=== block 1 ===
[src/rtl/fetch_stage.sv]
// Fetch stage: PC generation, synchronous ROM addressing and a one-entry skid
// buffer so the F/D latch never loses or repeats an instruction across stalls.
module fetch_stage #(
  parameter logic [31:0] RESET_PC    = 32'd0,
  parameter int          IMEM_ADDR_W = 12,
  parameter logic [31:0] NOP         = 32'h00000000
) (
  input  logic                   clock,
  input  logic                   reset,
  input  logic                   stall,
  input  logic                   redirect_valid,
  input  logic [31:0]            redirect_pc,
  output logic [IMEM_ADDR_W-1:0] imem_addr,
  input  logic [31:0]            imem_q,
  output logic [31:0]            fd_ir,
  output logic [31:0]            fd_pc,
  output logic                   fd_enable,
  output logic                   fd_valid
);

  typedef enum logic [1:0] {EMPTY, RUN, HOLD} state_e;

  state_e      state_q;
  logic [31:0] pc_q, req_pc_q, hold_ir_q;

  assign imem_addr = pc_q[IMEM_ADDR_W-1:0];
  assign fd_enable = ~stall | redirect_valid;

  // A redirect squashes whatever the mux would present this cycle.
  always_comb begin
    fd_ir    = NOP;
    fd_pc    = 32'd0;
    fd_valid = 1'b0;
    if (!redirect_valid) begin
      case (state_q)
        RUN: begin
          fd_ir    = imem_q;
          fd_pc    = req_pc_q + 32'd1;
          fd_valid = 1'b1;
        end
        HOLD: begin
          fd_ir    = hold_ir_q;
          fd_pc    = req_pc_q + 32'd1;
          fd_valid = 1'b1;
        end
        default: ;
      endcase
    end
  end

  always_ff @(posedge clock) begin
    if (reset) begin
      pc_q      <= RESET_PC;
      req_pc_q  <= 32'd0;
      hold_ir_q <= NOP;
      state_q   <= EMPTY;
    end else if (redirect_valid) begin
      pc_q    <= redirect_pc;
      state_q <= EMPTY;
    end else if (stall) begin
      // ROM output moves on to mem[pc] next cycle, so capture it now.
      if (state_q == RUN) begin
        hold_ir_q <= imem_q;
        state_q   <= HOLD;
      end
    end else begin
      req_pc_q <= pc_q;
      pc_q     <= pc_q + 32'd1;
      state_q  <= RUN;
    end
  end

endmodule
[config.mk]
export PLATFORM = sky130hd
export DESIGN_NAME = fetch_stage
export DESIGN_NICKNAME = d
export VERILOG_FILES = /design/src/rtl/fetch_stage.sv
export SDC_FILE = /design/constraint.sdc
export NUM_CORES = 1
export LEC_CHECK = 0
export ABC_AREA = 1
export CAP_MARGIN = 40
export CORE_ASPECT_RATIO = 0.5
export CORE_UTILIZATION = 30
export DETAILED_ROUTE_END_ITERATION = 12
export GPL_TIMING_DRIVEN = 0
export SYNTH_ARGS = -nofsm -noshare
export SYNTH_HDL_FRONTEND = slang
export SYNTH_SLANG_ARGS = --single-unit
[constraint.sdc]
create_clock -name clock -period 5.2 [get_ports clock]
set_input_delay 1.56 -clock clock [delete_from_list [all_inputs] [get_ports clock]]
set_output_delay 1.56 -clock clock [all_outputs]
set_load 0.05 [all_outputs]
Fig. 1: block 1, routed metal, one colour a layer
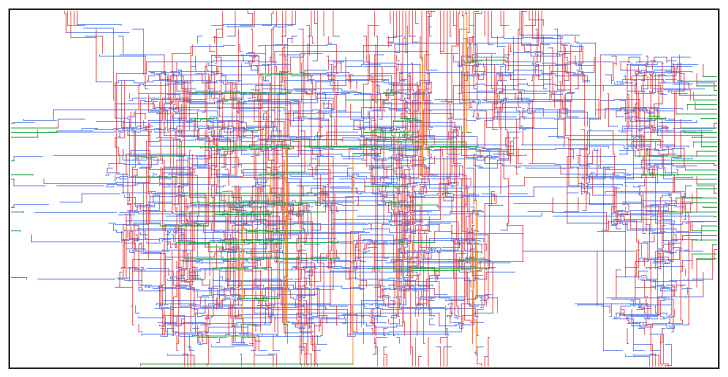
| colour | layer | wire length |
|---|---|---|
| blue | metal 1 | 10,600 um |
| red | metal 2 | 10,000 um |
| orange | metal 4 | 451 um |
| green | metal 3 | 1,400 um |

Fig. 2: block 1, power grid
Bar = 50 um. Pins as bars on the die edge. Tap cells in grey.
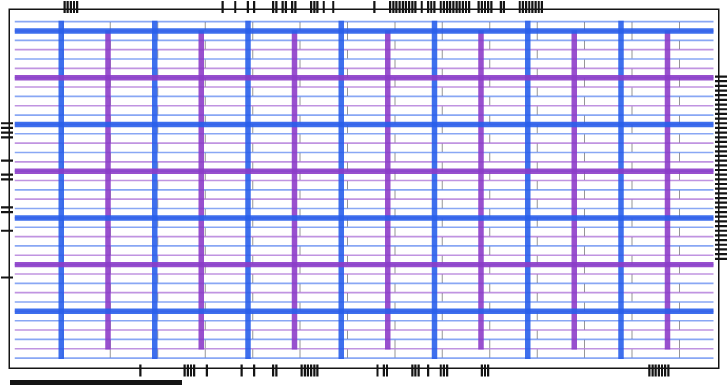
| colour | net |
|---|---|
| purple | VDD |
| blue | VSS |
met5 straps: 7
signal pins: 146
met1 rails: 37

Fig. 3: block 1, congestion heat map
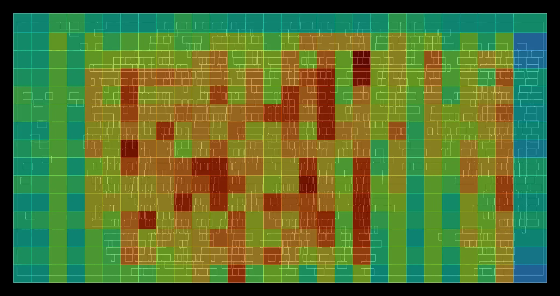
GRT Total Usage: 20.8%
fin util: 42.0%
Avg WL per Cell: 15.7 um
M2 GR Usage: 33.3%
met3 global-route usage: 2.98%

==> notes.md <==
impl run done, here's what came out: Internal Pwr Total roughly 1200 uW, cells on worst reg2reg path 10, hold slack 0.460 ns, post-CTS setup buffer count 0, Final #Nets roughly 1,200, comb area leader simple AND/OR/NAND/NOR gates, status finished, final reports clean, fp util between 30% and 40%, vias in the first global route about 6,600, Placed Area 8010 um^2, total DRC errors in the routed layout 0, CTS Hold Bufs 0, cell count along the critical path 6, final HPWL from detailed placement 17,300 um, Finished Cell Area 8350 um^2, Seq/total area 23.5%, RR Startpoint pc_q[1], clk_skew between 0.01 and 0.015 ns, Worst R2R End pc_q[26], met1 GRT Util ~29%, synth-to-layout area growth 33.8%, # Max-Cap Violations 0, # fillers between 2,000 and 2,500, Die W between 200 and 250 um, DIE AREA about 21,000 um^2, sequence of cells on the critical path buf_4 > nor2_2 > buf_1 > o21ai_0 > a21oi_1 > clkdlybuf4s50_1

=== block 2 ===
Fig. 4: block 2, power grid
Bar = 100 um. Pins as bars on the die edge. Tap cells in grey.
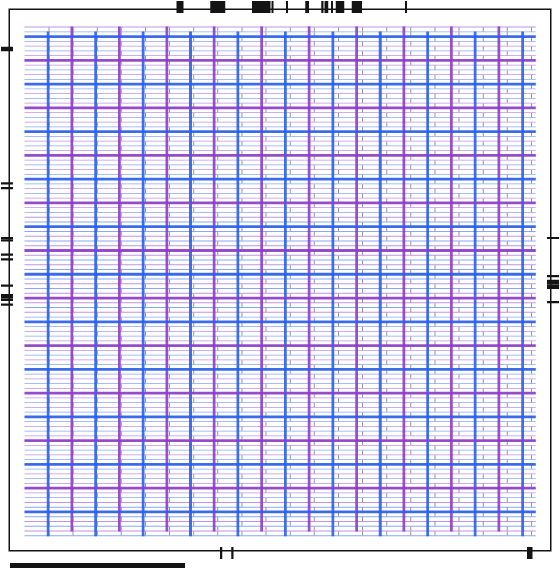
==> config.mk <==
export PLATFORM = sky130hd
export DESIGN_NAME = mem_wb_stage
export DESIGN_NICKNAME = d
export VERILOG_FILES = /design/src/rtl/mem_wb_stage.sv
export SDC_FILE = /design/constraint.sdc
export NUM_CORES = 1
export LEC_CHECK = 0
export CORE_MARGIN = 8
export CORE_UTILIZATION = 57
export DETAILED_ROUTE_END_ITERATION = 10
export PLACE_DENSITY = 0.83
export SLEW_MARGIN = 20
export SYNTH_ARGS = -nofsm -noshare
export SYNTH_HDL_FRONTEND = slang
export SYNTH_SLANG_ARGS = --single-unit
export TNS_END_PERCENT = 20
==> constraint.sdc <==
create_clock -name clk -period 1.8 [get_ports clk]
set_input_delay 0.45 -clock clk [delete_from_list [all_inputs] [get_ports clk]]
set_output_delay 0.45 -clock clk [all_outputs]
set_load 0.02 [all_outputs]
==> src/rtl/mem_wb_stage.sv <==
// MEM stage of the 16-bit MIPS pipeline: data memory, branch resolve and the
// MEM/WB register that feeds the register-file write port.
module mem_wb_stage #(
  parameter int DATA_W = 16,
  parameter int ADDR_W = 6,
  parameter int REG_W  = 4
) (
  input  logic              clk,
  input  logic              clear,
  input  logic              stall,
  input  logic              flush,
  input  logic              branch_in,
  input  logic              memread_in,
  input  logic              memwrite_in,
  input  logic              zero_in,
  input  logic              regwrite_in,
  input  logic              memtoreg_in,
  input  logic [DATA_W-1:0] alu_res_in,
  input  logic [DATA_W-1:0] st_data_in,
  input  logic [REG_W-1:0]  dest_in,
  output logic              pcsrc,
  output logic              wb_regwrite,
  output logic [REG_W-1:0]  wb_addr,
  output logic [DATA_W-1:0] wb_data,
  output logic              addr_err
);

  localparam int DEPTH = 2 ** ADDR_W;

  logic [DATA_W-1:0] mem_reg [DEPTH];

  logic              regwrite_reg;
  logic              memtoreg_reg;
  logic [REG_W-1:0]  dest_reg;
  logic [DATA_W-1:0] alu_reg;
  logic [DATA_W-1:0] load_reg;
  logic              addr_err_reg;

  logic [ADDR_W-1:0] word_addr;
  logic              in_range;
  logic              mem_access;
  logic              store_en;
  logic [DATA_W-1:0] rd_data;
  logic              addr_err_next;

  assign pcsrc      = branch_in & zero_in;
  assign word_addr  = alu_res_in[ADDR_W-1:0];
  assign in_range   = (alu_res_in[DATA_W-1:ADDR_W] == '0);
  assign mem_access = memread_in | memwrite_in;
  assign store_en   = memwrite_in & ~stall & in_range;

  // Combinational read of the pre-edge contents gives read-old on a same-address store.
  assign rd_data = in_range ? mem_reg[word_addr] : '0;

  assign addr_err_next = addr_err_reg | (mem_access & ~in_range & ~stall);

  // One register per word so the whole array clears on reset.
  generate
    for (genvar gi = 0; gi < DEPTH; gi++) begin : g_mem
      always_ff @(posedge clk or negedge clear) begin
        if (!clear) begin
          mem_reg[gi] <= '0;
        end else if (store_en && (word_addr == ADDR_W'(gi))) begin
          mem_reg[gi] <= st_data_in;
        end
      end
    end
  endgenerate

  always_ff @(posedge clk or negedge clear) begin
    if (!clear) begin
      addr_err_reg <= 1'b0;
    end else begin
      addr_err_reg <= addr_err_next;
    end
  end

  // MEM/WB register: flush beats stall beats normal capture.
  always_ff @(posedge clk or negedge clear) begin
    if (!clear) begin
      regwrite_reg <= 1'b0;
      memtoreg_reg <= 1'b0;
      dest_reg     <= '0;
      alu_reg      <= '0;
      load_reg     <= '0;
    end else if (flush) begin
      regwrite_reg <= 1'b0;
      memtoreg_reg <= 1'b0;
      dest_reg     <= '0;
      alu_reg      <= '0;
      load_reg     <= '0;
    end else if (!stall) begin
      regwrite_reg <= regwrite_in;
      memtoreg_reg <= memtoreg_in;
      dest_reg     <= dest_in;
      alu_reg      <= alu_res_in;
      load_reg     <= memread_in ? rd_data : '0;
    end
  end

  assign wb_regwrite = regwrite_reg;
  assign wb_addr     = dest_reg;
  assign wb_data     = memtoreg_reg ? load_reg : alu_reg;
  assign addr_err    = addr_err_reg;

endmodule

==> notes.md <==
impl run done, here's what came out: #MultiIn Comb between 1,500 and 2,000, vias in the first global route 35,500, Met2 Wirelength 72,900 um, H-tree lvl count 3, Synth area leader dfrtp_1, Setup crit start kind input port, Clock-cell share between 6 and 7%, Synth cell types about 46, worst min path class input port to flop, worst-case clock buffer depth 3, crit path capture type flop, M2 GR Usage between 50% and 60%, final tally of setup violations 1,057, Net Sw Frac a little under a quarter, CP max stage delay 0.60 ns, post-CTS setup buffer count 51, Synth flops 1,063, MUX share of area 36.5%, group drawing the most power registers, most frequent CP cell buf_6, failing checks negative setup slack, DR iter-0 viols about 3,300, Clock Sinks 1,063, status finished with violations, Worst slew margin roughly 51%, Setup WS post-layout -0.519 ns, Commonest Layout Cell dfrtp_1, combinational group share of total power around 6.5%, crit path to mem_reg[991], critical setup path kind input port to flop, XOR Share, Synth 0%, clk ins delay skew pair approximately 0.69 ns, Worst R2R End load_reg[1], asr flop ratio synth 100%, # IOs 69, cells on worst reg2reg path 6, total grt overflow 0, # Max-Cap Violations 0, total CTS buffers approximately 110
## Picture notes: Fig. 4
| colour | net |
|---|---|
| purple | VDD |
| blue | VSS |
tap cells: 1,144
signal pins: 69
met5 straps: 21
rows: 107
Die W: 309 um
core area: 85,100 um^2
worst IR drop on VDD: 0.848 mV


=== block 3 ===
**src/rtl/frame_pixel_responder.sv**
```systemverilog
// Framebuffer-side responder for the gray-scale pixel stream: serves one FIFO pixel
// per next-pixel strobe edge and restarts the frame on a frame-reset strobe edge.
module frame_pixel_responder #(
    parameter int                DATA_W       = 4,
    parameter int                DEPTH        = 16,
    parameter int                FRAME_PIXELS = 307200,
    parameter int                CNT_W        = 19,
    parameter logic [DATA_W-1:0] UNDERRUN_VAL = '0
) (
    input  logic                       clk,
    input  logic                       rst,
    input  logic                       next_pixel_in,
    input  logic                       frame_reset_in,
    output logic [DATA_W-1:0]          pixel_out,
    input  logic                       wr_valid,
    input  logic [DATA_W-1:0]          wr_data,
    output logic                       wr_ready,
    output logic [$clog2(DEPTH):0]     fill_level,
    output logic                       frame_start,
    output logic                       frame_done,
    output logic                       underrun,
    output logic                       overrun
);
    localparam int PTR_W  = $clog2(DEPTH);
    localparam int FILL_W = PTR_W + 1;

    typedef enum logic [1:0] {IDLE, STREAM, DONE} state_t;

    state_t              state_q, state_d;
    logic                np_prev_q, fr_prev_q;
    logic [PTR_W-1:0]    rd_ptr_q, rd_ptr_d, wr_ptr_q, wr_ptr_d;
    logic [FILL_W-1:0]   fill_q, fill_d;
    logic [DATA_W-1:0]   pixel_q, pixel_d;
    logic [CNT_W-1:0]    cnt_q, cnt_d, cnt_inc;
    logic                frame_start_q, frame_start_d;
    logic                frame_done_q, frame_done_d;
    logic                underrun_q, underrun_d;
    logic                overrun_q, overrun_d;
    logic [DATA_W-1:0]   mem_q [DEPTH];

    logic np_edge, fr_edge, full, empty, push, pop;

    always_comb begin
        np_edge  = next_pixel_in & ~np_prev_q;
        fr_edge  = frame_reset_in & ~fr_prev_q;
        full     = (fill_q == FILL_W'(DEPTH));
        empty    = (fill_q == '0);
        wr_ready = ~full & ~fr_edge;
        push     = wr_valid & wr_ready;
        cnt_inc  = cnt_q + CNT_W'(1);

        state_d       = state_q;
        pixel_d       = pixel_q;
        cnt_d         = cnt_q;
        underrun_d    = underrun_q;
        overrun_d     = overrun_q;
        frame_start_d = 1'b0;
        frame_done_d  = 1'b0;
        pop           = 1'b0;

        // Frame reset wins over a coincident pixel request, which is dropped.
        if (fr_edge) begin
            state_d       = STREAM;
            cnt_d         = '0;
            pixel_d       = UNDERRUN_VAL;
            frame_start_d = 1'b1;
            underrun_d    = 1'b0;
            overrun_d     = 1'b0;
        end else if (np_edge) begin
            case (state_q)
                STREAM: begin
                    if (!empty) begin
                        pixel_d = mem_q[rd_ptr_q];
                        pop     = 1'b1;
                    end else begin
                        pixel_d    = UNDERRUN_VAL;
                        underrun_d = 1'b1;
                    end
                    cnt_d = cnt_inc;
                    if (cnt_inc == CNT_W'(FRAME_PIXELS)) begin
                        frame_done_d = 1'b1;
                        state_d      = DONE;
                    end
                end
                DONE: begin
                    pixel_d   = UNDERRUN_VAL;
                    overrun_d = 1'b1;
                end
                default: ;
            endcase
        end

        if (fr_edge) begin
            rd_ptr_d = wr_ptr_q;
            wr_ptr_d = wr_ptr_q;
            fill_d   = '0;
        end else begin
            rd_ptr_d = pop  ? rd_ptr_q + PTR_W'(1) : rd_ptr_q;
            wr_ptr_d = push ? wr_ptr_q + PTR_W'(1) : wr_ptr_q;
            fill_d   = fill_q + FILL_W'(push) - FILL_W'(pop);
        end
    end

    always_ff @(posedge clk or posedge rst) begin
        if (rst) begin
            state_q       <= IDLE;
            np_prev_q     <= 1'b0;
            fr_prev_q     <= 1'b0;
            rd_ptr_q      <= '0;
            wr_ptr_q      <= '0;
            fill_q        <= '0;
            pixel_q       <= '0;
            cnt_q         <= '0;
            frame_start_q <= 1'b0;
            frame_done_q  <= 1'b0;
            underrun_q    <= 1'b0;
            overrun_q     <= 1'b0;
        end else begin
            state_q       <= state_d;
            np_prev_q     <= next_pixel_in;
            fr_prev_q     <= frame_reset_in;
            rd_ptr_q      <= rd_ptr_d;
            wr_ptr_q      <= wr_ptr_d;
            fill_q        <= fill_d;
            pixel_q       <= pixel_d;
            cnt_q         <= cnt_d;
            frame_start_q <= frame_start_d;
            frame_done_q  <= frame_done_d;
            underrun_q    <= underrun_d;
            overrun_q     <= overrun_d;
        end
    end

    always_ff @(posedge clk) begin
        if (push) mem_q[wr_ptr_q] <= wr_data;
    end

    assign pixel_out   = pixel_q;
    assign fill_level  = fill_q;
    assign frame_start = frame_start_q;
    assign frame_done  = frame_done_q;
    assign underrun    = underrun_q;
    assign overrun     = overrun_q;
endmodule
```
**config.mk**
```make
export PLATFORM = sky130hd
export DESIGN_NAME = frame_pixel_responder
export DESIGN_NICKNAME = d
export VERILOG_FILES = /design/src/rtl/frame_pixel_responder.sv
export SDC_FILE = /design/constraint.sdc
export NUM_CORES = 1
export LEC_CHECK = 0
export CORE_MARGIN = 5
export CORE_UTILIZATION = 25
export DETAILED_ROUTE_END_ITERATION = 6
export PLACE_DENSITY_LB_ADDON = 0.12
export SLEW_MARGIN = 20
export SYNTH_ARGS = -nofsm -noshare
export SYNTH_HDL_FRONTEND = slang
export SYNTH_SLANG_ARGS = --single-unit
```
**constraint.sdc**
```tcl
create_clock -name clk -period 4.2 [get_ports clk]
set_input_delay 1.05 -clock clk [delete_from_list [all_inputs] [get_ports clk]]
set_output_delay 1.05 -clock clk [all_outputs]
set_load 0.01 [all_outputs]
```
Fig. 5: block 3, power grid
Bar = 50 um. Pins as bars on the die edge. Tap cells in grey.
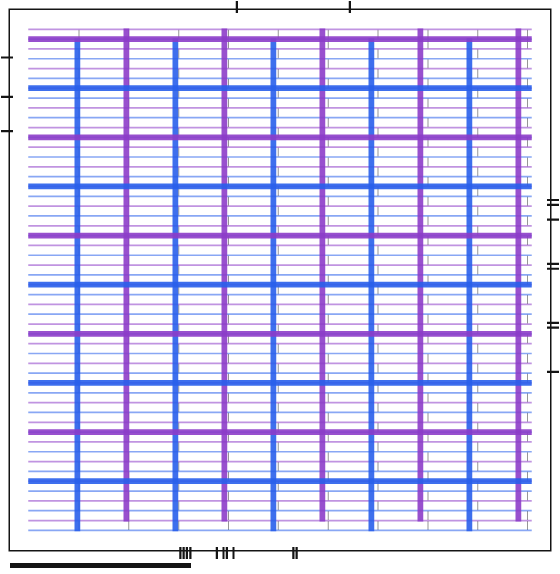
| colour | net |
|---|---|
| blue | VSS |
| purple | VDD |
met4 straps: 10
met1 rails: 52
signal pins: 23

==> notes.md <==
impl run done, here's what came out: post-CTS setup buffer count 0, crit path time final about 3.5 ns, DIE AREA 22,300 um^2, # diodes 0, Clock-cell share between 5 and 6%, # IOs 23, logic area roughly 1700 um^2, comb area leader simple AND/OR/NAND/NOR gates, Finished Cell Area approximately 5700 um^2, post-route antenna net violation count 0, clock share of power around 28%, combinational share of cell area just under 30%, Top Family by Delay on Critical Path buffers and inverters, RSZ-0062 raised after global routing no, Die H ~150 um, clock buffers 9, root buffer cell clkbuf_16, status finished, final reports clean, Leakage a little over 0.002 uW, total grt overflow 0, pre-CTS WS roughly 0.43 ns, RR Startpoint fill_level[2], count of plain and timing-repair buffers 28, Placed Area between 5000 and 6000 um^2, CTS Hold Bufs 0, final weighted congestion in routability-driven placement roughly 0.7, hold depth 2, Tcrit/Tclk final around 82%, max reg flops 64, Synth cell types around 45, P_comb 820 uW, worst hold path endpoint overrun, total CTS buffers 9, share of layout cells above drive strength 1 12.3%, IO buf count 22, buffers and inverters on the worst path 3, worst min path class flop to flop, fmax around 290 MHz, M2 GR Usage 16.0%, synth warn 0, critical setup path kind input port to output port

=== block 4 ===
<file path="config.mk">
export PLATFORM = sky130hd
export DESIGN_NAME = ofm_stream_reader_flat
export DESIGN_NICKNAME = d
export VERILOG_FILES = /design/src/rtl/ofm_stream_reader_if.sv /design/src/rtl/ofm_stream_reader.sv /design/src/flat_wrapper.sv
export SDC_FILE = /design/constraint.sdc
export NUM_CORES = 1
export LEC_CHECK = 0
export CORE_MARGIN = 2
export CORE_UTILIZATION = 50
export CTS_CLUSTER_SIZE = 24
export DETAILED_ROUTE_END_ITERATION = 12
export GPL_TIMING_DRIVEN = 0
export MAX_ROUTING_LAYER = met4
export PLACE_DENSITY = 0.72
export SETUP_SLACK_MARGIN = 0.5
export SLEW_MARGIN = 40
export SYNTH_ARGS = -nofsm -noshare
export SYNTH_HDL_FRONTEND = slang
export SYNTH_SLANG_ARGS = --single-unit
</file>
<file path="constraint.sdc">
create_clock -name clk -period 21 [get_ports clk]
set_input_delay 3.15 -clock clk [delete_from_list [all_inputs] [get_ports clk]]
set_output_delay 3.15 -clock clk [all_outputs]
set_load 0.01 [all_outputs]
</file>
<file path="src/rtl/ofm_stream_reader_if.sv">
// Handshake and bus bundle for the OFM stream reader: control, RAM read port and output beat stream.
interface ofm_stream_reader_if #(
  parameter int unsigned DATA_WIDTH  = 8,
  parameter int unsigned INOUT_WIDTH = 128,
  parameter int unsigned ADDR_WIDTH  = 17
);
  localparam int unsigned WPB = INOUT_WIDTH / (2 * DATA_WIDTH);

  logic                    start;
  logic                    busy;
  logic                    done;
  logic                    ram_rd_en;
  logic [ADDR_WIDTH-1:0]   ram_rd_addr;
  logic [2*DATA_WIDTH-1:0] ram_rd_data;
  logic                    m_valid;
  logic                    m_ready;
  logic [INOUT_WIDTH-1:0]  m_data;
  logic [WPB-1:0]          m_keep;
  logic                    m_last;

  modport master (
    input  start, ram_rd_data, m_ready,
    output busy, done, ram_rd_en, ram_rd_addr, m_valid, m_data, m_keep, m_last
  );

  modport slave (
    output start, ram_rd_data, m_ready,
    input  busy, done, ram_rd_en, ram_rd_addr, m_valid, m_data, m_keep, m_last
  );
endinterface

</file>
<file path="src/rtl/ofm_stream_reader.sv">
// Drains the OFM RAM in address order and packs WPB words per output beat,
// with a one-beat pack buffer behind a registered output stage.
module ofm_stream_reader #(
  parameter int unsigned DATA_WIDTH       = 8,
  parameter int unsigned INOUT_WIDTH      = 128,
  parameter int unsigned OFM_SIZE_POOLING = 26,
  parameter int unsigned NO_FILTER        = 128,
  parameter int unsigned ADDR_WIDTH       = 17
) (
  input  logic                 clk,
  input  logic                 rst,
  ofm_stream_reader_if.master  bus
);
  localparam int unsigned WW    = 2 * DATA_WIDTH;
  localparam int unsigned WPB   = INOUT_WIDTH / WW;
  localparam int unsigned TOTAL = OFM_SIZE_POOLING * OFM_SIZE_POOLING * NO_FILTER;
  localparam int unsigned CW    = $clog2(WPB + 1);
  localparam int unsigned SW    = (WPB > 1) ? $clog2(WPB) : 1;
  localparam int unsigned OW    = $clog2(2 * WPB + 1);
  localparam int unsigned NW    = ADDR_WIDTH + 1;

  typedef enum logic [1:0] {IDLE, READ, FLUSH, DONE} state_e;

  state_e state_q, state_d;

  logic                   armed_q;
  logic                   busy_q, busy_d, done_q, done_d;
  logic                   rd_en_q, rd_en_d, rd_vld_q, rd_vld_d;
  logic [ADDR_WIDTH-1:0]  addr_q, addr_d;
  logic [NW-1:0]          issued_q, issued_d, cap_q, cap_d;
  logic [OW-1:0]          occ_q, occ_d, occ_after;
  logic [INOUT_WIDTH-1:0] pack_q, pack_d, pack_n;
  logic [CW-1:0]          pcnt_q, pcnt_d, cnt_n;
  logic                   pfull_q, pfull_d, plast_q, plast_d;
  logic                   mvalid_q, mvalid_d, mlast_q, mlast_d;
  logic [INOUT_WIDTH-1:0] mdata_q, mdata_d;
  logic [WPB-1:0]         mkeep_q, mkeep_d;
  logic [CW-1:0]          mcnt_q, mcnt_d;
  logic [SW-1:0]          slot;
  logic                   start_ok, acc, out_free, moved, fin, issue, last_issue;

  function automatic logic [WPB-1:0] keep_of(input logic [CW-1:0] n);
    for (int unsigned i = 0; i < WPB; i++) keep_of[i] = (CW'(i) < n);
  endfunction

  // Reads are credited against everything issued but not yet accepted downstream (output + pack).
  always_comb begin
    start_ok   = armed_q && bus.start && (state_q == IDLE);
    acc        = mvalid_q && bus.m_ready;
    occ_after  = occ_q - (acc ? OW'(mcnt_q) : OW'(0));
    issue      = (start_ok || (state_q == READ)) && (occ_after < OW'(2 * WPB));
    last_issue = issue && (issued_q == NW'(TOTAL - 1));
  end

  always_ff @(posedge clk or posedge rst) begin
    if (rst) state_q <= IDLE;
    else     state_q <= state_d;
  end

  always_comb begin
    state_d = state_q;
    case (state_q)
      IDLE:    if (start_ok) state_d = last_issue ? FLUSH : READ;
      READ:    if (last_issue) state_d = FLUSH;
      FLUSH:   if (acc && mlast_q) state_d = DONE;
      DONE:    state_d = IDLE;
      default: state_d = IDLE;
    endcase
  end

  always_comb begin
    busy_d   = (state_d != IDLE);
    done_d   = (state_d == DONE);
    rd_en_d  = issue;
    rd_vld_d = rd_en_q;
    addr_d   = addr_q;
    issued_d = issued_q;
    cap_d    = cap_q;
    occ_d    = occ_after + OW'(issue);
    pack_d   = pack_q;
    pcnt_d   = pcnt_q;
    pfull_d  = pfull_q;
    plast_d  = plast_q;
    mvalid_d = mvalid_q;
    mdata_d  = mdata_q;
    mkeep_d  = mkeep_q;
    mlast_d  = mlast_q;
    mcnt_d   = mcnt_q;
    out_free = !mvalid_q || bus.m_ready;
    moved    = 1'b0;
    pack_n   = '0;
    cnt_n    = '0;
    slot     = '0;
    fin      = 1'b0;

    if (issue) begin
      addr_d   = issued_q[ADDR_WIDTH-1:0];
      issued_d = issued_q + NW'(1);
    end

    if (acc) mvalid_d = 1'b0;

    if (pfull_q && out_free) begin
      mvalid_d = 1'b1;
      mdata_d  = pack_q;
      mkeep_d  = keep_of(pcnt_q);
      mlast_d  = plast_q;
      mcnt_d   = pcnt_q;
      pack_d   = '0;
      pcnt_d   = '0;
      pfull_d  = 1'b0;
      plast_d  = 1'b0;
      moved    = 1'b1;
    end

    // A completing word goes straight to the output when it is free, saving a cycle per beat.
    if (rd_vld_q) begin
      slot   = pcnt_d[SW-1:0];
      pack_n = pack_d;
      pack_n[slot*WW +: WW] = bus.ram_rd_data;
      cnt_n  = pcnt_d + CW'(1);
      fin    = (cap_q == NW'(TOTAL - 1));
      cap_d  = cap_q + NW'(1);
      if ((cnt_n == CW'(WPB)) || fin) begin
        if (out_free && !moved) begin
          mvalid_d = 1'b1;
          mdata_d  = pack_n;
          mkeep_d  = keep_of(cnt_n);
          mlast_d  = fin;
          mcnt_d   = cnt_n;
          pack_d   = '0;
          pcnt_d   = '0;
        end else begin
          pack_d  = pack_n;
          pcnt_d  = cnt_n;
          pfull_d = 1'b1;
          plast_d = fin;
        end
      end else begin
        pack_d = pack_n;
        pcnt_d = cnt_n;
      end
    end

    if (state_q == DONE) begin
      issued_d = '0;
      cap_d    = '0;
      occ_d    = '0;
    end
  end

  always_ff @(posedge clk or posedge rst) begin
    if (rst) begin
      armed_q  <= 1'b0;
      busy_q   <= 1'b0;
      done_q   <= 1'b0;
      rd_en_q  <= 1'b0;
      rd_vld_q <= 1'b0;
      addr_q   <= '0;
      issued_q <= '0;
      cap_q    <= '0;
      occ_q    <= '0;
      pack_q   <= '0;
      pcnt_q   <= '0;
      pfull_q  <= 1'b0;
      plast_q  <= 1'b0;
      mvalid_q <= 1'b0;
      mdata_q  <= '0;
      mkeep_q  <= '0;
      mlast_q  <= 1'b0;
      mcnt_q   <= '0;
    end else begin
      armed_q  <= 1'b1;
      busy_q   <= busy_d;
      done_q   <= done_d;
      rd_en_q  <= rd_en_d;
      rd_vld_q <= rd_vld_d;
      addr_q   <= addr_d;
      issued_q <= issued_d;
      cap_q    <= cap_d;
      occ_q    <= occ_d;
      pack_q   <= pack_d;
      pcnt_q   <= pcnt_d;
      pfull_q  <= pfull_d;
      plast_q  <= plast_d;
      mvalid_q <= mvalid_d;
      mdata_q  <= mdata_d;
      mkeep_q  <= mkeep_d;
      mlast_q  <= mlast_d;
      mcnt_q   <= mcnt_d;
    end
  end

  assign bus.busy        = busy_q;
  assign bus.done        = done_q;
  assign bus.ram_rd_en   = rd_en_q;
  assign bus.ram_rd_addr = addr_q;
  assign bus.m_valid     = mvalid_q;
  assign bus.m_data      = mdata_q;
  assign bus.m_keep      = mkeep_q;
  assign bus.m_last      = mlast_q;
endmodule

</file>
<file path="src/flat_wrapper.sv">
// flat-port wrapper written by rule: the top's interface ports become plain ports
module ofm_stream_reader_flat 
#(
  parameter int unsigned DATA_WIDTH       = 8,
  parameter int unsigned INOUT_WIDTH      = 128,
  parameter int unsigned OFM_SIZE_POOLING = 26,
  parameter int unsigned NO_FILTER        = 128,
  parameter int unsigned ADDR_WIDTH       = 17
)
  (clk, rst, bus_start, bus_ram_rd_data, bus_m_ready, bus_busy, bus_done, bus_ram_rd_en, bus_ram_rd_addr, bus_m_valid, bus_m_data, bus_m_keep, bus_m_last);
  ofm_stream_reader_if #(.DATA_WIDTH(DATA_WIDTH), .INOUT_WIDTH(INOUT_WIDTH), .ADDR_WIDTH(ADDR_WIDTH)) bus_i ();
  input  logic clk;
  input  logic rst;
  input wire logic [$bits(bus_i.start)-1:0] bus_start;
  input wire logic [$bits(bus_i.ram_rd_data)-1:0] bus_ram_rd_data;
  input wire logic [$bits(bus_i.m_ready)-1:0] bus_m_ready;
  output wire logic [$bits(bus_i.busy)-1:0] bus_busy;
  output wire logic [$bits(bus_i.done)-1:0] bus_done;
  output wire logic [$bits(bus_i.ram_rd_en)-1:0] bus_ram_rd_en;
  output wire logic [$bits(bus_i.ram_rd_addr)-1:0] bus_ram_rd_addr;
  output wire logic [$bits(bus_i.m_valid)-1:0] bus_m_valid;
  output wire logic [$bits(bus_i.m_data)-1:0] bus_m_data;
  output wire logic [$bits(bus_i.m_keep)-1:0] bus_m_keep;
  output wire logic [$bits(bus_i.m_last)-1:0] bus_m_last;
  assign bus_i.start = bus_start;
  assign bus_i.ram_rd_data = bus_ram_rd_data;
  assign bus_i.m_ready = bus_m_ready;
  assign bus_busy = bus_i.busy;
  assign bus_done = bus_i.done;
  assign bus_ram_rd_en = bus_i.ram_rd_en;
  assign bus_ram_rd_addr = bus_i.ram_rd_addr;
  assign bus_m_valid = bus_i.m_valid;
  assign bus_m_data = bus_i.m_data;
  assign bus_m_keep = bus_i.m_keep;
  assign bus_m_last = bus_i.m_last;
  ofm_stream_reader #(.DATA_WIDTH(DATA_WIDTH), .INOUT_WIDTH(INOUT_WIDTH), .OFM_SIZE_POOLING(OFM_SIZE_POOLING), .NO_FILTER(NO_FILTER), .ADDR_WIDTH(ADDR_WIDTH)) u_core (.clk(clk), .rst(rst), .bus(bus_i));
endmodule
</file>
Fig. 6: block 4, power grid
Bar = 50 um. Pins as bars on the die edge. Tap cells in grey.
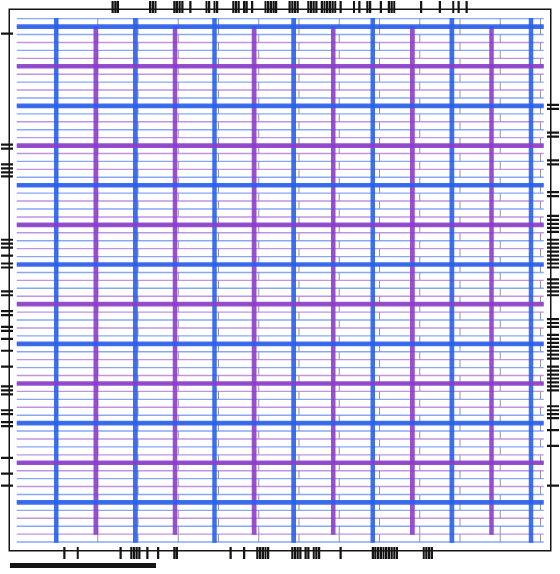
| colour | net |
|---|---|
| blue | VSS |
| purple | VDD |
rows: 66
tap cells: 442

==> notes.md <==
impl run done, here's what came out: hold_sp u_core.bus.ram_rd_en, hold slack around 0.42 ns, GRT Total Usage 29.9%, clock buffers ~60, Worst R2R End u_core.bus.m_data[50], num rows 66, Seq power about 660 uW, non-filler cells, final ~2,300, fp util roughly half, slowest CP cell a2111oi_1, final HPWL from detailed placement around 34,000 um, crit path capture type flop, Clock-cell share under 10%, crit path to u_core.bus.m_data[50], Commonest Layout Cell dfrtp_1, fa+ha+maj area frac roughly 1.4%, DRT met1 WL about 21,000 um, RR Startpoint u_core.bus.m_valid, Leakage ~0.0096 uW, Sequential Power Share between 40% and 50%, Clock Power about 650 uW, Setup WS post-layout around 13 ns, Tap Cells ~440, crit path time final 8.43 ns, post_cts resized 0, share of layout cells above drive strength 1 approximately a tenth, fin util 61.6%, Met2 Wirelength approximately 23,000 um, Power Total approximately 1300 uW, net count after synthesis around 1,700, status finished, final reports clean, Syn Inst Count between 1,500 and 2,000, Die W 185 um, DIE AREA between 30,000 and 40,000 um^2, Seq/total area approximately 43%, Simple-Gate Fraction of Synth Area between 20% and 30%
Fig. 7: block 4, placement by cell class
Bar = 50 um.
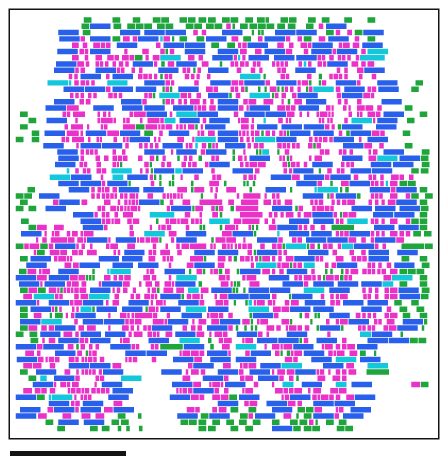
| colour | class | cells | share of their area |
|---|---|---|---|
| green | remaining buffers and delay cells | 323 | 12% |
| cyan | clock drivers and dummy loads | 65 | 6.2% |
| blue | sequential cells | 341 | 44% |
| magenta | combinational and other logic | 1,131 | 38% |


=== block 5 ===
--- src/rtl/mult_hilo_unit_pkg.sv ---
// Shared types and constants for the HI/LO multiplier unit and its decode interface.
package mult_pkg;

  localparam int MULT_WIDTH = 32;

  typedef enum logic {
    MULT_IDLE = 1'b0,
    MULT_RUN  = 1'b1
  } mult_state_t;

  // Out_select encodings used by the main decoder's writeback mux
  localparam logic [1:0] OUT_SEL_MFHI = 2'b11;
  localparam logic [1:0] OUT_SEL_MFLO = 2'b10;
  localparam logic [1:0] OUT_SEL_ALU  = 2'b00;

endpackage

--- src/rtl/mult_hilo_unit_if.sv ---
// Decode/EX-side bundle for the multiplier: start strobes, operands, HI/LO read port and status.
interface mult_hilo_unit_if
  import mult_pkg::*;
#(
  parameter int WIDTH = MULT_WIDTH
);
  logic             Start_mult;
  logic             Mult_sign;
  logic [WIDTH-1:0] SrcA;
  logic [WIDTH-1:0] SrcB;
  logic             Hilo_rd;
  logic             Hi_sel;
  logic [WIDTH-1:0] Hilo_out;
  logic             Busy;
  logic             Done;
  logic             Stall;

  modport master (
    output Start_mult, Mult_sign, SrcA, SrcB, Hilo_rd, Hi_sel,
    input  Hilo_out, Busy, Done, Stall
  );

  modport slave (
    input  Start_mult, Mult_sign, SrcA, SrcB, Hilo_rd, Hi_sel,
    output Hilo_out, Busy, Done, Stall
  );
endinterface

--- src/rtl/mult_booth_step.sv ---
// One shift-add iteration: adds multiplicand * digit into the accumulator, RADIX_BITS bits at a time.
module mult_booth_step #(
  parameter int WIDTH      = 32,
  parameter int RADIX_BITS = 1
) (
  input  logic [2*WIDTH-1:0]    acc_in,
  input  logic [2*WIDTH-1:0]    mcand_in,
  input  logic [RADIX_BITS-1:0] digit,
  output logic [2*WIDTH-1:0]    acc_out
);

  // mcand_in is already aligned to this iteration's weight; each digit bit adds a further shift
  logic [2*WIDTH-1:0] pp_sum [RADIX_BITS+1];

  assign pp_sum[0] = acc_in;

  generate
    for (genvar gi = 0; gi < RADIX_BITS; gi++) begin : g_pp
      assign pp_sum[gi+1] = pp_sum[gi] + (digit[gi] ? (mcand_in << gi) : '0);
    end
  endgenerate

  assign acc_out = pp_sum[RADIX_BITS];

endmodule

--- src/rtl/mult_hilo_unit.sv ---
// Multi-cycle shift-add multiplier with HI/LO result registers and MFHI/MFLO stall.
// Define MULT_EARLY_TERM_EN to commit as soon as the remaining multiplier bits are all zero.
module mult_hilo_unit
  import mult_pkg::*;
#(
  parameter int WIDTH      = MULT_WIDTH,
  parameter int RADIX_BITS = 1
) (
  input logic             clk,
  input logic             reset,
  mult_hilo_unit_if.slave bus
);

  localparam int N  = WIDTH / RADIX_BITS;
  localparam int CW = $clog2(N + 1);

  mult_state_t        state_reg, state_next;
  logic [2*WIDTH-1:0] acc_reg, acc_next;
  logic [2*WIDTH-1:0] mcand_reg, mcand_next;
  logic [WIDTH-1:0]   mplier_reg, mplier_next;
  logic [WIDTH-1:0]   hi_reg, hi_next;
  logic [WIDTH-1:0]   lo_reg, lo_next;
  logic [CW-1:0]      cnt_reg, cnt_next;
  logic               neg_reg, neg_next;
  logic               done_reg, done_next;

  logic [2*WIDTH-1:0] step_sum;
  logic [2*WIDTH-1:0] product;
  logic [WIDTH-1:0]   mag_a, mag_b;
  logic [WIDTH-1:0]   mplier_shift;
  logic               last_step;

  mult_booth_step #(
    .WIDTH      (WIDTH),
    .RADIX_BITS (RADIX_BITS)
  ) u_step (
    .acc_in   (acc_reg),
    .mcand_in (mcand_reg),
    .digit    (mplier_reg[RADIX_BITS-1:0]),
    .acc_out  (step_sum)
  );

  // Magnitudes are kept as unsigned WIDTH values so the most negative operand stays exact
  assign mag_a = (bus.Mult_sign && bus.SrcA[WIDTH-1]) ? -bus.SrcA : bus.SrcA;
  assign mag_b = (bus.Mult_sign && bus.SrcB[WIDTH-1]) ? -bus.SrcB : bus.SrcB;

  assign mplier_shift = mplier_reg >> RADIX_BITS;
  assign product      = neg_reg ? -step_sum : step_sum;

`ifdef MULT_EARLY_TERM_EN
  assign last_step = (cnt_reg == CW'(1)) || (mplier_shift == '0);
`else
  assign last_step = (cnt_reg == CW'(1));
`endif

  always_ff @(posedge clk or posedge reset) begin
    if (reset) begin
      state_reg <= MULT_IDLE;
    end else begin
      state_reg <= state_next;
    end
  end

  always_comb begin
    state_next  = state_reg;
    acc_next    = acc_reg;
    mcand_next  = mcand_reg;
    mplier_next = mplier_reg;
    hi_next     = hi_reg;
    lo_next     = lo_reg;
    cnt_next    = cnt_reg;
    neg_next    = neg_reg;
    done_next   = 1'b0;

    case (state_reg)
      MULT_IDLE: begin
        if (bus.Start_mult) begin
          mcand_next  = {{WIDTH{1'b0}}, mag_a};
          mplier_next = mag_b;
          neg_next    = bus.Mult_sign & (bus.SrcA[WIDTH-1] ^ bus.SrcB[WIDTH-1]);
          acc_next    = '0;
          cnt_next    = CW'(N);
          state_next  = MULT_RUN;
        end
      end
      MULT_RUN: begin
        acc_next    = step_sum;
        mcand_next  = mcand_reg << RADIX_BITS;
        mplier_next = mplier_shift;
        cnt_next    = cnt_reg - CW'(1);
        if (last_step) begin
          {hi_next, lo_next} = product;
          done_next          = 1'b1;
          state_next         = MULT_IDLE;
        end
      end
      default: state_next = MULT_IDLE;
    endcase
  end

  always_ff @(posedge clk or posedge reset) begin
    if (reset) begin
      acc_reg    <= '0;
      mcand_reg  <= '0;
      mplier_reg <= '0;
      hi_reg     <= '0;
      lo_reg     <= '0;
      cnt_reg    <= '0;
      neg_reg    <= 1'b0;
      done_reg   <= 1'b0;
    end else begin
      acc_reg    <= acc_next;
      mcand_reg  <= mcand_next;
      mplier_reg <= mplier_next;
      hi_reg     <= hi_next;
      lo_reg     <= lo_next;
      cnt_reg    <= cnt_next;
      neg_reg    <= neg_next;
      done_reg   <= done_next;
    end
  end

  assign bus.Busy     = (state_reg == MULT_RUN);
  assign bus.Done     = done_reg;
  assign bus.Stall    = bus.Hilo_rd & bus.Busy;
  assign bus.Hilo_out = bus.Hi_sel ? hi_reg : lo_reg;

endmodule

--- src/flat_wrapper.sv ---
// flat-port wrapper written by rule: the top's interface ports become plain ports
module mult_hilo_unit_flat import mult_pkg::*;
#(
  parameter int WIDTH      = MULT_WIDTH,
  parameter int RADIX_BITS = 1
)
  (clk, reset, bus_Start_mult, bus_Mult_sign, bus_SrcA, bus_SrcB, bus_Hilo_rd, bus_Hi_sel, bus_Hilo_out, bus_Busy, bus_Done, bus_Stall);
  mult_hilo_unit_if #(.WIDTH(WIDTH)) bus_i ();
  input logic clk;
  input logic reset;
  input wire logic [$bits(bus_i.Start_mult)-1:0] bus_Start_mult;
  input wire logic [$bits(bus_i.Mult_sign)-1:0] bus_Mult_sign;
  input wire logic [$bits(bus_i.SrcA)-1:0] bus_SrcA;
  input wire logic [$bits(bus_i.SrcB)-1:0] bus_SrcB;
  input wire logic [$bits(bus_i.Hilo_rd)-1:0] bus_Hilo_rd;
  input wire logic [$bits(bus_i.Hi_sel)-1:0] bus_Hi_sel;
  output wire logic [$bits(bus_i.Hilo_out)-1:0] bus_Hilo_out;
  output wire logic [$bits(bus_i.Busy)-1:0] bus_Busy;
  output wire logic [$bits(bus_i.Done)-1:0] bus_Done;
  output wire logic [$bits(bus_i.Stall)-1:0] bus_Stall;
  assign bus_i.Start_mult = bus_Start_mult;
  assign bus_i.Mult_sign = bus_Mult_sign;
  assign bus_i.SrcA = bus_SrcA;
  assign bus_i.SrcB = bus_SrcB;
  assign bus_i.Hilo_rd = bus_Hilo_rd;
  assign bus_i.Hi_sel = bus_Hi_sel;
  assign bus_Hilo_out = bus_i.Hilo_out;
  assign bus_Busy = bus_i.Busy;
  assign bus_Done = bus_i.Done;
  assign bus_Stall = bus_i.Stall;
  mult_hilo_unit #(.WIDTH(WIDTH), .RADIX_BITS(RADIX_BITS)) u_core (.clk(clk), .reset(reset), .bus(bus_i));
endmodule
--- config.mk ---
export PLATFORM = sky130hd
export DESIGN_NAME = mult_hilo_unit_flat
export DESIGN_NICKNAME = d
export VERILOG_FILES = /design/src/rtl/mult_hilo_unit_pkg.sv /design/src/rtl/mult_hilo_unit_if.sv /design/src/rtl/mult_booth_step.sv /design/src/rtl/mult_hilo_unit.sv /design/src/flat_wrapper.sv
export SDC_FILE = /design/constraint.sdc
export NUM_CORES = 1
export LEC_CHECK = 0
export ABC_AREA = 1
export ABC_CLOCK_PERIOD_IN_PS = 10600
export CAP_MARGIN = 15
export CORE_ASPECT_RATIO = 0.6
export CORE_UTILIZATION = 42
export CTS_CLUSTER_DIAMETER = 60
export DETAILED_ROUTE_END_ITERATION = 16
export PLACE_DENSITY_LB_ADDON = 0.2
export SLEW_MARGIN = 5
export SYNTH_ARGS = -nofsm -noshare
export SYNTH_HDL_FRONTEND = slang
export SYNTH_HIERARCHICAL = 1
export SYNTH_SLANG_ARGS = --single-unit
--- constraint.sdc ---
create_clock -name clk -period 10.6 [get_ports clk]
set_clock_uncertainty 0.1 [all_clocks]
set_input_delay 2.12 -clock clk [delete_from_list [all_inputs] [get_ports clk]]
set_output_delay 2.12 -clock clk [all_outputs]
set_load 0.005 [all_outputs]
Fig. 8: block 5, power grid
Bar = 100 um. Pins as bars on the die edge. Tap cells in grey.
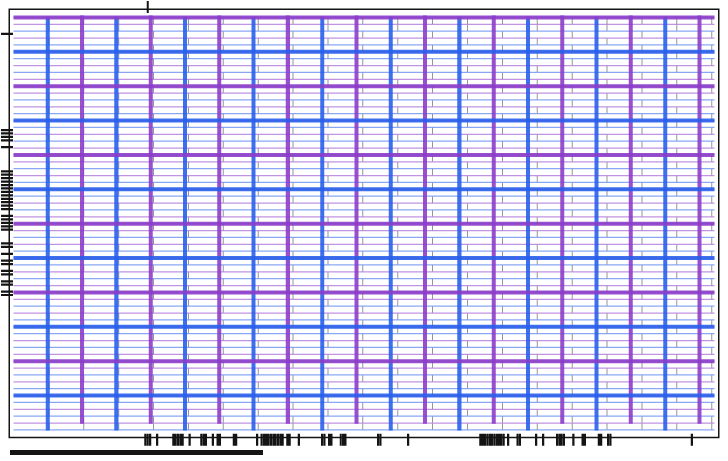
| colour | net |
|---|---|
| blue | VSS |
| purple | VDD |
met4 straps: 20
signal pins: 105

Fig. 9: block 5, placement by cell class
Bar = 100 um.
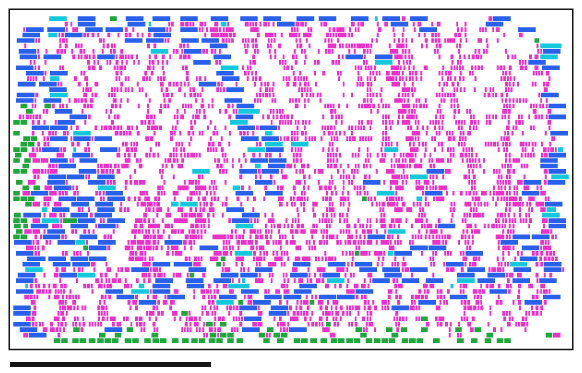
| colour | class | cells | share of their area |
|---|---|---|---|
| cyan | clock drivers and dummy loads | 53 | 4.8% |
| green | remaining buffers and delay cells | 116 | 5.4% |
| blue | sequential cells | 233 | 27% |
| magenta | combinational and other logic | 2,837 | 63% |

==> notes.md <==
impl run done, here's what came out: Flop area about 5800 um^2, Setup crit start kind input port, CTS Hold Bufs 0, Leakage approximately 0.012 uW, comb area leader simple AND/OR/NAND/NOR gates, Clock Power approximately 1100 uW, cells on worst reg2reg path 23, pre-CTS WS 4.58 ns, DR iter-0 viols 2,564, Compound Share, Synth between 10% and 20%, Tcrit/Tclk final 56.9%, Worst slew margin between 20% and 30%, Synth cell types around 46, count leader, synth nand2_1, Area leader share between 20 and 30%, Post-synth EDFFs 0, tool warnings 29, status finished, final reports clean, initial antenna violation count 1, Top Family by Delay on Critical Path buffers and inverters, layer with the highest usage met1, vias in the first global route 18,500, Final #Nets 3,356, Power Dens Cells about 280 nW/um^2, Seq power about 1600 uW, met3 global-route usage approximately 11%, Met2 Wirelength ~25,000 um, Worst R2R End u_core/hi_reg[28], RR Startpoint u_core/mplier_reg[0], routed wire length ~75,000 um, NonClk Buf Share 5.18%

=== block 6 ===
Fig. 10: block 6, power grid
Bar = 20 um. Pins as bars on the die edge. Tap cells in grey.
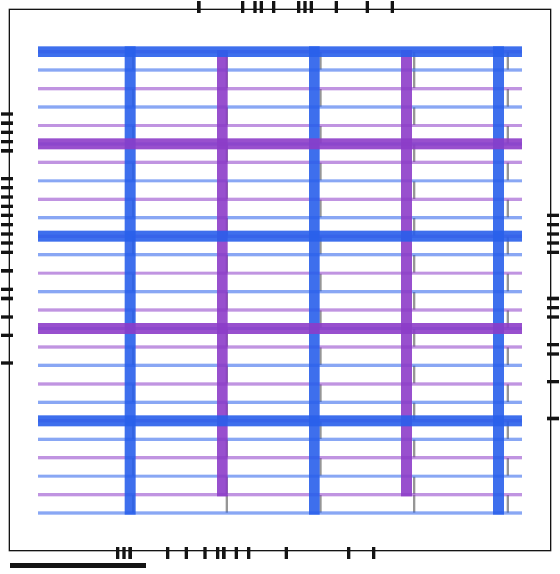
Fig. 11: block 6, placement by cell class
Bar = 20 um.
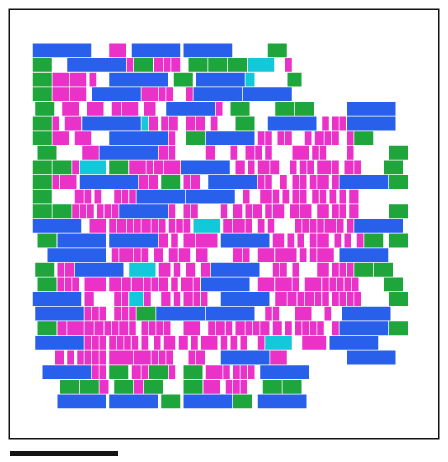
### config.mk
export PLATFORM = sky130hd
export DESIGN_NAME = hamming_secded_dec
export DESIGN_NICKNAME = d
export VERILOG_FILES = /design/src/rtl/hamming_pkg.sv /design/src/rtl/hamming_syndrome.sv /design/src/rtl/hamming_secded_dec.sv
export SDC_FILE = /design/constraint.sdc
export NUM_CORES = 1
export LEC_CHECK = 0
export ABC_AREA = 1
export ABC_CLOCK_PERIOD_IN_PS = 3820
export CAP_MARGIN = 20
export CORE_MARGIN = 4
export CORE_UTILIZATION = 56
export DETAILED_ROUTE_END_ITERATION = 10
export HOLD_SLACK_MARGIN = 0.15
export PLACE_DENSITY = 0.95
export SLEW_MARGIN = 20
export SYNTH_ARGS = -nofsm -noshare
export SYNTH_HDL_FRONTEND = slang
export SYNTH_SLANG_ARGS = --single-unit
### constraint.sdc
create_clock -name clk -period 3.82 [get_ports clk]
set_input_delay 0.764 -clock clk [delete_from_list [all_inputs] [get_ports clk]]
set_output_delay 0.764 -clock clk [all_outputs]
set_load 0.01 [all_outputs]
### src/rtl/hamming_pkg.sv
// Shared definitions for the Hamming SECDED codec family: code geometry helpers,
// the parity-coverage rule, and the status encoding used by the decoder.
package hamming_pkg;

  localparam logic [1:0] ST_CLEAN  = 2'd0;
  localparam logic [1:0] ST_CORR   = 2'd1;
  localparam logic [1:0] ST_UNCORR = 2'd2;

  function automatic bit is_pow2(input int i);
    return (i > 0) && ((i & (i - 1)) == 0);
  endfunction

  function automatic int code_width(input int data_w, input int par_w);
    return data_w + par_w + 1;
  endfunction

  // Data bits fill the non-power-of-two positions in ascending order.
  function automatic int data_index(input int pos);
    int idx;
    idx = 0;
    for (int p = 1; p < pos; p++) begin
      if (!is_pow2(p)) idx++;
    end
    return idx;
  endfunction

  // Parity bit k covers every position whose index has bit k set.
  function automatic bit covers(input int pos, input int k);
    return ((pos >> k) & 1) == 1;
  endfunction

endpackage

### src/rtl/hamming_syndrome.sv
// Combinational syndrome and overall-parity generator for a SECDED codeword
// (bit 0 = overall parity, bit i = Hamming position i).
module hamming_syndrome
  import hamming_pkg::*;
#(
  parameter int N     = 8,
  parameter int PAR_W = 3
) (
  input  logic [N-1:0]     code,
  output logic [PAR_W-1:0] syn,
  output logic             par
);

  always_comb begin
    syn = '0;
    for (int k = 0; k < PAR_W; k++) begin
      for (int i = 1; i < N; i++) begin
        if (covers(i, k)) syn[k] = syn[k] ^ code[i];
      end
    end
    par = ^code;
  end

endmodule

### src/rtl/hamming_secded_dec.sv
// Two-stage valid/ready Hamming SECDED decoder with saturating health counters
// for corrected and uncorrectable beats.
module hamming_secded_dec
  import hamming_pkg::*;
#(
  parameter int DATA_W = 4,
  parameter int PAR_W  = 3,
  parameter int CNT_W  = 16
) (
  input  logic                    clk,
  input  logic                    rst,
  input  logic                    in_valid,
  output logic                    in_ready,
  input  logic [DATA_W+PAR_W:0]   code_in,
  output logic                    out_valid,
  input  logic                    out_ready,
  output logic [DATA_W-1:0]       data_out,
  output logic                    err_corr,
  output logic                    err_uncorr,
  output logic [PAR_W-1:0]        err_pos,
  input  logic                    cnt_clr,
  output logic [CNT_W-1:0]        corr_cnt,
  output logic [CNT_W-1:0]        uncorr_cnt
);

  localparam int N = code_width(DATA_W, PAR_W);

  if (((1 << PAR_W) < N) || ((1 << (PAR_W - 1)) > N - 1)) begin : g_cfg_err
    $error("hamming_secded_dec: PAR_W does not fit DATA_W");
  end

  function automatic logic [CNT_W-1:0] sat_inc(input logic [CNT_W-1:0] c);
    return (&c) ? c : c + CNT_W'(1);
  endfunction

  logic             vld_p1, vld_p2;
  logic             adv_p2;
  logic [N-1:0]     code_p1;
  logic [PAR_W-1:0] syn_p0, syn_p1;
  logic             par_p0, par_p1;

  assign adv_p2    = !vld_p2 || out_ready;
  assign in_ready  = !vld_p1 || adv_p2;
  assign out_valid = vld_p2;

  hamming_syndrome #(.N(N), .PAR_W(PAR_W)) u_syndrome (
    .code (code_in),
    .syn  (syn_p0),
    .par  (par_p0)
  );

  // ---- stage 1: capture codeword, syndrome and overall parity ----
  always_ff @(posedge clk or posedge rst) begin
    if (rst) vld_p1 <= 1'b0;
    else if (in_ready) vld_p1 <= in_valid;
  end

  always_ff @(posedge clk) begin
    if (in_valid && in_ready) begin
      code_p1 <= code_in;
      syn_p1  <= syn_p0;
      par_p1  <= par_p0;
    end
  end

  logic [1:0]        status_p1;
  logic [N-1:0]      fixed_p1;
  logic [DATA_W-1:0] data_p1;
  logic              unused_chk_p1;

  always_comb begin
    status_p1 = ST_CLEAN;
    fixed_p1  = code_p1;
    if (par_p1) begin
      if (int'(syn_p1) <= N - 1) begin
        status_p1 = ST_CORR;
        fixed_p1  = code_p1 ^ (N'(1) << syn_p1);
      end else begin
        status_p1 = ST_UNCORR;
      end
    end else if (syn_p1 != '0) begin
      status_p1 = ST_UNCORR;
    end

    // Check bits were already consumed by the syndrome; only data is extracted.
    data_p1       = '0;
    unused_chk_p1 = fixed_p1[0];
    for (int pos = 1; pos < N; pos++) begin
      if (is_pow2(pos)) unused_chk_p1 = unused_chk_p1 ^ fixed_p1[pos];
      else              data_p1[data_index(pos)] = fixed_p1[pos];
    end
  end

  // ---- stage 2: registered result, held while downstream stalls ----
  always_ff @(posedge clk or posedge rst) begin
    if (rst) begin
      vld_p2     <= 1'b0;
      data_out   <= '0;
      err_corr   <= 1'b0;
      err_uncorr <= 1'b0;
      err_pos    <= '0;
    end else if (adv_p2) begin
      vld_p2 <= vld_p1;
      if (vld_p1) begin
        data_out   <= data_p1;
        err_corr   <= (status_p1 == ST_CORR);
        err_uncorr <= (status_p1 == ST_UNCORR);
        err_pos    <= syn_p1;
      end
    end
  end

  logic             xfer;
  logic [CNT_W-1:0] corr_cnt_d, uncorr_cnt_d;

  assign xfer = vld_p2 && out_ready;

  always_comb begin
    corr_cnt_d   = corr_cnt;
    uncorr_cnt_d = uncorr_cnt;
    if (xfer && err_corr)   corr_cnt_d   = sat_inc(corr_cnt);
    if (xfer && err_uncorr) uncorr_cnt_d = sat_inc(uncorr_cnt);
    if (cnt_clr) begin
      corr_cnt_d   = '0;
      uncorr_cnt_d = '0;
    end
  end

  always_ff @(posedge clk or posedge rst) begin
    if (rst) begin
      corr_cnt   <= '0;
      uncorr_cnt <= '0;
    end else begin
      corr_cnt   <= corr_cnt_d;
      uncorr_cnt <= uncorr_cnt_d;
    end
  end

endmodule

==> notes.md <==
impl run done, here's what came out: fa+ha+maj area frac less than 1%, critical setup path kind input port to output port, slowest CP cell clkdlybuf4s50_1, Seq power roughly 650 uW, met3 global-route usage ~4.7%, Tcrit/Tclk final a little under three quarters, Synth cell types 26, final weighted congestion in routability-driven placement about 0.9, Net Sw Frac between 20 and 30%, Area leader share between 30% and 40%, Commonest cells post-synth nand2_1 (126), dfrtp_1 (43), nor2_1 (41), inv_1 (32), nand3_1 (18), post-synthesis chip area from yosys ~2900 um^2, worst min path class flop to flop, DR iter-0 viols roughly 210, Vias/cell about 5.3, Worst slew margin 64.9%, Tap Cells 67, # IOs about 56, MUX share of area 0%, RSZ-0062 raised after global routing no, crit path to in_ready, status finished, final reports clean, group drawing the most power registers, synth warn 0, Primary FF master, synth dfrtp_1, top flop regs corr_cnt (16), uncorr_cnt (16)
## Picture notes: Fig. 10
| colour | net |
|---|---|
| purple | VDD |
| blue | VSS |
met4 straps: 5
tap cells: 67

## Picture notes: Fig. 11
| colour | class | cells | share of their area |
|---|---|---|---|
| cyan | clock drivers and dummy loads | 8 | 2.5% |
| green | remaining buffers and delay cells | 56 | 16% |
| magenta | combinational and other logic | 313 | 43% |
| blue | sequential cells | 51 | 38% |
num rows: 25
Seq/total area: 37.2%
Finished Cell Area: 3540 um^2
core area: 4850 um^2


=== block 7 ===
Fig. 12: block 7, placement by cell class
Bar = 20 um.
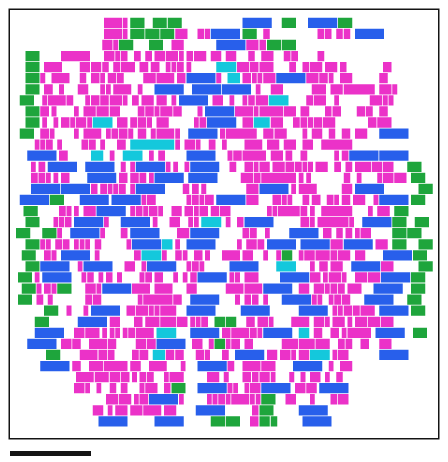
Fig. 13: block 7, congestion heat map
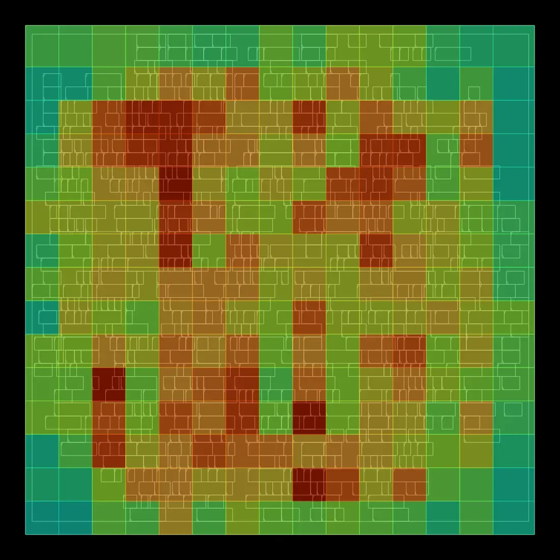
`config.mk`:
```
export PLATFORM = sky130hd
export DESIGN_NAME = bf16_divider_flat
export DESIGN_NICKNAME = d
export VERILOG_FILES = /design/src/rtl/bf16_divider_if.sv /design/src/rtl/bf16_divider.sv /design/src/flat_wrapper.sv
export SDC_FILE = /design/constraint.sdc
export NUM_CORES = 1
export LEC_CHECK = 0
export CORE_UTILIZATION = 53
export CTS_BUF_LIST = sky130_fd_sc_hd__clkbuf_8
export CTS_CLUSTER_DIAMETER = 200
export CTS_CLUSTER_SIZE = 28
export DETAILED_ROUTE_END_ITERATION = 8
export PLACE_DENSITY = 0.78
export SLEW_MARGIN = 5
export SYNTH_ARGS = -nofsm -noshare
export SYNTH_HDL_FRONTEND = slang
export SYNTH_SLANG_ARGS = --single-unit
```
`constraint.sdc`:
```
create_clock -name clk -period 7.7 [get_ports clk]
set_clock_uncertainty 0.05 [all_clocks]
set_input_delay 1.54 -clock clk [delete_from_list [all_inputs] [get_ports clk]]
set_output_delay 1.54 -clock clk [all_outputs]
set_load 0.1 [all_outputs]
```
`src/rtl/bf16_divider_if.sv`:
```
// Handshake and result bundle for the BF16 divider.
interface bf16_divider_if;
  logic        in_valid;
  logic        in_ready;
  logic [15:0] A;
  logic [15:0] B;
  logic        out_valid;
  logic        out_ready;
  logic [15:0] result;
  logic        zero;
  logic        underflow;
  logic        overflow;
  logic        qNaN;
  logic        sNaN;
  logic        positive_inf;
  logic        negative_inf;

  modport master (
    output in_valid, A, B, out_ready,
    input  in_ready, out_valid, result,
    input  zero, underflow, overflow, qNaN, sNaN, positive_inf, negative_inf
  );

  modport slave (
    input  in_valid, A, B, out_ready,
    output in_ready, out_valid, result,
    output zero, underflow, overflow, qNaN, sNaN, positive_inf, negative_inf
  );
endinterface

```
`src/rtl/bf16_divider.sv`:
```
// Sequential BF16 divider: A / B via a 10-step radix-2 restoring mantissa
// loop, round-to-nearest-even, and the multiply-add flag set.
module bf16_divider (
  input  logic          clk,
  input  logic          rst,
  bf16_divider_if.slave io
);

  typedef enum logic [1:0] {IDLE, CALC, ROUND, DONE} state_t;

  typedef struct packed {
    logic [15:0] res;
    logic        zero;
    logic        qnan;
    logic        snan;
    logic        pinf;
    logic        ninf;
  } special_t;

  state_t             state;
  logic [15:0]        a_r;
  logic [15:0]        b_r;
  logic [8:0]         rem;
  logic [7:0]         dvs;
  logic [9:0]         q;
  logic signed [9:0]  e;
  logic [3:0]         cnt;
  logic               special_r;

  logic               in_special;
  logic               ge;
  logic [7:0]         rem_sub;
  special_t           sp;
  logic               sign;
  logic [8:0]         mant9;
  logic               guard;
  logic               sticky;
  logic               carry;
  logic signed [9:0]  e_adj;

  // Result of a division whose operands hit a zero/inf/NaN class.
  function automatic special_t classify(input logic [15:0] a, input logic [15:0] b);
    special_t s;
    logic     a_zero, b_zero, a_inf, b_inf, a_nan, b_nan, a_snan, b_snan, sg;
    a_zero = (a[14:7] == 8'h00);
    b_zero = (b[14:7] == 8'h00);
    a_inf  = (a[14:7] == 8'hFF) && (a[6:0] == 7'h00);
    b_inf  = (b[14:7] == 8'hFF) && (b[6:0] == 7'h00);
    a_nan  = (a[14:7] == 8'hFF) && (a[6:0] != 7'h00);
    b_nan  = (b[14:7] == 8'hFF) && (b[6:0] != 7'h00);
    a_snan = a_nan && !a[6];
    b_snan = b_nan && !b[6];
    sg     = a[15] ^ b[15];
    s      = '0;
    if (a_nan || b_nan) begin
      s.res  = 16'h7FC0;
      s.qnan = 1'b1;
      s.snan = a_snan || b_snan;
    end else if ((a_zero && b_zero) || (a_inf && b_inf)) begin
      s.res  = 16'h7FC0;
      s.qnan = 1'b1;
    end else if (a_inf || b_zero) begin
      s.res  = {sg, 8'hFF, 7'h00};
      s.pinf = !sg;
      s.ninf = sg;
    end else begin
      // remaining cases: zero dividend or infinite divisor
      s.res  = {sg, 15'h0000};
      s.zero = 1'b1;
    end
    return s;
  endfunction

  // Any operand with exponent 0 or FF bypasses the mantissa loop.
  assign in_special = (io.A[14:7] == 8'h00) || (io.A[14:7] == 8'hFF) ||
                      (io.B[14:7] == 8'h00) || (io.B[14:7] == 8'hFF);

  assign io.in_ready = (state == IDLE) && !rst;

  assign sp   = classify(a_r, b_r);
  assign sign = a_r[15] ^ b_r[15];

  // One restoring step: trial subtract of the divisor from the partial remainder.
  always_comb begin
    ge      = (rem >= {1'b0, dvs});
    rem_sub = rem[7:0];
    if (ge) rem_sub = 8'(rem - {1'b0, dvs});
  end

  // Normalise the quotient, pick guard/sticky and round to nearest even.
  always_comb begin
    mant9  = '0;
    guard  = 1'b0;
    sticky = 1'b0;
    e_adj  = e;
    if (q[9]) begin
      mant9  = {1'b0, q[9:2]};
      guard  = q[1];
      sticky = q[0] | (rem != 9'd0);
    end else begin
      mant9  = {1'b0, q[8:1]};
      guard  = q[0];
      sticky = (rem != 9'd0);
      e_adj  = e - 10'sd1;
    end
    if (guard && (sticky || mant9[0])) mant9 = mant9 + 9'd1;
    carry = (mant9[8:7] == 2'b10);
    if (carry) begin
      mant9 = 9'h080;
      e_adj = e_adj + 10'sd1;
    end
  end

  // Control FSM, iteration datapath and registered result/flags.
  always_ff @(posedge clk) begin
    if (rst) begin
      state           <= IDLE;
      a_r             <= '0;
      b_r             <= '0;
      rem             <= '0;
      dvs             <= '0;
      q               <= '0;
      e               <= '0;
      cnt             <= '0;
      special_r       <= 1'b0;
      io.out_valid    <= 1'b0;
      io.result       <= '0;
      io.zero         <= 1'b0;
      io.underflow    <= 1'b0;
      io.overflow     <= 1'b0;
      io.qNaN         <= 1'b0;
      io.sNaN         <= 1'b0;
      io.positive_inf <= 1'b0;
      io.negative_inf <= 1'b0;
    end else begin
      case (state)
        IDLE: begin
          if (io.in_valid) begin
            a_r       <= io.A;
            b_r       <= io.B;
            rem       <= {2'b01, io.A[6:0]};
            dvs       <= {1'b1, io.B[6:0]};
            q         <= '0;
            cnt       <= '0;
            e         <= $signed({2'b00, io.A[14:7]}) - $signed({2'b00, io.B[14:7]}) + 10'sd127;
            special_r <= in_special;
            // specials take ROUND as their single pass-through cycle
            state     <= in_special ? ROUND : CALC;
          end
        end
        CALC: begin
          q   <= {q[8:0], ge};
          rem <= {rem_sub, 1'b0};
          cnt <= cnt + 4'd1;
          if (cnt == 4'd9) state <= ROUND;
        end
        ROUND: begin
          io.underflow <= 1'b0;
          io.overflow  <= 1'b0;
          if (special_r) begin
            io.result       <= sp.res;
            io.zero         <= sp.zero;
            io.qNaN         <= sp.qnan;
            io.sNaN         <= sp.snan;
            io.positive_inf <= sp.pinf;
            io.negative_inf <= sp.ninf;
          end else begin
            io.qNaN <= 1'b0;
            io.sNaN <= 1'b0;
            if (e_adj >= 10'sd255) begin
              io.result       <= {sign, 8'hFF, 7'h00};
              io.overflow     <= 1'b1;
              io.zero         <= 1'b0;
              io.positive_inf <= !sign;
              io.negative_inf <= sign;
            end else if (e_adj <= 10'sd0) begin
              io.result       <= {sign, 15'h0000};
              io.underflow    <= 1'b1;
              io.zero         <= 1'b1;
              io.positive_inf <= 1'b0;
              io.negative_inf <= 1'b0;
            end else begin
              io.result       <= {sign, e_adj[7:0], mant9[6:0]};
              io.zero         <= 1'b0;
              io.positive_inf <= 1'b0;
              io.negative_inf <= 1'b0;
            end
          end
          io.out_valid <= 1'b1;
          state        <= DONE;
        end
        DONE: begin
          if (io.out_ready) begin
            io.out_valid <= 1'b0;
            state        <= IDLE;
          end
        end
        default: state <= IDLE;
      endcase
    end
  end

endmodule
```
`src/flat_wrapper.sv`:
```
// flat-port wrapper written by rule: the top's interface ports become plain ports
module bf16_divider_flat 
  (clk, rst, io_in_valid, io_A, io_B, io_out_ready, io_in_ready, io_out_valid, io_result, io_zero, io_underflow, io_overflow, io_qNaN, io_sNaN, io_positive_inf, io_negative_inf);
  bf16_divider_if io_i ();
  input  logic clk;
  input  logic rst;
  input wire logic [$bits(io_i.in_valid)-1:0] io_in_valid;
  input wire logic [$bits(io_i.A)-1:0] io_A;
  input wire logic [$bits(io_i.B)-1:0] io_B;
  input wire logic [$bits(io_i.out_ready)-1:0] io_out_ready;
  output wire logic [$bits(io_i.in_ready)-1:0] io_in_ready;
  output wire logic [$bits(io_i.out_valid)-1:0] io_out_valid;
  output wire logic [$bits(io_i.result)-1:0] io_result;
  output wire logic [$bits(io_i.zero)-1:0] io_zero;
  output wire logic [$bits(io_i.underflow)-1:0] io_underflow;
  output wire logic [$bits(io_i.overflow)-1:0] io_overflow;
  output wire logic [$bits(io_i.qNaN)-1:0] io_qNaN;
  output wire logic [$bits(io_i.sNaN)-1:0] io_sNaN;
  output wire logic [$bits(io_i.positive_inf)-1:0] io_positive_inf;
  output wire logic [$bits(io_i.negative_inf)-1:0] io_negative_inf;
  assign io_i.in_valid = io_in_valid;
  assign io_i.A = io_A;
  assign io_i.B = io_B;
  assign io_i.out_ready = io_out_ready;
  assign io_in_ready = io_i.in_ready;
  assign io_out_valid = io_i.out_valid;
  assign io_result = io_i.result;
  assign io_zero = io_i.zero;
  assign io_underflow = io_i.underflow;
  assign io_overflow = io_i.overflow;
  assign io_qNaN = io_i.qNaN;
  assign io_sNaN = io_i.sNaN;
  assign io_positive_inf = io_i.positive_inf;
  assign io_negative_inf = io_i.negative_inf;
  bf16_divider u_core (.clk(clk), .rst(rst), .io(io_i));
endmodule
```
==> notes.md <==
impl run done, here's what came out: WL met3 ~700 um, count leader, synth nand2_1, #MultiIn Comb around 540, hold depth 2, Critical Path RT ~6.1 ns, P_comb 1230 uW, fp util between 50% and 60%, Power Total roughly 2200 uW, status finished, final reports clean, Sequential Power Share 29.4%, routed via count ~5,200, crit path time final about 4.5 ns, Leakage 0.00241 uW, worst min path class flop to flop, Commonest Layout Cell nand2_1, fin util between 60% and 70%, post-route antenna net violation count 0, RR Startpoint u_core.q[9], count of plain and timing-repair buffers approximately 65, Finished Cell Area 6480 um^2, share of layout cells above drive strength 1 under 10%, post-CTS setup buffer count 0, GRT Total Usage ~26%
About Fig. 12:
| colour | class | cells | share of their area |
|---|---|---|---|
| blue | sequential cells | 93 | 30% |
| magenta | combinational and other logic | 575 | 57% |
| cyan | clock drivers and dummy loads | 16 | 3.3% |
| green | remaining buffers and delay cells | 65 | 10% |
Seq/total area: 28.7%
num rows: 37

About Fig. 13:
met3 global-route usage: 5.49%
Avg WL per Cell: 15.4 um
layer with the highest usage: met2
M2 GR Usage: 40.4%
met1 GRT Util: 34.4%


=== block 8 ===
--- config.mk ---
export PLATFORM = sky130hd
export DESIGN_NAME = pf_mem_arbiter
export DESIGN_NICKNAME = d
export VERILOG_FILES = /design/src/rtl/pf_mem_arbiter.sv
export SDC_FILE = /design/constraint.sdc
export NUM_CORES = 1
export LEC_CHECK = 0
export ABC_AREA = 1
export CAP_MARGIN = 25
export CORE_AREA = 2 2 559 561
export CTS_BUF_LIST = sky130_fd_sc_hd__clkbuf_2
export CTS_CLUSTER_DIAMETER = 120
export DETAILED_ROUTE_END_ITERATION = 10
export DIE_AREA = 0 0 561 563
export PLACE_DENSITY = 0.3
export SETUP_SLACK_MARGIN = 0.5
export SLEW_MARGIN = 20
export SYNTH_ARGS = -nofsm -noshare
export SYNTH_HDL_FRONTEND = slang
export SYNTH_SLANG_ARGS = --single-unit
--- constraint.sdc ---
create_clock -name clk -period 2.3 [get_ports clk]
set_input_delay 0.46 -clock clk [delete_from_list [all_inputs] [get_ports clk]]
set_output_delay 0.46 -clock clk [all_outputs]
set_load 0.02 [all_outputs]
--- src/rtl/pf_mem_arbiter.sv ---
// Arbitrates demand and prefetch line traffic onto one cacheline adaptor, demand first.
// Latency: grant in IDLE, request one cycle later, completion forwarded in the mem_resp cycle.
// Backpressure: non-preemptive, so requests hold until served; a demand hitting the in-flight prefetch line merges.
module pf_mem_arbiter #(
  parameter int OFFSET_W = 5,
  parameter int CNT_W    = 16
) (
  input  logic             clk,
  input  logic             rst,
  input  logic             cache_read,
  input  logic             cache_write,
  input  logic [31:0]      cache_address,
  input  logic [255:0]     cache_wdata,
  output logic [255:0]     cache_rdata,
  output logic             cache_resp,
  input  logic             pf_read,
  input  logic [31:0]      pf_address,
  output logic [255:0]     pf_rdata,
  output logic             pf_resp,
  output logic             mem_read,
  output logic             mem_write,
  output logic [31:0]      mem_address,
  output logic [255:0]     mem_wdata,
  input  logic [255:0]     mem_rdata,
  input  logic             mem_resp,
  output logic [CNT_W-1:0] pf_issued_cnt,
  output logic [CNT_W-1:0] pf_merged_cnt
);

  localparam int LINE_W = 32 - OFFSET_W;

  typedef enum logic [1:0] {IDLE, DEM_WR, DEM_RD, PF_RD} state_t;

  state_t            state;
  state_t            state_nxt;
  logic [LINE_W-1:0] line_q;
  logic [255:0]      wdata_q;
  logic [LINE_W-1:0] last_pf_line;
  logic              last_pf_valid;

  logic              grant_load;
  logic              grant_wr;
  logic              grant_pf;
  logic [31:0]       grant_addr;
  logic              pf_eligible;
  logic              merge_hit;

  // Offset bits never reach memory: requests are always whole lines.
  logic unused_offsets;
  assign unused_offsets = ^{cache_address[OFFSET_W-1:0], pf_address[OFFSET_W-1:0]};

  assign mem_address = {line_q, {OFFSET_W{1'b0}}};
  assign mem_wdata   = wdata_q;

  // A sticky pf_read for the line just fetched must not hit memory again.
  assign pf_eligible = pf_read &&
                       !(last_pf_valid && (pf_address[31:OFFSET_W] == last_pf_line));

  // A demand read for the line currently being prefetched shares the response.
  // A concurrent writeback takes precedence, so no merge while cache_write is high.
  assign merge_hit = (state == PF_RD) && mem_resp && cache_read && !cache_write &&
                     (cache_address[31:OFFSET_W] == line_q);

  // State register, latched grant, prefetch history and saturating statistics.
  always_ff @(posedge clk) begin
    if (!rst) begin
      state         <= IDLE;
      line_q        <= '0;
      wdata_q       <= '0;
      last_pf_line  <= '0;
      last_pf_valid <= 1'b0;
      pf_issued_cnt <= '0;
      pf_merged_cnt <= '0;
    end else begin
      state <= state_nxt;
      if (grant_load) begin
        line_q <= grant_addr[31:OFFSET_W];
      end
      if (grant_wr) begin
        wdata_q <= cache_wdata;
      end
      if (grant_pf && (pf_issued_cnt != {CNT_W{1'b1}})) begin
        pf_issued_cnt <= pf_issued_cnt + 1'b1;
      end
      if ((state == PF_RD) && mem_resp) begin
        last_pf_line  <= line_q;
        last_pf_valid <= 1'b1;
      end
      if (merge_hit && (pf_merged_cnt != {CNT_W{1'b1}})) begin
        pf_merged_cnt <= pf_merged_cnt + 1'b1;
      end
    end
  end

  // Grant selection, request drive and combinational completion routing.
  always_comb begin
    state_nxt   = state;
    mem_read    = 1'b0;
    mem_write   = 1'b0;
    cache_resp  = 1'b0;
    cache_rdata = '0;
    pf_resp     = 1'b0;
    pf_rdata    = '0;
    grant_load  = 1'b0;
    grant_wr    = 1'b0;
    grant_pf    = 1'b0;
    grant_addr  = cache_address;
    case (state)
      IDLE: begin
        if (cache_write) begin
          grant_load = 1'b1;
          grant_wr   = 1'b1;
          state_nxt  = DEM_WR;
        end else if (cache_read) begin
          grant_load = 1'b1;
          state_nxt  = DEM_RD;
        end else if (pf_eligible) begin
          grant_load = 1'b1;
          grant_pf   = 1'b1;
          grant_addr = pf_address;
          state_nxt  = PF_RD;
        end
      end
      DEM_WR, DEM_RD: begin
        mem_write = (state == DEM_WR);
        mem_read  = (state == DEM_RD);
        if (mem_resp) begin
          cache_resp  = 1'b1;
          cache_rdata = mem_rdata;
          state_nxt   = IDLE;
        end
      end
      PF_RD: begin
        mem_read = 1'b1;
        if (mem_resp) begin
          pf_resp   = 1'b1;
          pf_rdata  = mem_rdata;
          state_nxt = IDLE;
          if (merge_hit) begin
            cache_resp  = 1'b1;
            cache_rdata = mem_rdata;
          end
        end
      end
      default: state_nxt = IDLE;
    endcase
  end

endmodule

Fig. 14: block 8, power grid
Bar = 200 um. Pins as bars on the die edge. Tap cells in grey.
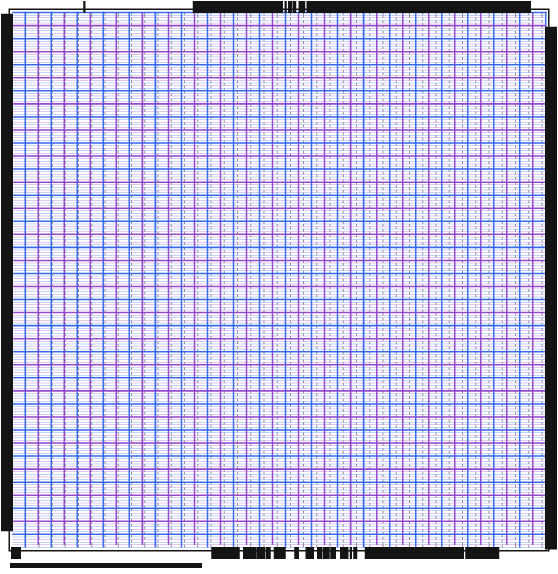
| colour | net |
|---|---|
| blue | VSS |
| purple | VDD |
met4 straps: 41
met5 straps: 41
rows: 205
signal pins: 1,418

==> notes.md <==
impl run done, here's what came out: status finished with violations, failing checks negative setup slack, r2r setup slk -0.27 ns, Commonest cells post-synth nor2_1 (870), inv_1 (373), dfxtp_1 (345), o21ai_0 (288), and3_1 (257), Seq share, synth about 37%, layer with the highest usage met2, crit path time final a little over 4 ns, largest net degree at the start of global routing around 64, clk ins delay skew pair around 1.4 ns, Commonest Layout Cell clkdlybuf4s50_1, post-synthesis chip area from yosys ~19,000 um^2, routed wire length ~200,000 um, max reg flops between 200 and 300, clock share of power between 20% and 30%, CTS Hold Bufs 377, final tally of setup violations about 850, worst min path class input port to flop, Setup WS post-layout -1.82 ns, group drawing the most power combinational logic, WL met3 around 13,000 um, Top Family by Delay on Critical Path simple AND/OR/NAND/NOR gates, fa+ha+maj area frac less than 1%, Worst Setup SP line_q[8], worst hold path endpoint mem_wdata[84], Setup crit start kind flop, count leader, synth nor2_1, cells on worst reg2reg path 16, final HPWL from detailed placement around 170,000 um, hold depth 4, Power Dens Cells 430 nW/um^2, Tcrit/Tclk final 179%, total CTS buffers about 110, Sw Pwr between 8000 and 9000 uW, routed via count ~29,000, ranking of synthesized cells by area dfxtp_1 (37%), nor2_1 (17%), and3_1 (8.6%)
Fig. 15: block 8, placement by cell class
Bar = 200 um.
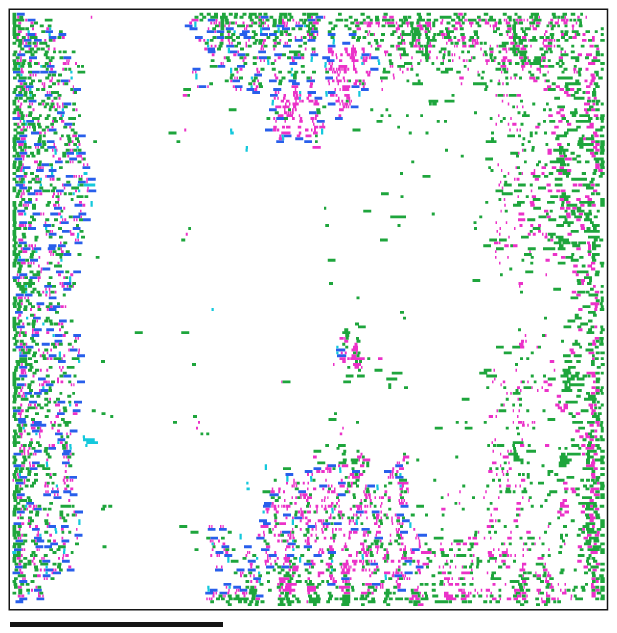
| colour | class | cells | share of their area |
|---|---|---|---|
| green | remaining buffers and delay cells | 2,449 | 55% |
| blue | sequential cells | 345 | 15% |
| cyan | clock drivers and dummy loads | 179 | 2.0% |
| magenta | combinational and other logic | 2,347 | 28% |
core area: 310,000 um^2
fin util: 16.7%
Finished Cell Area: 51,700 um^2
Seq/total area: 13.4%
num rows: 205


=== block 9 ===
Fig. 16: block 9, power grid
Bar = 10 um. Pins as bars on the die edge. Tap cells in grey.
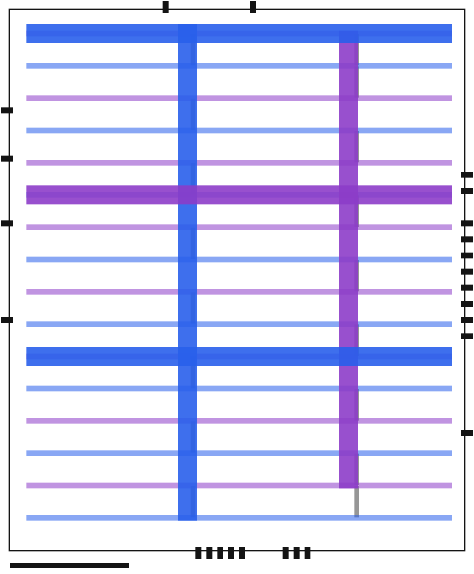
Fig. 17: block 9, placement by cell class
Bar = 10 um.
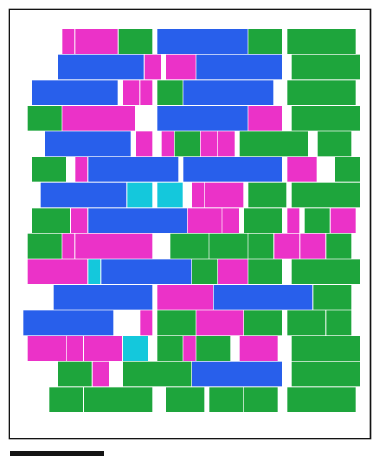
[src/rtl/int_controller_if.sv]
// Control-unit <-> interrupt controller bundle: raw irq lines, mask access, request/ack handshake.
// Combinational wiring only; the int_save_pc/int_done pulses act as the handshake.
// master = control-unit side, slave = controller side.
interface int_controller_if;
  logic [3:0] irq;
  logic       mask_we;
  logic [3:0] mask_wdata;
  logic       int_save_pc;
  logic       int_done;
  logic       int_sig;
  logic [1:0] int_vector;
  logic [3:0] mask;
  logic [3:0] pending;
  logic       busy;

  modport master (
    output irq, mask_we, mask_wdata, int_save_pc, int_done,
    input  int_sig, int_vector, mask, pending, busy
  );

  modport slave (
    input  irq, mask_we, mask_wdata, int_save_pc, int_done,
    output int_sig, int_vector, mask, pending, busy
  );
endinterface

[src/rtl/int_controller.sv]
// 4-source edge-triggered interrupt controller, fixed priority (bit 0 highest), no nesting.
// Latency: irq rise -> int_sig after 2 edges (4 with INTC_SYNC_EN, which adds a 2-flop irq synchronizer).
// Backpressure: requests wait in pending until int_save_pc; new edges only accumulate.
module int_controller (
  input  logic         clk,
  input  logic         rst,
  int_controller_if.slave bus
);

  typedef enum logic [1:0] {
    IDLE = 2'd0,
    REQ  = 2'd1,
    SERV = 2'd2
  } state_t;

  state_t     state;
  logic [3:0] irq_src;
  logic [3:0] irq_q;
  logic [3:0] rise;
  logic [3:0] pending;
  logic [3:0] mask;
  logic [3:0] enabled;
  logic [3:0] clr;
  logic [1:0] vec;
  logic [1:0] sel;
  logic       take;

`ifdef INTC_SYNC_EN
  logic [3:0] sync1;
  logic [3:0] sync2;

  always_ff @(posedge clk or posedge rst) begin
    if (rst) begin
      sync1 <= 4'b0000;
      sync2 <= 4'b0000;
    end else begin
      sync1 <= bus.irq;
      sync2 <= sync1;
    end
  end

  assign irq_src = sync2;
`else
  assign irq_src = bus.irq;
`endif

  assign rise    = irq_src & ~irq_q;
  assign enabled = pending & mask;

  always_comb begin
    sel = 2'd3;
    casez (enabled)
      4'b???1: sel = 2'd0;
      4'b??10: sel = 2'd1;
      4'b?100: sel = 2'd2;
      default: sel = 2'd3;
    endcase
  end

  // An acknowledge retires the serviced bit, but a fresh edge on that bit re-arms it.
  assign take = (state == REQ) && bus.int_save_pc;
  assign clr  = take ? (4'b0001 << vec) : 4'b0000;

  always_ff @(posedge clk or posedge rst) begin
    if (rst) begin
      irq_q   <= 4'b0000;
      pending <= 4'b0000;
      mask    <= 4'b0000;
    end else begin
      irq_q   <= irq_src;
      pending <= (pending & ~clr) | rise;
      if (bus.mask_we) begin
        mask <= bus.mask_wdata;
      end
    end
  end

  always_ff @(posedge clk or posedge rst) begin
    if (rst) begin
      state <= IDLE;
      vec   <= 2'd0;
    end else begin
      case (state)
        IDLE: begin
          if (|enabled) begin
            state <= REQ;
            vec   <= sel;
          end
        end
        // An acknowledge already in flight takes precedence over a late mask-off.
        REQ: begin
          if (bus.int_save_pc) begin
            state <= SERV;
          end else if (!mask[vec]) begin
            state <= IDLE;
          end
        end
        SERV: begin
          if (bus.int_done) begin
            state <= IDLE;
          end
        end
        default: state <= IDLE;
      endcase
    end
  end

  assign bus.int_sig    = (state == REQ);
  assign bus.busy       = (state == SERV);
  assign bus.int_vector = vec;
  assign bus.mask       = mask;
  assign bus.pending    = pending;

endmodule

[src/flat_wrapper.sv]
// flat-port wrapper written by rule: the top's interface ports become plain ports
module int_controller_flat 
  (clk, rst, bus_irq, bus_mask_we, bus_mask_wdata, bus_int_save_pc, bus_int_done, bus_int_sig, bus_int_vector, bus_mask, bus_pending, bus_busy);
  int_controller_if bus_i ();
  input  logic clk;
  input  logic rst;
  input wire logic [$bits(bus_i.irq)-1:0] bus_irq;
  input wire logic [$bits(bus_i.mask_we)-1:0] bus_mask_we;
  input wire logic [$bits(bus_i.mask_wdata)-1:0] bus_mask_wdata;
  input wire logic [$bits(bus_i.int_save_pc)-1:0] bus_int_save_pc;
  input wire logic [$bits(bus_i.int_done)-1:0] bus_int_done;
  output wire logic [$bits(bus_i.int_sig)-1:0] bus_int_sig;
  output wire logic [$bits(bus_i.int_vector)-1:0] bus_int_vector;
  output wire logic [$bits(bus_i.mask)-1:0] bus_mask;
  output wire logic [$bits(bus_i.pending)-1:0] bus_pending;
  output wire logic [$bits(bus_i.busy)-1:0] bus_busy;
  assign bus_i.irq = bus_irq;
  assign bus_i.mask_we = bus_mask_we;
  assign bus_i.mask_wdata = bus_mask_wdata;
  assign bus_i.int_save_pc = bus_int_save_pc;
  assign bus_i.int_done = bus_int_done;
  assign bus_int_sig = bus_i.int_sig;
  assign bus_int_vector = bus_i.int_vector;
  assign bus_mask = bus_i.mask;
  assign bus_pending = bus_i.pending;
  assign bus_busy = bus_i.busy;
  int_controller u_core (.clk(clk), .rst(rst), .bus(bus_i));
endmodule
[config.mk]
export PLATFORM = sky130hd
export DESIGN_NAME = int_controller_flat
export DESIGN_NICKNAME = d
export VERILOG_FILES = /design/src/rtl/int_controller_if.sv /design/src/rtl/int_controller.sv /design/src/flat_wrapper.sv
export SDC_FILE = /design/constraint.sdc
export NUM_CORES = 1
export LEC_CHECK = 0
export CAP_MARGIN = 20
export CORE_ASPECT_RATIO = 1.2
export CORE_UTILIZATION = 41
export CTS_CLUSTER_DIAMETER = 120
export DETAILED_ROUTE_END_ITERATION = 10
export GPL_ROUTABILITY_DRIVEN = 0
export PLACE_DENSITY = 0.87
export SYNTH_ARGS = -nofsm -noshare
export SYNTH_HDL_FRONTEND = slang
export SYNTH_SLANG_ARGS = --single-unit
[constraint.sdc]
create_clock -name clk -period 1.2 [get_ports clk]
set_input_delay 0.24 -clock clk [delete_from_list [all_inputs] [get_ports clk]]
set_output_delay 0.24 -clock clk [all_outputs]
set_load 0.1 [all_outputs]
==> notes.md <==
impl run done, here's what came out: Vias/cell 5.87, met1 GRT Util between 30 and 40%, status finished with violations, Avg WL per Cell roughly 20 um, # IOs 25, P_comb 2720 uW, combinational share of cell area between 20% and 30%, Clock-cell share under 10%, Tap Cells 17, CTS tree yes, vias in the first global route ~630, Power Total between 3000 and 4000 uW, critical setup path kind flop to output port, core area roughly 1500 um^2, failing checks negative setup slack, met3 global-route usage around 5%, M2 GR Usage about 43%, Area leader share 61.9%, NonClk Buf Share 41.3%, Leading cell kind buffers, routed via count 681, Power Dens Cells between 3000 and 4000 nW/um^2, clock share of power between 7 and 8%, Worst R2R End u_core.bus.int_vector[0], Commonest cells post-synth dfrtp_1 (16), inv_1 (7), o21ai_0 (7), mux2_2 (4), Met2 Wirelength approximately 1200 um, Setup crit start kind flop, Simple-Gate Fraction of Synth Area just under 8%, Setup WS post-layout -0.259 ns, cell count along the critical path 2, count leader, synth dfrtp_1, Finished Cell Area 1310 um^2, clock buffers 4, final tally of setup violations 16, Clock Power between 200 and 300 uW, root buffer cell clkbuf_4, WL met3 roughly 190 um, GRT Total Usage a little over a quarter, group drawing the most power combinational logic, Post-Place Cells 102, Worst Setup SP u_core.state[1]
Notes on Fig. 16 above:
| colour | net |
|---|---|
| blue | VSS |
| purple | VDD |
tap cells: 17
met4 straps: 2
met5 straps: 3

Notes on Fig. 17 above:
| colour | class | cells | share of their area |
|---|---|---|---|
| magenta | combinational and other logic | 36 | 23% |
| blue | sequential cells | 16 | 33% |
| cyan | clock drivers and dummy loads | 4 | 2.0% |
| green | remaining buffers and delay cells | 43 | 42% |


=== block 10 ===
Fig. 18: block 10, power grid
Bar = 20 um. Pins as bars on the die edge. Tap cells in grey.
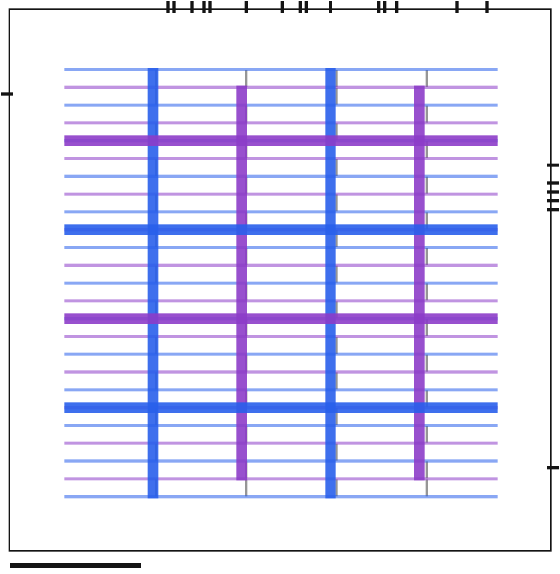
Fig. 19: block 10, placement by cell class
Bar = 20 um.
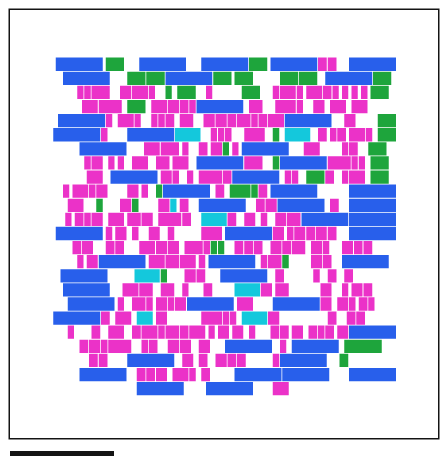
===== config.mk =====
export PLATFORM = sky130hd
export DESIGN_NAME = tick_scheduler
export DESIGN_NICKNAME = d
export VERILOG_FILES = /design/src/rtl/tick_scheduler.sv
export SDC_FILE = /design/constraint.sdc
export NUM_CORES = 1
export LEC_CHECK = 0
export CORE_MARGIN = 8
export CORE_UTILIZATION = 62
export DETAILED_ROUTE_END_ITERATION = 7
export GPL_TIMING_DRIVEN = 0
export PLACE_DENSITY = 0.85
export SETUP_SLACK_MARGIN = 0.3
export SKIP_LAST_GASP = 1
export SYNTH_ARGS = -nofsm -noshare
export SYNTH_HDL_FRONTEND = slang
export SYNTH_SLANG_ARGS = --single-unit

===== constraint.sdc =====
create_clock -name clk -period 4.7 [get_ports clk]
set_clock_uncertainty 0.15 [all_clocks]
set_input_delay 0.94 -clock clk [delete_from_list [all_inputs] [get_ports clk]]
set_output_delay 0.94 -clock clk [all_outputs]
set_load 0.01 [all_outputs]

===== src/rtl/tick_scheduler.sv =====
// tick_scheduler: sequences an SNN core through a run of fixed-period timesteps
module tick_scheduler #(
  parameter int          NUM_NEURONS = 256,
  parameter int          NUM_TICKS   = 16,
  parameter logic [31:0] TICK_PERIOD = 32'd4000,
  localparam int         NW          = NUM_NEURONS > 1 ? $clog2(NUM_NEURONS) : 1,
  localparam int         TW          = NUM_TICKS > 1 ? $clog2(NUM_TICKS) : 1
) (
  input  logic          clk,
  input  logic          rst,
  input  logic          start,
  input  logic          abort,
  input  logic          input_buffer_empty,
  input  logic          neuron_ready,
  output logic          neuron_valid,
  output logic [NW-1:0] neuron_idx,
  output logic          tick,
  output logic [TW-1:0] tick_idx,
  output logic          busy,
  output logic          done
);
  typedef enum logic [2:0] {IDLE, DRAIN, SCAN, WAIT, TICK, DONE} state_t;
  state_t      state, nxt;
  logic [31:0] period_cnt;
  logic        hs, last_n, last_t, counting;
  assign hs       = neuron_valid & neuron_ready;
  assign last_n   = neuron_idx == NW'(NUM_NEURONS - 1);
  assign last_t   = tick_idx == TW'(NUM_TICKS - 1);
  assign counting = state inside {DRAIN, SCAN, WAIT};
  // next state; abort overrides every transition, including a start in IDLE
  always_comb begin
    nxt = state;
    unique case (state)
      IDLE:    nxt = start ? DRAIN : IDLE;
      DRAIN:   nxt = input_buffer_empty ? SCAN : DRAIN;
      SCAN:    nxt = hs && last_n ? WAIT : SCAN;
      WAIT:    nxt = period_cnt >= TICK_PERIOD - 32'd2 ? TICK : WAIT;
      TICK:    nxt = last_t ? DONE : DRAIN;
      DONE:    nxt = IDLE;
      default: nxt = IDLE;
    endcase
    if (abort) nxt = IDLE;
  end
  // state, counters and outputs; outputs are registered decodes of the next state
  always_ff @(posedge clk or negedge rst)
    if (!rst) begin
      state        <= IDLE;
      neuron_valid <= 1'b0;
      neuron_idx   <= '0;
      tick         <= 1'b0;
      tick_idx     <= '0;
      busy         <= 1'b0;
      done         <= 1'b0;
      period_cnt   <= '0;
    end else begin
      state        <= nxt;
      neuron_valid <= nxt == SCAN;
      tick         <= nxt == TICK;
      done         <= nxt == DONE;
      busy         <= nxt != IDLE;
      neuron_idx   <= nxt != SCAN ? '0 : hs ? neuron_idx + 1'b1 : neuron_idx;
      tick_idx     <= nxt == IDLE ? '0 : state == TICK && nxt == DRAIN ? tick_idx + 1'b1 : tick_idx;
      period_cnt   <= nxt == IDLE || (nxt == DRAIN && state != DRAIN) ? '0 :
                      counting && period_cnt != '1 ? period_cnt + 32'd1 : period_cnt;
    end
endmodule


==> notes.md <==
impl run done, here's what came out: cell count along the critical path 7, Tap Cells 52, post-route setup TNS 0 ns, fin util between 70% and 80%, tool warnings 27, Commonest Layout Cell dfrtp_1, GRT Total Usage between 10% and 20%, Clock Sinks slightly above 50, vias in the first global route 2,065, status finished, final reports clean, # Max-Cap Violations 0, clock share of power 34.5%, Met2 Wirelength about 2800 um, RSZ-0062 raised after global routing no, #MultiIn Comb between 200 and 250, initial antenna violation count 0, Tcrit/Tclk final about three fifths, Top Family by Delay on Critical Path simple AND/OR/NAND/NOR gates, top flop regs period_cnt (32), neuron_idx (8), tick_idx (4), worst min path class flop to flop, Clock-cell share under 10%, root buffer cell clkbuf_8, critical setup path kind flop to flop, IO buf count 20, Yosys Instances 305, met3 global-route usage 3.57%, Sequential Power Share between 50% and 60%
About Fig. 18:
| colour | net |
|---|---|
| purple | VDD |
| blue | VSS |
signal pins: 22
met1 rails: 25
tap cells: 52
met4 straps: 4
core area: 4320 um^2
Die H: 82.5 um
Die W: 82.5 um
worst IR drop on VDD: 0.171 mV

About Fig. 19:
| colour | class | cells | share of their area |
|---|---|---|---|
| blue | sequential cells | 51 | 42% |
| green | remaining buffers and delay cells | 34 | 8.9% |
| magenta | combinational and other logic | 241 | 46% |
| cyan | clock drivers and dummy loads | 8 | 3.1% |


=== block 11 ===
File: src/rtl/mem_arb_pkg.sv
// Shared types and requester indices for the two-port memory arbiter.
package mem_arb_pkg;

  typedef enum logic {
    ARB_IDLE  = 1'b0,
    ARB_GRANT = 1'b1
  } arb_state_t;

  localparam logic REQ_IF  = 1'b0;
  localparam logic REQ_LSU = 1'b1;

endpackage

File: src/rtl/Mux2_1.sv
// Two-input payload multiplexer; sel=0 passes zero, sel=1 passes one.
module Mux2_1 #(
  parameter int WIDTH = 32
) (
  input  logic [WIDTH-1:0] zero,
  input  logic [WIDTH-1:0] one,
  input  logic             sel,
  output logic [WIDTH-1:0] y
);

  for (genvar gi = 0; gi < WIDTH; gi++) begin : g_bit
    assign y[gi] = sel ? one[gi] : zero[gi];
  end

endmodule

File: src/rtl/mem_port_arb.sv
// Two-requester arbiter for one shared memory port with valid/ready sequencing.
// Define ARB_FIXED_PRIO_EN to replace round robin with fixed req0 priority.
module mem_port_arb
  import mem_arb_pkg::*;
#(
  parameter int WIDTH = 32
) (
  input  logic             clk,
  input  logic             rst,
  input  logic             req0,
  input  logic [WIDTH-1:0] payload0,
  output logic             gnt0,
  input  logic             req1,
  input  logic [WIDTH-1:0] payload1,
  output logic             gnt1,
  output logic             m_valid,
  output logic [WIDTH-1:0] m_payload,
  input  logic             m_ready,
  output logic             m_sel,
  output logic             busy
);

  arb_state_t state_q, state_d;
  logic       owner_q, owner_d;
  logic       last_q, last_d;
  logic       req_owner, req_other, handshake, win;

  assign req_owner = owner_q ? req1 : req0;
  assign req_other = owner_q ? req0 : req1;

  always_comb begin
    win = REQ_IF;
`ifdef ARB_FIXED_PRIO_EN
    win = req0 ? REQ_IF : REQ_LSU;
`else
    if (req0 && req1) win = ~last_q;
    else              win = req1 ? REQ_LSU : REQ_IF;
`endif
  end

  always_comb begin
    state_d   = state_q;
    owner_d   = owner_q;
    last_d    = last_q;
    m_valid   = 1'b0;
    gnt0      = 1'b0;
    gnt1      = 1'b0;
    handshake = 1'b0;
    case (state_q)
      ARB_IDLE: begin
        if (req0 || req1) begin
          owner_d = win;
          state_d = ARB_GRANT;
        end
      end
      ARB_GRANT: begin
        m_valid   = req_owner;
        handshake = req_owner && m_ready;
        if (handshake) begin
          gnt0   = (owner_q == REQ_IF);
          gnt1   = (owner_q == REQ_LSU);
          last_d = owner_q;
`ifdef ARB_FIXED_PRIO_EN
          if (req0 || req1) owner_d = win;
          else              state_d = ARB_IDLE;
`else
          if (req_other)      owner_d = ~owner_q;
          else if (!req_owner) state_d = ARB_IDLE;
`endif
        end else if (!req_owner) begin
          // Owner withdrew before the handshake: drop the tenure, pointer untouched.
          state_d = ARB_IDLE;
        end
      end
      default: state_d = ARB_IDLE;
    endcase
  end

  always_ff @(posedge clk) begin
    if (rst) begin
      state_q <= ARB_IDLE;
      owner_q <= REQ_IF;
      last_q  <= REQ_LSU;
    end else begin
      state_q <= state_d;
      owner_q <= owner_d;
      last_q  <= last_d;
    end
  end

  assign busy  = (state_q == ARB_GRANT);
  assign m_sel = owner_q;

  Mux2_1 #(.WIDTH(WIDTH)) u_mux (
    .zero (payload0),
    .one  (payload1),
    .sel  (m_sel),
    .y    (m_payload)
  );

endmodule
File: config.mk
export PLATFORM = sky130hd
export DESIGN_NAME = mem_port_arb
export DESIGN_NICKNAME = d
export VERILOG_FILES = /design/src/rtl/mem_arb_pkg.sv /design/src/rtl/Mux2_1.sv /design/src/rtl/mem_port_arb.sv
export SDC_FILE = /design/constraint.sdc
export NUM_CORES = 1
export LEC_CHECK = 0
export ABC_AREA = 0
export CORE_MARGIN = 4
export CORE_UTILIZATION = 25
export DETAILED_ROUTE_END_ITERATION = 7
export PLACE_DENSITY = 0.88
export SLEW_MARGIN = 20
export SYNTH_ARGS = -nofsm -noshare
export SYNTH_HDL_FRONTEND = slang
export SYNTH_SLANG_ARGS = --single-unit
File: constraint.sdc
create_clock -name clk -period 1.95 [get_ports clk]
set_input_delay 0.2925 -clock clk [delete_from_list [all_inputs] [get_ports clk]]
set_output_delay 0.2925 -clock clk [all_outputs]
set_load 0.005 [all_outputs]
Fig. 20: block 11, power grid
Bar = 20 um. Pins as bars on the die edge. Tap cells in grey.
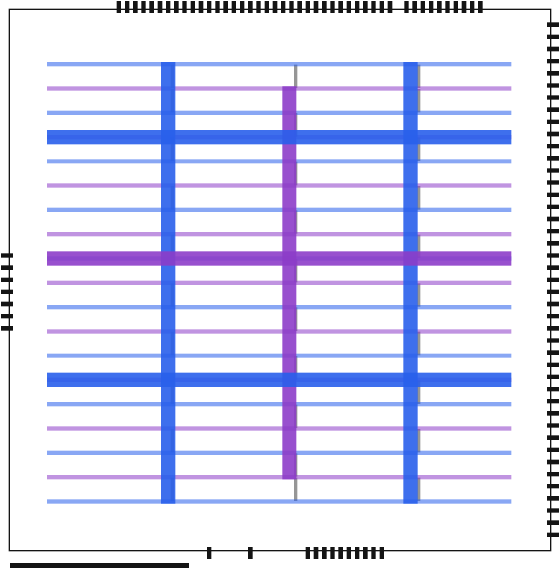
| colour | net |
|---|---|
| blue | VSS |
| purple | VDD |
met5 straps: 3
rows: 18

==> notes.md <==
impl run done, here's what came out: XOR Share, Synth 0%, total grt overflow 0, cell count along the critical path 4, combinational group share of total power 72.1%, DRT met1 WL 1230 um, Final #Nets approximately 240, Hold Fails Final Rpt 0, status finished, final reports clean, Sw Pwr 166 uW, share of layout cells above drive strength 1 between 20% and 30%, met3 global-route usage 4.68%, Avg WL per Cell 18.6 um, # diodes 0, RR Startpoint busy, Sequential Power Share between 10 and 15%, CTS tree yes, clock buffers 4, DIE AREA 3660 um^2, inverters 0, met1 GRT Util approximately 17%, Top Metal Used met4, Tcrit/Tclk final approximately 96%, Post-Place Cells between 150 and 200, total CTS buffers 3, Yosys Instances between 50 and 60, worst hold path endpoint busy, RSZ-0062 raised after global routing no, Post-synth EDFFs 0, M2 GR Usage between 30% and 40%, CP max stage delay between 0.4 and 0.5 ns, r2r setup slk 0.90 ns, Clock Power 111 uW, fmax 535 MHz
Fig. 21: block 11, placement by cell class
Bar = 20 um.
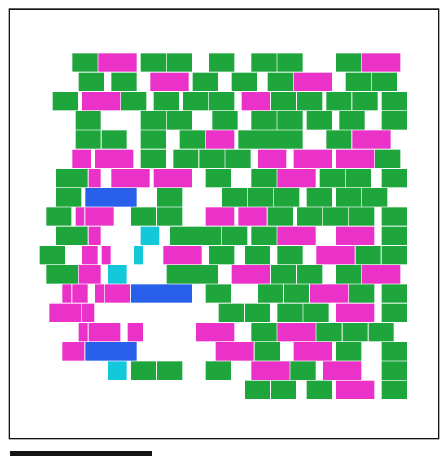
| colour | class | cells | share of their area |
|---|---|---|---|
| green | remaining buffers and delay cells | 108 | 62% |
| magenta | combinational and other logic | 50 | 33% |
| blue | sequential cells | 3 | 3.5% |
| cyan | clock drivers and dummy loads | 4 | 1.5% |
core area: 2540 um^2
fin util: 72.2%
Seq/total area: 3.47%
num rows: 18
Finished Cell Area: 1840 um^2


=== block 12 ===
`src/rtl/bcd_tick_counter.sv`:
```
// Multi-digit BCD up/down counter that advances once per rising edge of a divided tick level.
// Provides load with BCD clamping, wrap or saturate at the limits, and a terminal-count pulse.
module bcd_tick_counter #(
    parameter int DIGITS = 4,
    parameter bit WRAP   = 1'b1
) (
    input  logic                  clk,
    input  logic                  rst,
    input  logic                  tick_in,
    input  logic                  en,
    input  logic                  up,
    input  logic                  load,
    input  logic [4*DIGITS-1:0]   load_val,
    output logic [4*DIGITS-1:0]   bcd,
    output logic                  tc,
    output logic                  load_err
);

    logic                tick_d;
    logic                rise;
    logic                step;
    logic [4*DIGITS-1:0] inc_val;
    logic [4*DIGITS-1:0] dec_val;
    logic [4*DIGITS-1:0] clamp_val;
    logic                carry;
    logic                borrow;
    logic                bad_digit;
    logic [3:0]          cur_digit;
    logic [3:0]          ld_digit;

    assign rise = tick_in & ~tick_d;
    assign step = rise & en & ~load;

    // Carry and borrow ripple through all digits in one cycle; the carry/borrow
    // left over past the top digit flags the all-9 / all-0 limit.
    always_comb begin
        inc_val   = '0;
        dec_val   = '0;
        clamp_val = '0;
        carry     = 1'b1;
        borrow    = 1'b1;
        bad_digit = 1'b0;
        cur_digit = '0;
        ld_digit  = '0;
        for (int i = 0; i < DIGITS; i++) begin
            cur_digit = bcd[4*i +: 4];
            if (carry) begin
                if (cur_digit >= 4'd9) begin
                    inc_val[4*i +: 4] = 4'd0;
                end else begin
                    inc_val[4*i +: 4] = cur_digit + 4'd1;
                    carry             = 1'b0;
                end
            end else begin
                inc_val[4*i +: 4] = cur_digit;
            end

            if (borrow) begin
                if (cur_digit == 4'd0) begin
                    dec_val[4*i +: 4] = 4'd9;
                end else begin
                    dec_val[4*i +: 4] = cur_digit - 4'd1;
                    borrow            = 1'b0;
                end
            end else begin
                dec_val[4*i +: 4] = cur_digit;
            end

            ld_digit = load_val[4*i +: 4];
            if (ld_digit > 4'd9) begin
                clamp_val[4*i +: 4] = 4'd9;
                bad_digit           = 1'b1;
            end else begin
                clamp_val[4*i +: 4] = ld_digit;
            end
        end
    end

    always_ff @(posedge clk) begin
        if (rst) begin
            bcd      <= '0;
            tc       <= 1'b0;
            load_err <= 1'b0;
            // Starts high so a tick level already present out of reset is not counted.
            tick_d   <= 1'b1;
        end else begin
            tick_d   <= tick_in;
            tc       <= 1'b0;
            load_err <= 1'b0;
            if (load) begin
                bcd      <= clamp_val;
                load_err <= bad_digit;
            end else if (step) begin
                if (up) begin
                    if (carry) begin
                        tc <= 1'b1;
                        if (WRAP) bcd <= inc_val;
                    end else begin
                        bcd <= inc_val;
                    end
                end else begin
                    if (borrow) begin
                        tc <= 1'b1;
                        if (WRAP) bcd <= dec_val;
                    end else begin
                        bcd <= dec_val;
                    end
                end
            end
        end
    end

endmodule

```
`config.mk`:
```
export PLATFORM = sky130hd
export DESIGN_NAME = bcd_tick_counter
export DESIGN_NICKNAME = d
export VERILOG_FILES = /design/src/rtl/bcd_tick_counter.sv
export SDC_FILE = /design/constraint.sdc
export NUM_CORES = 1
export LEC_CHECK = 0
export ABC_AREA = 1
export ABC_CLOCK_PERIOD_IN_PS = 1930
export CAP_MARGIN = 5
export CORE_MARGIN = 5
export CORE_UTILIZATION = 50
export CTS_CLUSTER_DIAMETER = 40
export CTS_CLUSTER_SIZE = 24
export DETAILED_ROUTE_END_ITERATION = 6
export PLACE_DENSITY = 0.76
export SLEW_MARGIN = 20
export SYNTH_ARGS = -nofsm -noshare
export SYNTH_HDL_FRONTEND = slang
export SYNTH_SLANG_ARGS = --single-unit
```
`constraint.sdc`:
```
create_clock -name clk -period 1.93 [get_ports clk]
set_input_delay 0.386 -clock clk [delete_from_list [all_inputs] [get_ports clk]]
set_output_delay 0.386 -clock clk [all_outputs]
set_load 0.05 [all_outputs]
```
Fig. 22: block 12, clock distribution
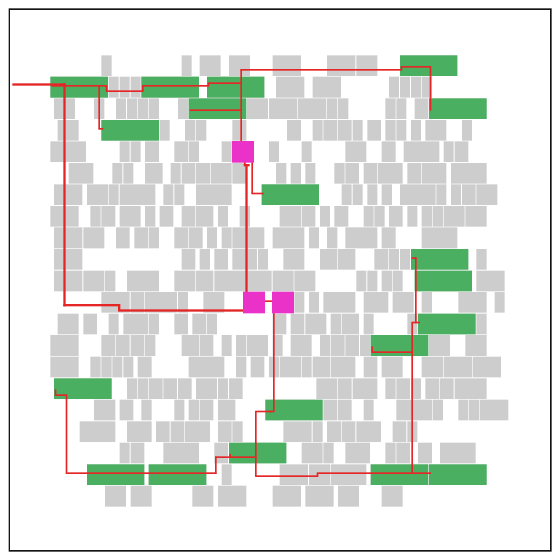
[green] flip-flops | count: 19
[magenta] clock drivers | count: 3
[red] clock wires | length: 285 um
routed clock nets: 4
flops lie: all over the die

Fig. 23: block 12, routed metal, one colour a layer
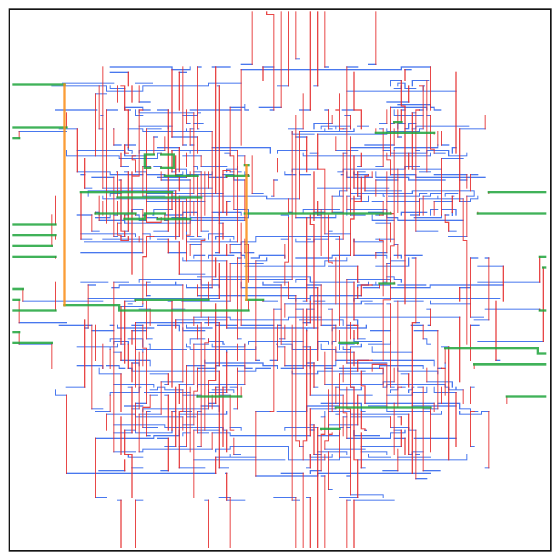
| colour | layer | wire length |
|---|---|---|
| green | metal 3 | 230 um |
| red | metal 2 | 2,090 um |
| orange | metal 4 | 44.9 um |
| blue | metal 1 | 2,030 um |
Avg WL per Cell: 12.0 um
GRT Total Usage: 20.6%
routed via count: 1,867

==> notes.md <==
impl run done, here's what came out: hold slack roughly 0.60 ns, post-CTS setup buffer count 0, Die H between 60 and 70 um, Die W just under 70 um, Leakage between 0.001 and 0.0015 uW, # diodes 0, pre-CTS WS approximately 0.026 ns, Power Total between 1000 and 1500 uW, Worst R2R End bcd[15], synth-to-layout area growth 31.5%, met1 GRT Util 27.6%, Seq/total area between 10% and 20%, vias in the first global route 1,735, # IOs 40, initial antenna violation count 0, Post-synth EDFFs 0, cells on worst reg2reg path 9, Clock-cell share under 10%, #MultiIn Comb ~210, r2r setup slk between 0.2 and 0.25 ns, Synth area leader dfxtp_1, H-tree lvl count 1, critical setup path kind flop to output port, status finished, final reports clean, buffers and inverters on the worst path 1, Commonest Layout Cell nand2_1, Least-Margin Pin Slew 0.492 ns

=== block 13 ===
**config.mk**
```make
export PLATFORM = sky130hd
export DESIGN_NAME = demux_1to8_reg
export DESIGN_NICKNAME = d
export VERILOG_FILES = /design/src/rtl/demux_1to8_reg.sv
export SDC_FILE = /design/constraint.sdc
export NUM_CORES = 1
export LEC_CHECK = 0
export CORE_ASPECT_RATIO = 0.7
export CORE_UTILIZATION = 35
export CTS_CLUSTER_SIZE = 40
export DETAILED_ROUTE_END_ITERATION = 8
export SLEW_MARGIN = 10
export SYNTH_ARGS = -nofsm -noshare
export SYNTH_HDL_FRONTEND = slang
export SYNTH_SLANG_ARGS = --single-unit
export TNS_END_PERCENT = 100
```
**constraint.sdc**
```tcl
create_clock -name clk -period 4.6 [get_ports clk]
set_clock_uncertainty 0.15 [all_clocks]
set_input_delay 0.92 -clock clk [delete_from_list [all_inputs] [get_ports clk]]
set_output_delay 0.92 -clock clk [all_outputs]
set_load 0.005 [all_outputs]
```
**src/rtl/demux_1to8_reg.sv**
```systemverilog
// Registered 1-to-8 demultiplexer with one single-entry valid/ready buffer per lane.
// Define AUTO_SEL_EN to steer words by an internal round-robin pointer instead of in_sel.
module demux_1to8_reg #(
  parameter int unsigned N = 32
) (
  input  logic           clk,
  input  logic           rst,
  input  logic           in_valid,
  output logic           in_ready,
  input  logic [2:0]     in_sel,
  input  logic [N-1:0]   in_data,
  output logic [7:0]     out_valid,
  input  logic [7:0]     out_ready,
  output logic [8*N-1:0] out_data
);

  logic [7:0]     valid_q, valid_d;
  logic [8*N-1:0] data_q, data_d;
  logic [2:0]     lane;
  logic           accept;

`ifdef AUTO_SEL_EN
  logic [2:0] ptr_q, ptr_d;
  logic       unused_sel;

  assign unused_sel = ^in_sel;
  assign lane       = ptr_q;

  always_comb begin
    ptr_d = ptr_q;
    if (accept) ptr_d = ptr_q + 3'd1;
  end

  always_ff @(posedge clk) begin
    if (rst) ptr_q <= '0;
    else     ptr_q <= ptr_d;
  end
`else
  assign lane = in_sel;
`endif

  // A full lane can still accept when its consumer drains it in the same cycle.
  assign in_ready = !valid_q[lane] || out_ready[lane];
  assign accept   = in_valid && in_ready;

  always_comb begin
    valid_d = valid_q & ~out_ready;
    data_d  = data_q;
    if (accept) begin
      valid_d[lane]          = 1'b1;
      data_d[lane*N +: N]    = in_data;
    end
  end

  always_ff @(posedge clk) begin
    if (rst) begin
      valid_q <= '0;
      data_q  <= '0;
    end else begin
      valid_q <= valid_d;
      data_q  <= data_d;
    end
  end

  assign out_valid = valid_q;
  assign out_data  = data_q;

endmodule

```
Fig. 24: block 13, power grid
Bar = 50 um. Pins as bars on the die edge. Tap cells in grey.
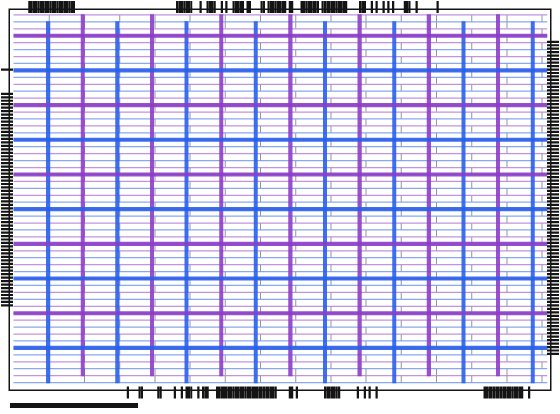
| colour | net |
|---|---|
| purple | VDD |
| blue | VSS |
tap cells: 412
rows: 53

Fig. 25: block 13, placement by cell class
Bar = 50 um.
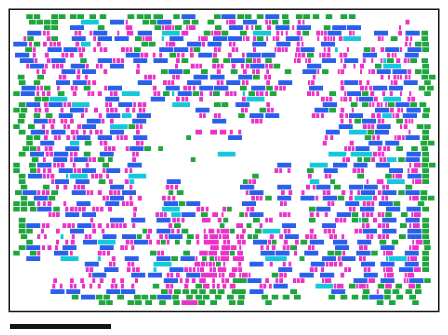
| colour | class | cells | share of their area |
|---|---|---|---|
| magenta | combinational and other logic | 851 | 33% |
| blue | sequential cells | 264 | 37% |
| cyan | clock drivers and dummy loads | 48 | 6.2% |
| green | remaining buffers and delay cells | 340 | 23% |
Seq/total area: 35.6%
num rows: 53
Finished Cell Area: 14,800 um^2
fin util: 49.2%
core area: 30,200 um^2

==> notes.md <==
impl run done, here's what came out: Least-Margin Pin Slew between 1 and 1.5 ns, Seq share, synth 49.0%, Sw Pwr 1290 uW, Worst slew margin 24.8%, P_comb roughly 450 uW, NonClk Buf Share a little under a quarter, DR iter-0 viols 1,130, crit path capture type output port, CP max stage delay ~0.63 ns, count leader, synth dfxtp_1, #MultiIn Comb about 800, Sequential Power Share 46.2%, Top Metal Used met4, met1 GRT Util roughly two fifths, status finished, final reports clean, Clock Sinks between 200 and 300, Primary FF master, synth dfxtp_1, Synth area leader dfxtp_1

=== block 14 ===
### config.mk
export PLATFORM = sky130hd
export DESIGN_NAME = jtag_er1_dr
export DESIGN_NICKNAME = d
export VERILOG_FILES = /design/src/rtl/jtag_er1_dr_pkg.sv /design/src/rtl/jtag_er1_dr_bit_counter.sv /design/src/rtl/jtag_er1_dr.sv
export SDC_FILE = /design/constraint.sdc
export NUM_CORES = 1
export LEC_CHECK = 0
export ABC_AREA = 1
export CORE_MARGIN = 2
export CORE_UTILIZATION = 40
export DETAILED_ROUTE_END_ITERATION = 7
export GPL_ROUTABILITY_DRIVEN = 1
export MAX_ROUTING_LAYER = met4
export PLACE_DENSITY = 0.68
export RECOVER_POWER = 100
export SLEW_MARGIN = 20
export SYNTH_ARGS = -nofsm -noshare
export SYNTH_HDL_FRONTEND = slang
export SYNTH_SLANG_ARGS = --single-unit
### constraint.sdc
create_clock -name JTCK -period 1.5 [get_ports JTCK]
set_clock_uncertainty 0.05 [all_clocks]
set_input_delay 0.3 -clock JTCK [delete_from_list [all_inputs] [get_ports JTCK]]
set_output_delay 0.3 -clock JTCK [all_outputs]
set_load 0.005 [all_outputs]
### src/rtl/jtag_er1_dr_pkg.sv
// Shared types and default constants for the ER1 user data register.
package jtag_er1_dr_pkg;

  localparam int unsigned ER1_WIDTH      = 36;
  localparam logic [35:0] ER1_CAPTURE_ID = 36'h0_CAFE_0001;

  typedef enum logic [1:0] {
    ST_IDLE     = 2'd0,
    ST_CAPTURED = 2'd1,
    ST_SHIFTING = 2'd2,
    ST_COMMIT   = 2'd3
  } dr_state_e;

endpackage

### src/rtl/jtag_er1_dr_bit_counter.sv
// Saturating shift-bit counter with clear, enable and an equals-MATCH flag.
module dr_bit_counter #(
  parameter int unsigned LIMIT = 37,
  parameter int unsigned MATCH = 36,
  parameter int unsigned CW    = 6
) (
  input  logic          clk,
  input  logic          rst,
  input  logic          clr,
  input  logic          en,
  output logic [CW-1:0] count,
  output logic          eq_match_c
);

  logic [CW-1:0] cnt_q, cnt_d;

  // Next count: clear wins, otherwise count up until LIMIT.
  always_comb begin
    cnt_d = cnt_q;
    if (clr) begin
      cnt_d = '0;
    end else if (en && (cnt_q != CW'(LIMIT))) begin
      cnt_d = cnt_q + CW'(1);
    end
  end

  // Counter register.
  always_ff @(posedge clk) begin
    if (rst) begin
      cnt_q <= '0;
    end else begin
      cnt_q <= cnt_d;
    end
  end

  assign count      = cnt_q;
  assign eq_match_c = (cnt_q == CW'(MATCH));

endmodule

### src/rtl/jtag_er1_dr.sv
// ER1 user data register between JTAGG and the LED matrix driver.
module jtag_er1_dr
  import jtag_er1_dr_pkg::*;
#(
  parameter int unsigned     WIDTH      = ER1_WIDTH,
  parameter logic [WIDTH-1:0] CAPTURE_ID = WIDTH'(ER1_CAPTURE_ID)
) (
  input  logic             JTCK,
  input  logic             RESET,
  input  logic             JTDI,
  input  logic             JSHIFT,
  input  logic             JUPDATE,
  input  logic             JCE1,
  input  logic             JRTI1,
  input  logic             DATA_IN_SEL,
  input  logic [WIDTH-1:0] DATA_IN,
  output logic             JTDO1,
  output logic [WIDTH-1:0] DATA_OUT,
  output logic             DATA_VALID,
  output logic             LEN_ERR,
  output logic             RTI_PULSE
);

  localparam int unsigned CW = $clog2(WIDTH + 2);

  dr_state_e        state_q, state_d;
  logic [WIDTH-1:0] sr_q, sr_d;
  logic             armed_q, armed_d;
  logic [WIDTH-1:0] data_out_q, data_out_d;
  logic             data_valid_q, data_valid_d;
  logic             len_err_q, len_err_d;
  logic             rti_hist_q, rti_hist_d;
  logic             rti_pulse_q, rti_pulse_d;

  logic             cnt_clr, cnt_en, cnt_full_c;
  logic [CW-1:0]    cnt;

  logic capture_c, shift_c, update_c, active_c;

  assign capture_c = JCE1 & ~JSHIFT;
  assign shift_c   = JCE1 & JSHIFT;
  assign update_c  = JUPDATE & armed_q;
  assign active_c  = (state_q == ST_CAPTURED) || (state_q == ST_SHIFTING);

  dr_bit_counter #(
    .LIMIT (WIDTH + 1),
    .MATCH (WIDTH),
    .CW    (CW)
  ) u_cnt (
    .clk        (JTCK),
    .rst        (RESET),
    .clr        (cnt_clr),
    .en         (cnt_en),
    .count      (cnt),
    .eq_match_c (cnt_full_c)
  );

  // Next-state and datapath decode; commit result is registered on the update
  // edge so DATA_OUT/DATA_VALID are visible during the COMMIT cycle.
  always_comb begin
    state_d      = state_q;
    sr_d         = sr_q;
    armed_d      = armed_q;
    data_out_d   = data_out_q;
    data_valid_d = 1'b0;
    len_err_d    = len_err_q;
    cnt_clr      = 1'b0;
    cnt_en       = 1'b0;
    rti_hist_d   = JRTI1;
    rti_pulse_d  = JRTI1 & ~rti_hist_q;

    if (state_q == ST_COMMIT) begin
      armed_d = 1'b0;
      state_d = ST_IDLE;
    end else if (capture_c) begin
      state_d = ST_CAPTURED;
      sr_d    = DATA_IN_SEL ? DATA_IN : CAPTURE_ID;
      cnt_clr = 1'b1;
      armed_d = 1'b1;
    end else if (active_c && shift_c) begin
      state_d = ST_SHIFTING;
      sr_d    = {JTDI, sr_q[WIDTH-1:1]};
      cnt_en  = 1'b1;
    end else if (active_c && update_c) begin
      state_d = ST_COMMIT;
      if (cnt_full_c) begin
        data_out_d   = sr_q;
        data_valid_d = 1'b1;
        len_err_d    = 1'b0;
      end else begin
        len_err_d    = 1'b1;
      end
    end
  end

  // State and output registers.
  always_ff @(posedge JTCK) begin
    if (RESET) begin
      state_q      <= ST_IDLE;
      sr_q         <= '0;
      armed_q      <= 1'b0;
      data_out_q   <= '0;
      data_valid_q <= 1'b0;
      len_err_q    <= 1'b0;
      rti_hist_q   <= 1'b0;
      rti_pulse_q  <= 1'b0;
    end else begin
      state_q      <= state_d;
      sr_q         <= sr_d;
      armed_q      <= armed_d;
      data_out_q   <= data_out_d;
      data_valid_q <= data_valid_d;
      len_err_q    <= len_err_d;
      rti_hist_q   <= rti_hist_d;
      rti_pulse_q  <= rti_pulse_d;
    end
  end

  assign JTDO1      = sr_q[0];
  assign DATA_OUT   = data_out_q;
  assign DATA_VALID = data_valid_q;
  assign LEN_ERR    = len_err_q;
  assign RTI_PULSE  = rti_pulse_q;

endmodule

Fig. 26: block 14, power grid
Bar = 20 um. Pins as bars on the die edge. Tap cells in grey.
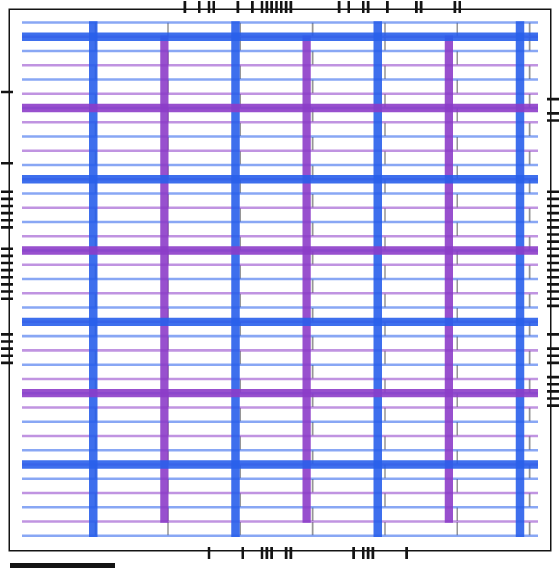
| colour | net |
|---|---|
| purple | VDD |
| blue | VSS |
rows: 36
tap cells: 133
met1 rails: 37

Fig. 27: block 14, placement by cell class
Bar = 20 um.
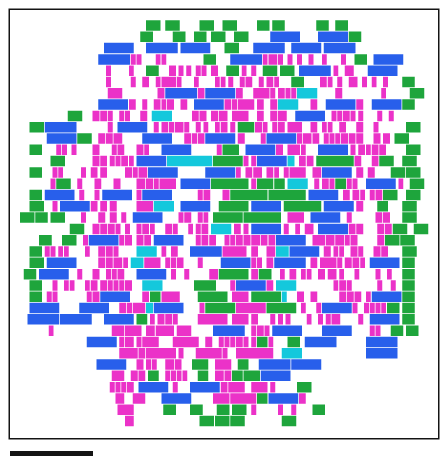
| colour | class | cells | share of their area |
|---|---|---|---|
| blue | sequential cells | 85 | 32% |
| cyan | clock drivers and dummy loads | 16 | 3.7% |
| magenta | combinational and other logic | 445 | 42% |
| green | remaining buffers and delay cells | 114 | 23% |
core area: 9640 um^2
Finished Cell Area: 5610 um^2
fin util: 58.2%

Fig. 28: block 14, clock distribution
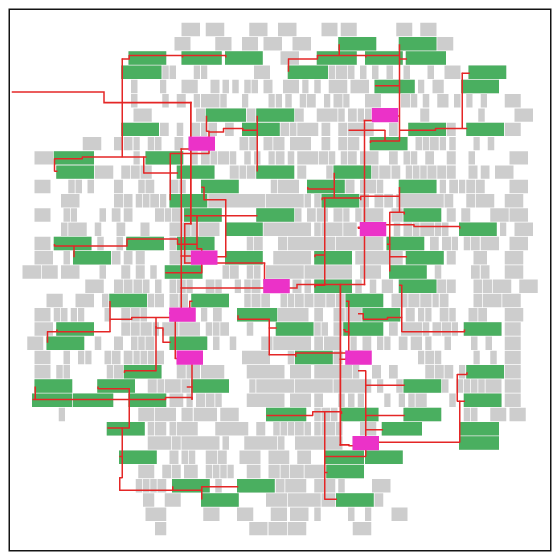
[magenta] clock drivers | count: 9
[green] flip-flops | count: 85
[red] clock wires | length: 971 um
routed clock nets: 10

==> notes.md <==
impl run done, here's what came out: largest net degree at the start of global routing between 70 and 80, Placed Area 4940 um^2, share of layout cells above drive strength 1 a little under a fifth, GRT Total Usage a little under a fifth, status finished with violations, failing checks negative setup slack, Synth flops 85, crit path to DATA_OUT[2], Final Max Slew Viols 0, cell count along the critical path 8, final tally of setup violations 63, Worst Path Max Fanout 13, commonest non-fill, non-tap cells in the layout nor2_1 (124), dfxtp_1 (68), nand3_1 (64), comb area leader simple AND/OR/NAND/NOR gates, clock share of power ~34%, count leader, synth nor2_1, worst min path class flop to flop, Setup WS post-layout -0.0877 ns, Internal Pwr Total 3530 uW, NonClk Buf Share roughly 22%, Commonest Layout Cell nor2_1, final HPWL from detailed placement between 6000 and 7000 um, CP max stage delay between 0.3 and 0.4 ns


==> gallery <==
Clock distribution.
shot_01.png
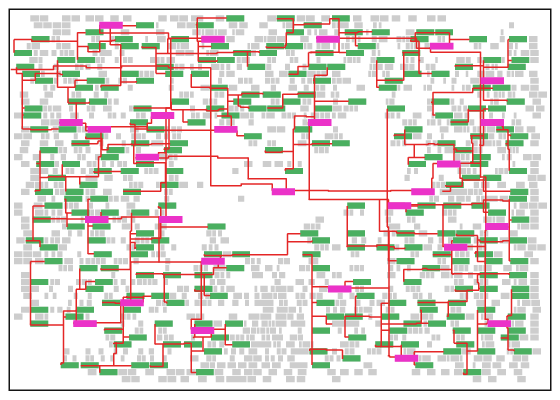
shot_02.png
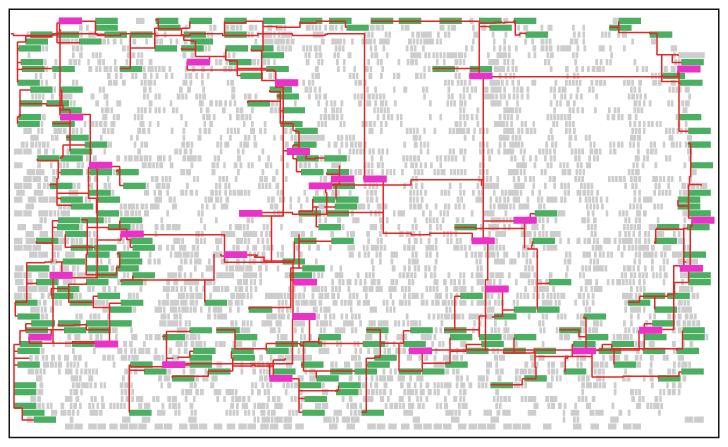
shot_03.png
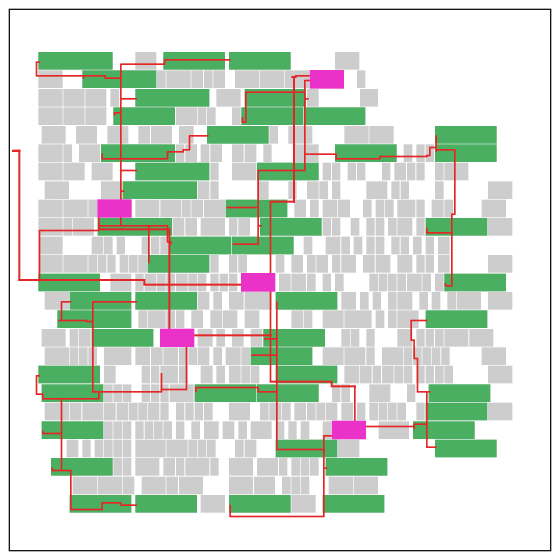
shot_04.png
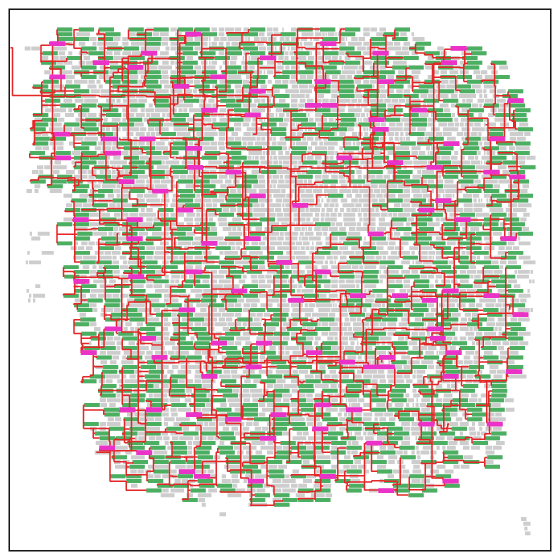
shot_05.png
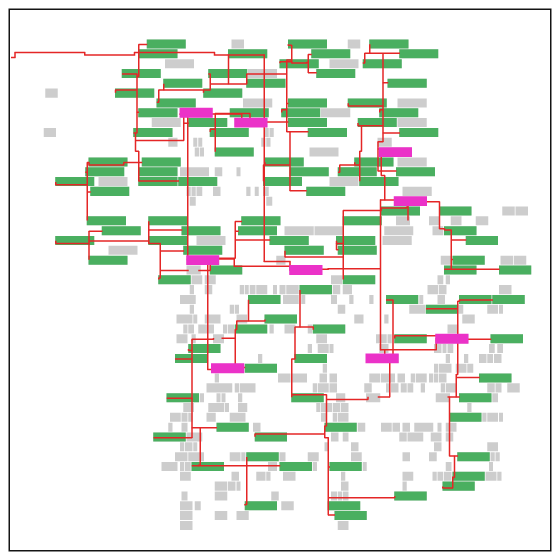
shot_06.png
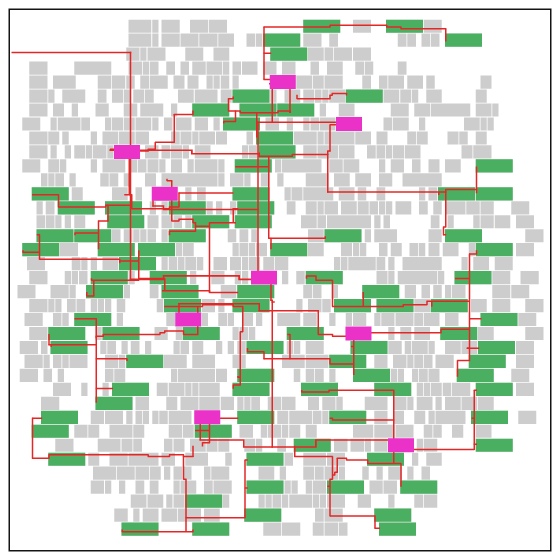
| picture | from |
|---|---|
| shot_05.png | block 3 |
| shot_02.png | block 5 |
| shot_04.png | block 2 |
| shot_01.png | block 13 |
| shot_03.png | block 6 |
| shot_06.png | block 7 |
The one with the most sequential cells is shot_04.png.
The one with the fewest sequential cells is shot_03.png.


==> screenshots <==
Congestion heat map.
image #1
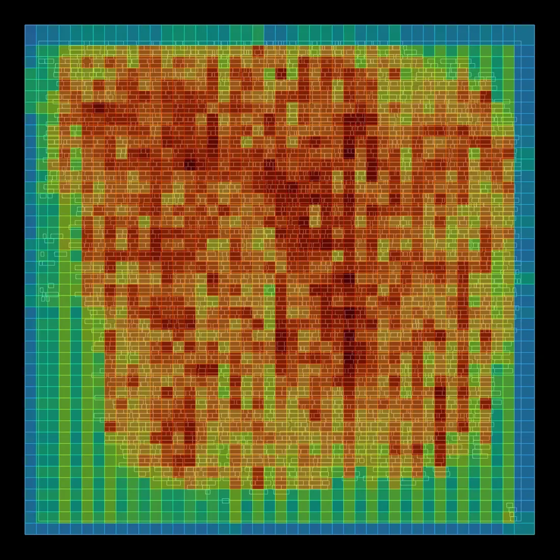
image #2
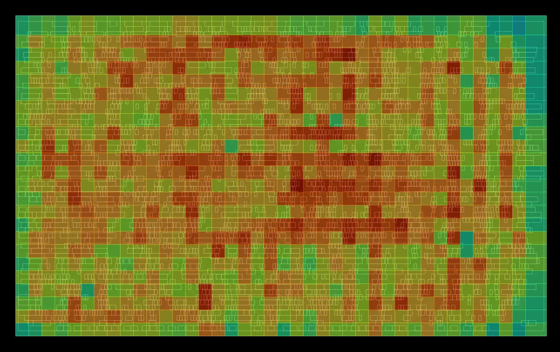
image #3
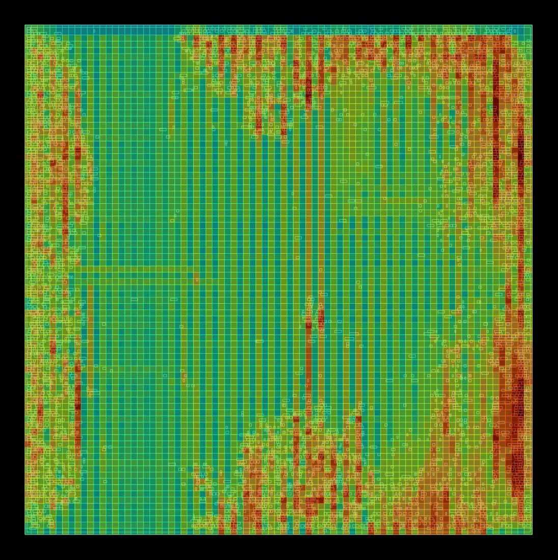
image #4
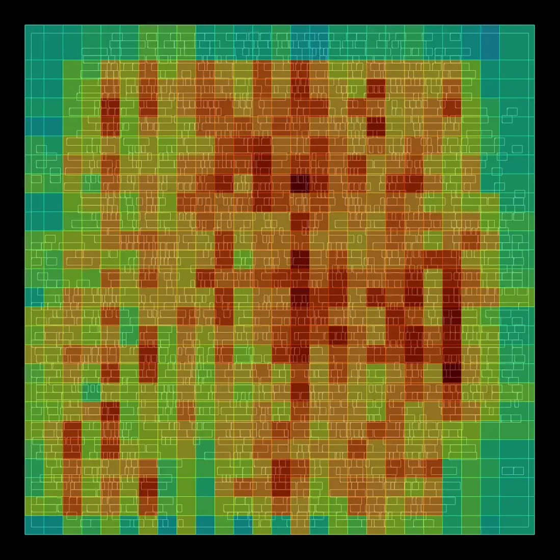
image #5
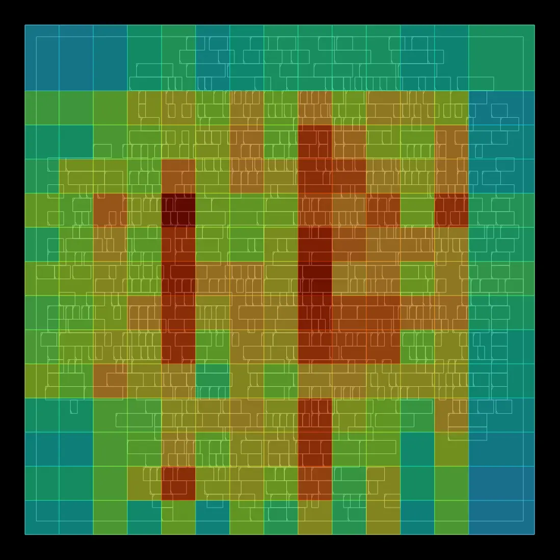
- lowest utilization: image #3
- lowest track usage: image #3
| from | picture |
|---|---|
| block 14 | image #5 |
| block 2 | image #1 |
| block 8 | image #3 |
| block 4 | image #4 |
| block 5 | image #2 |

Power is estimated from default activity; no workload was simulated.
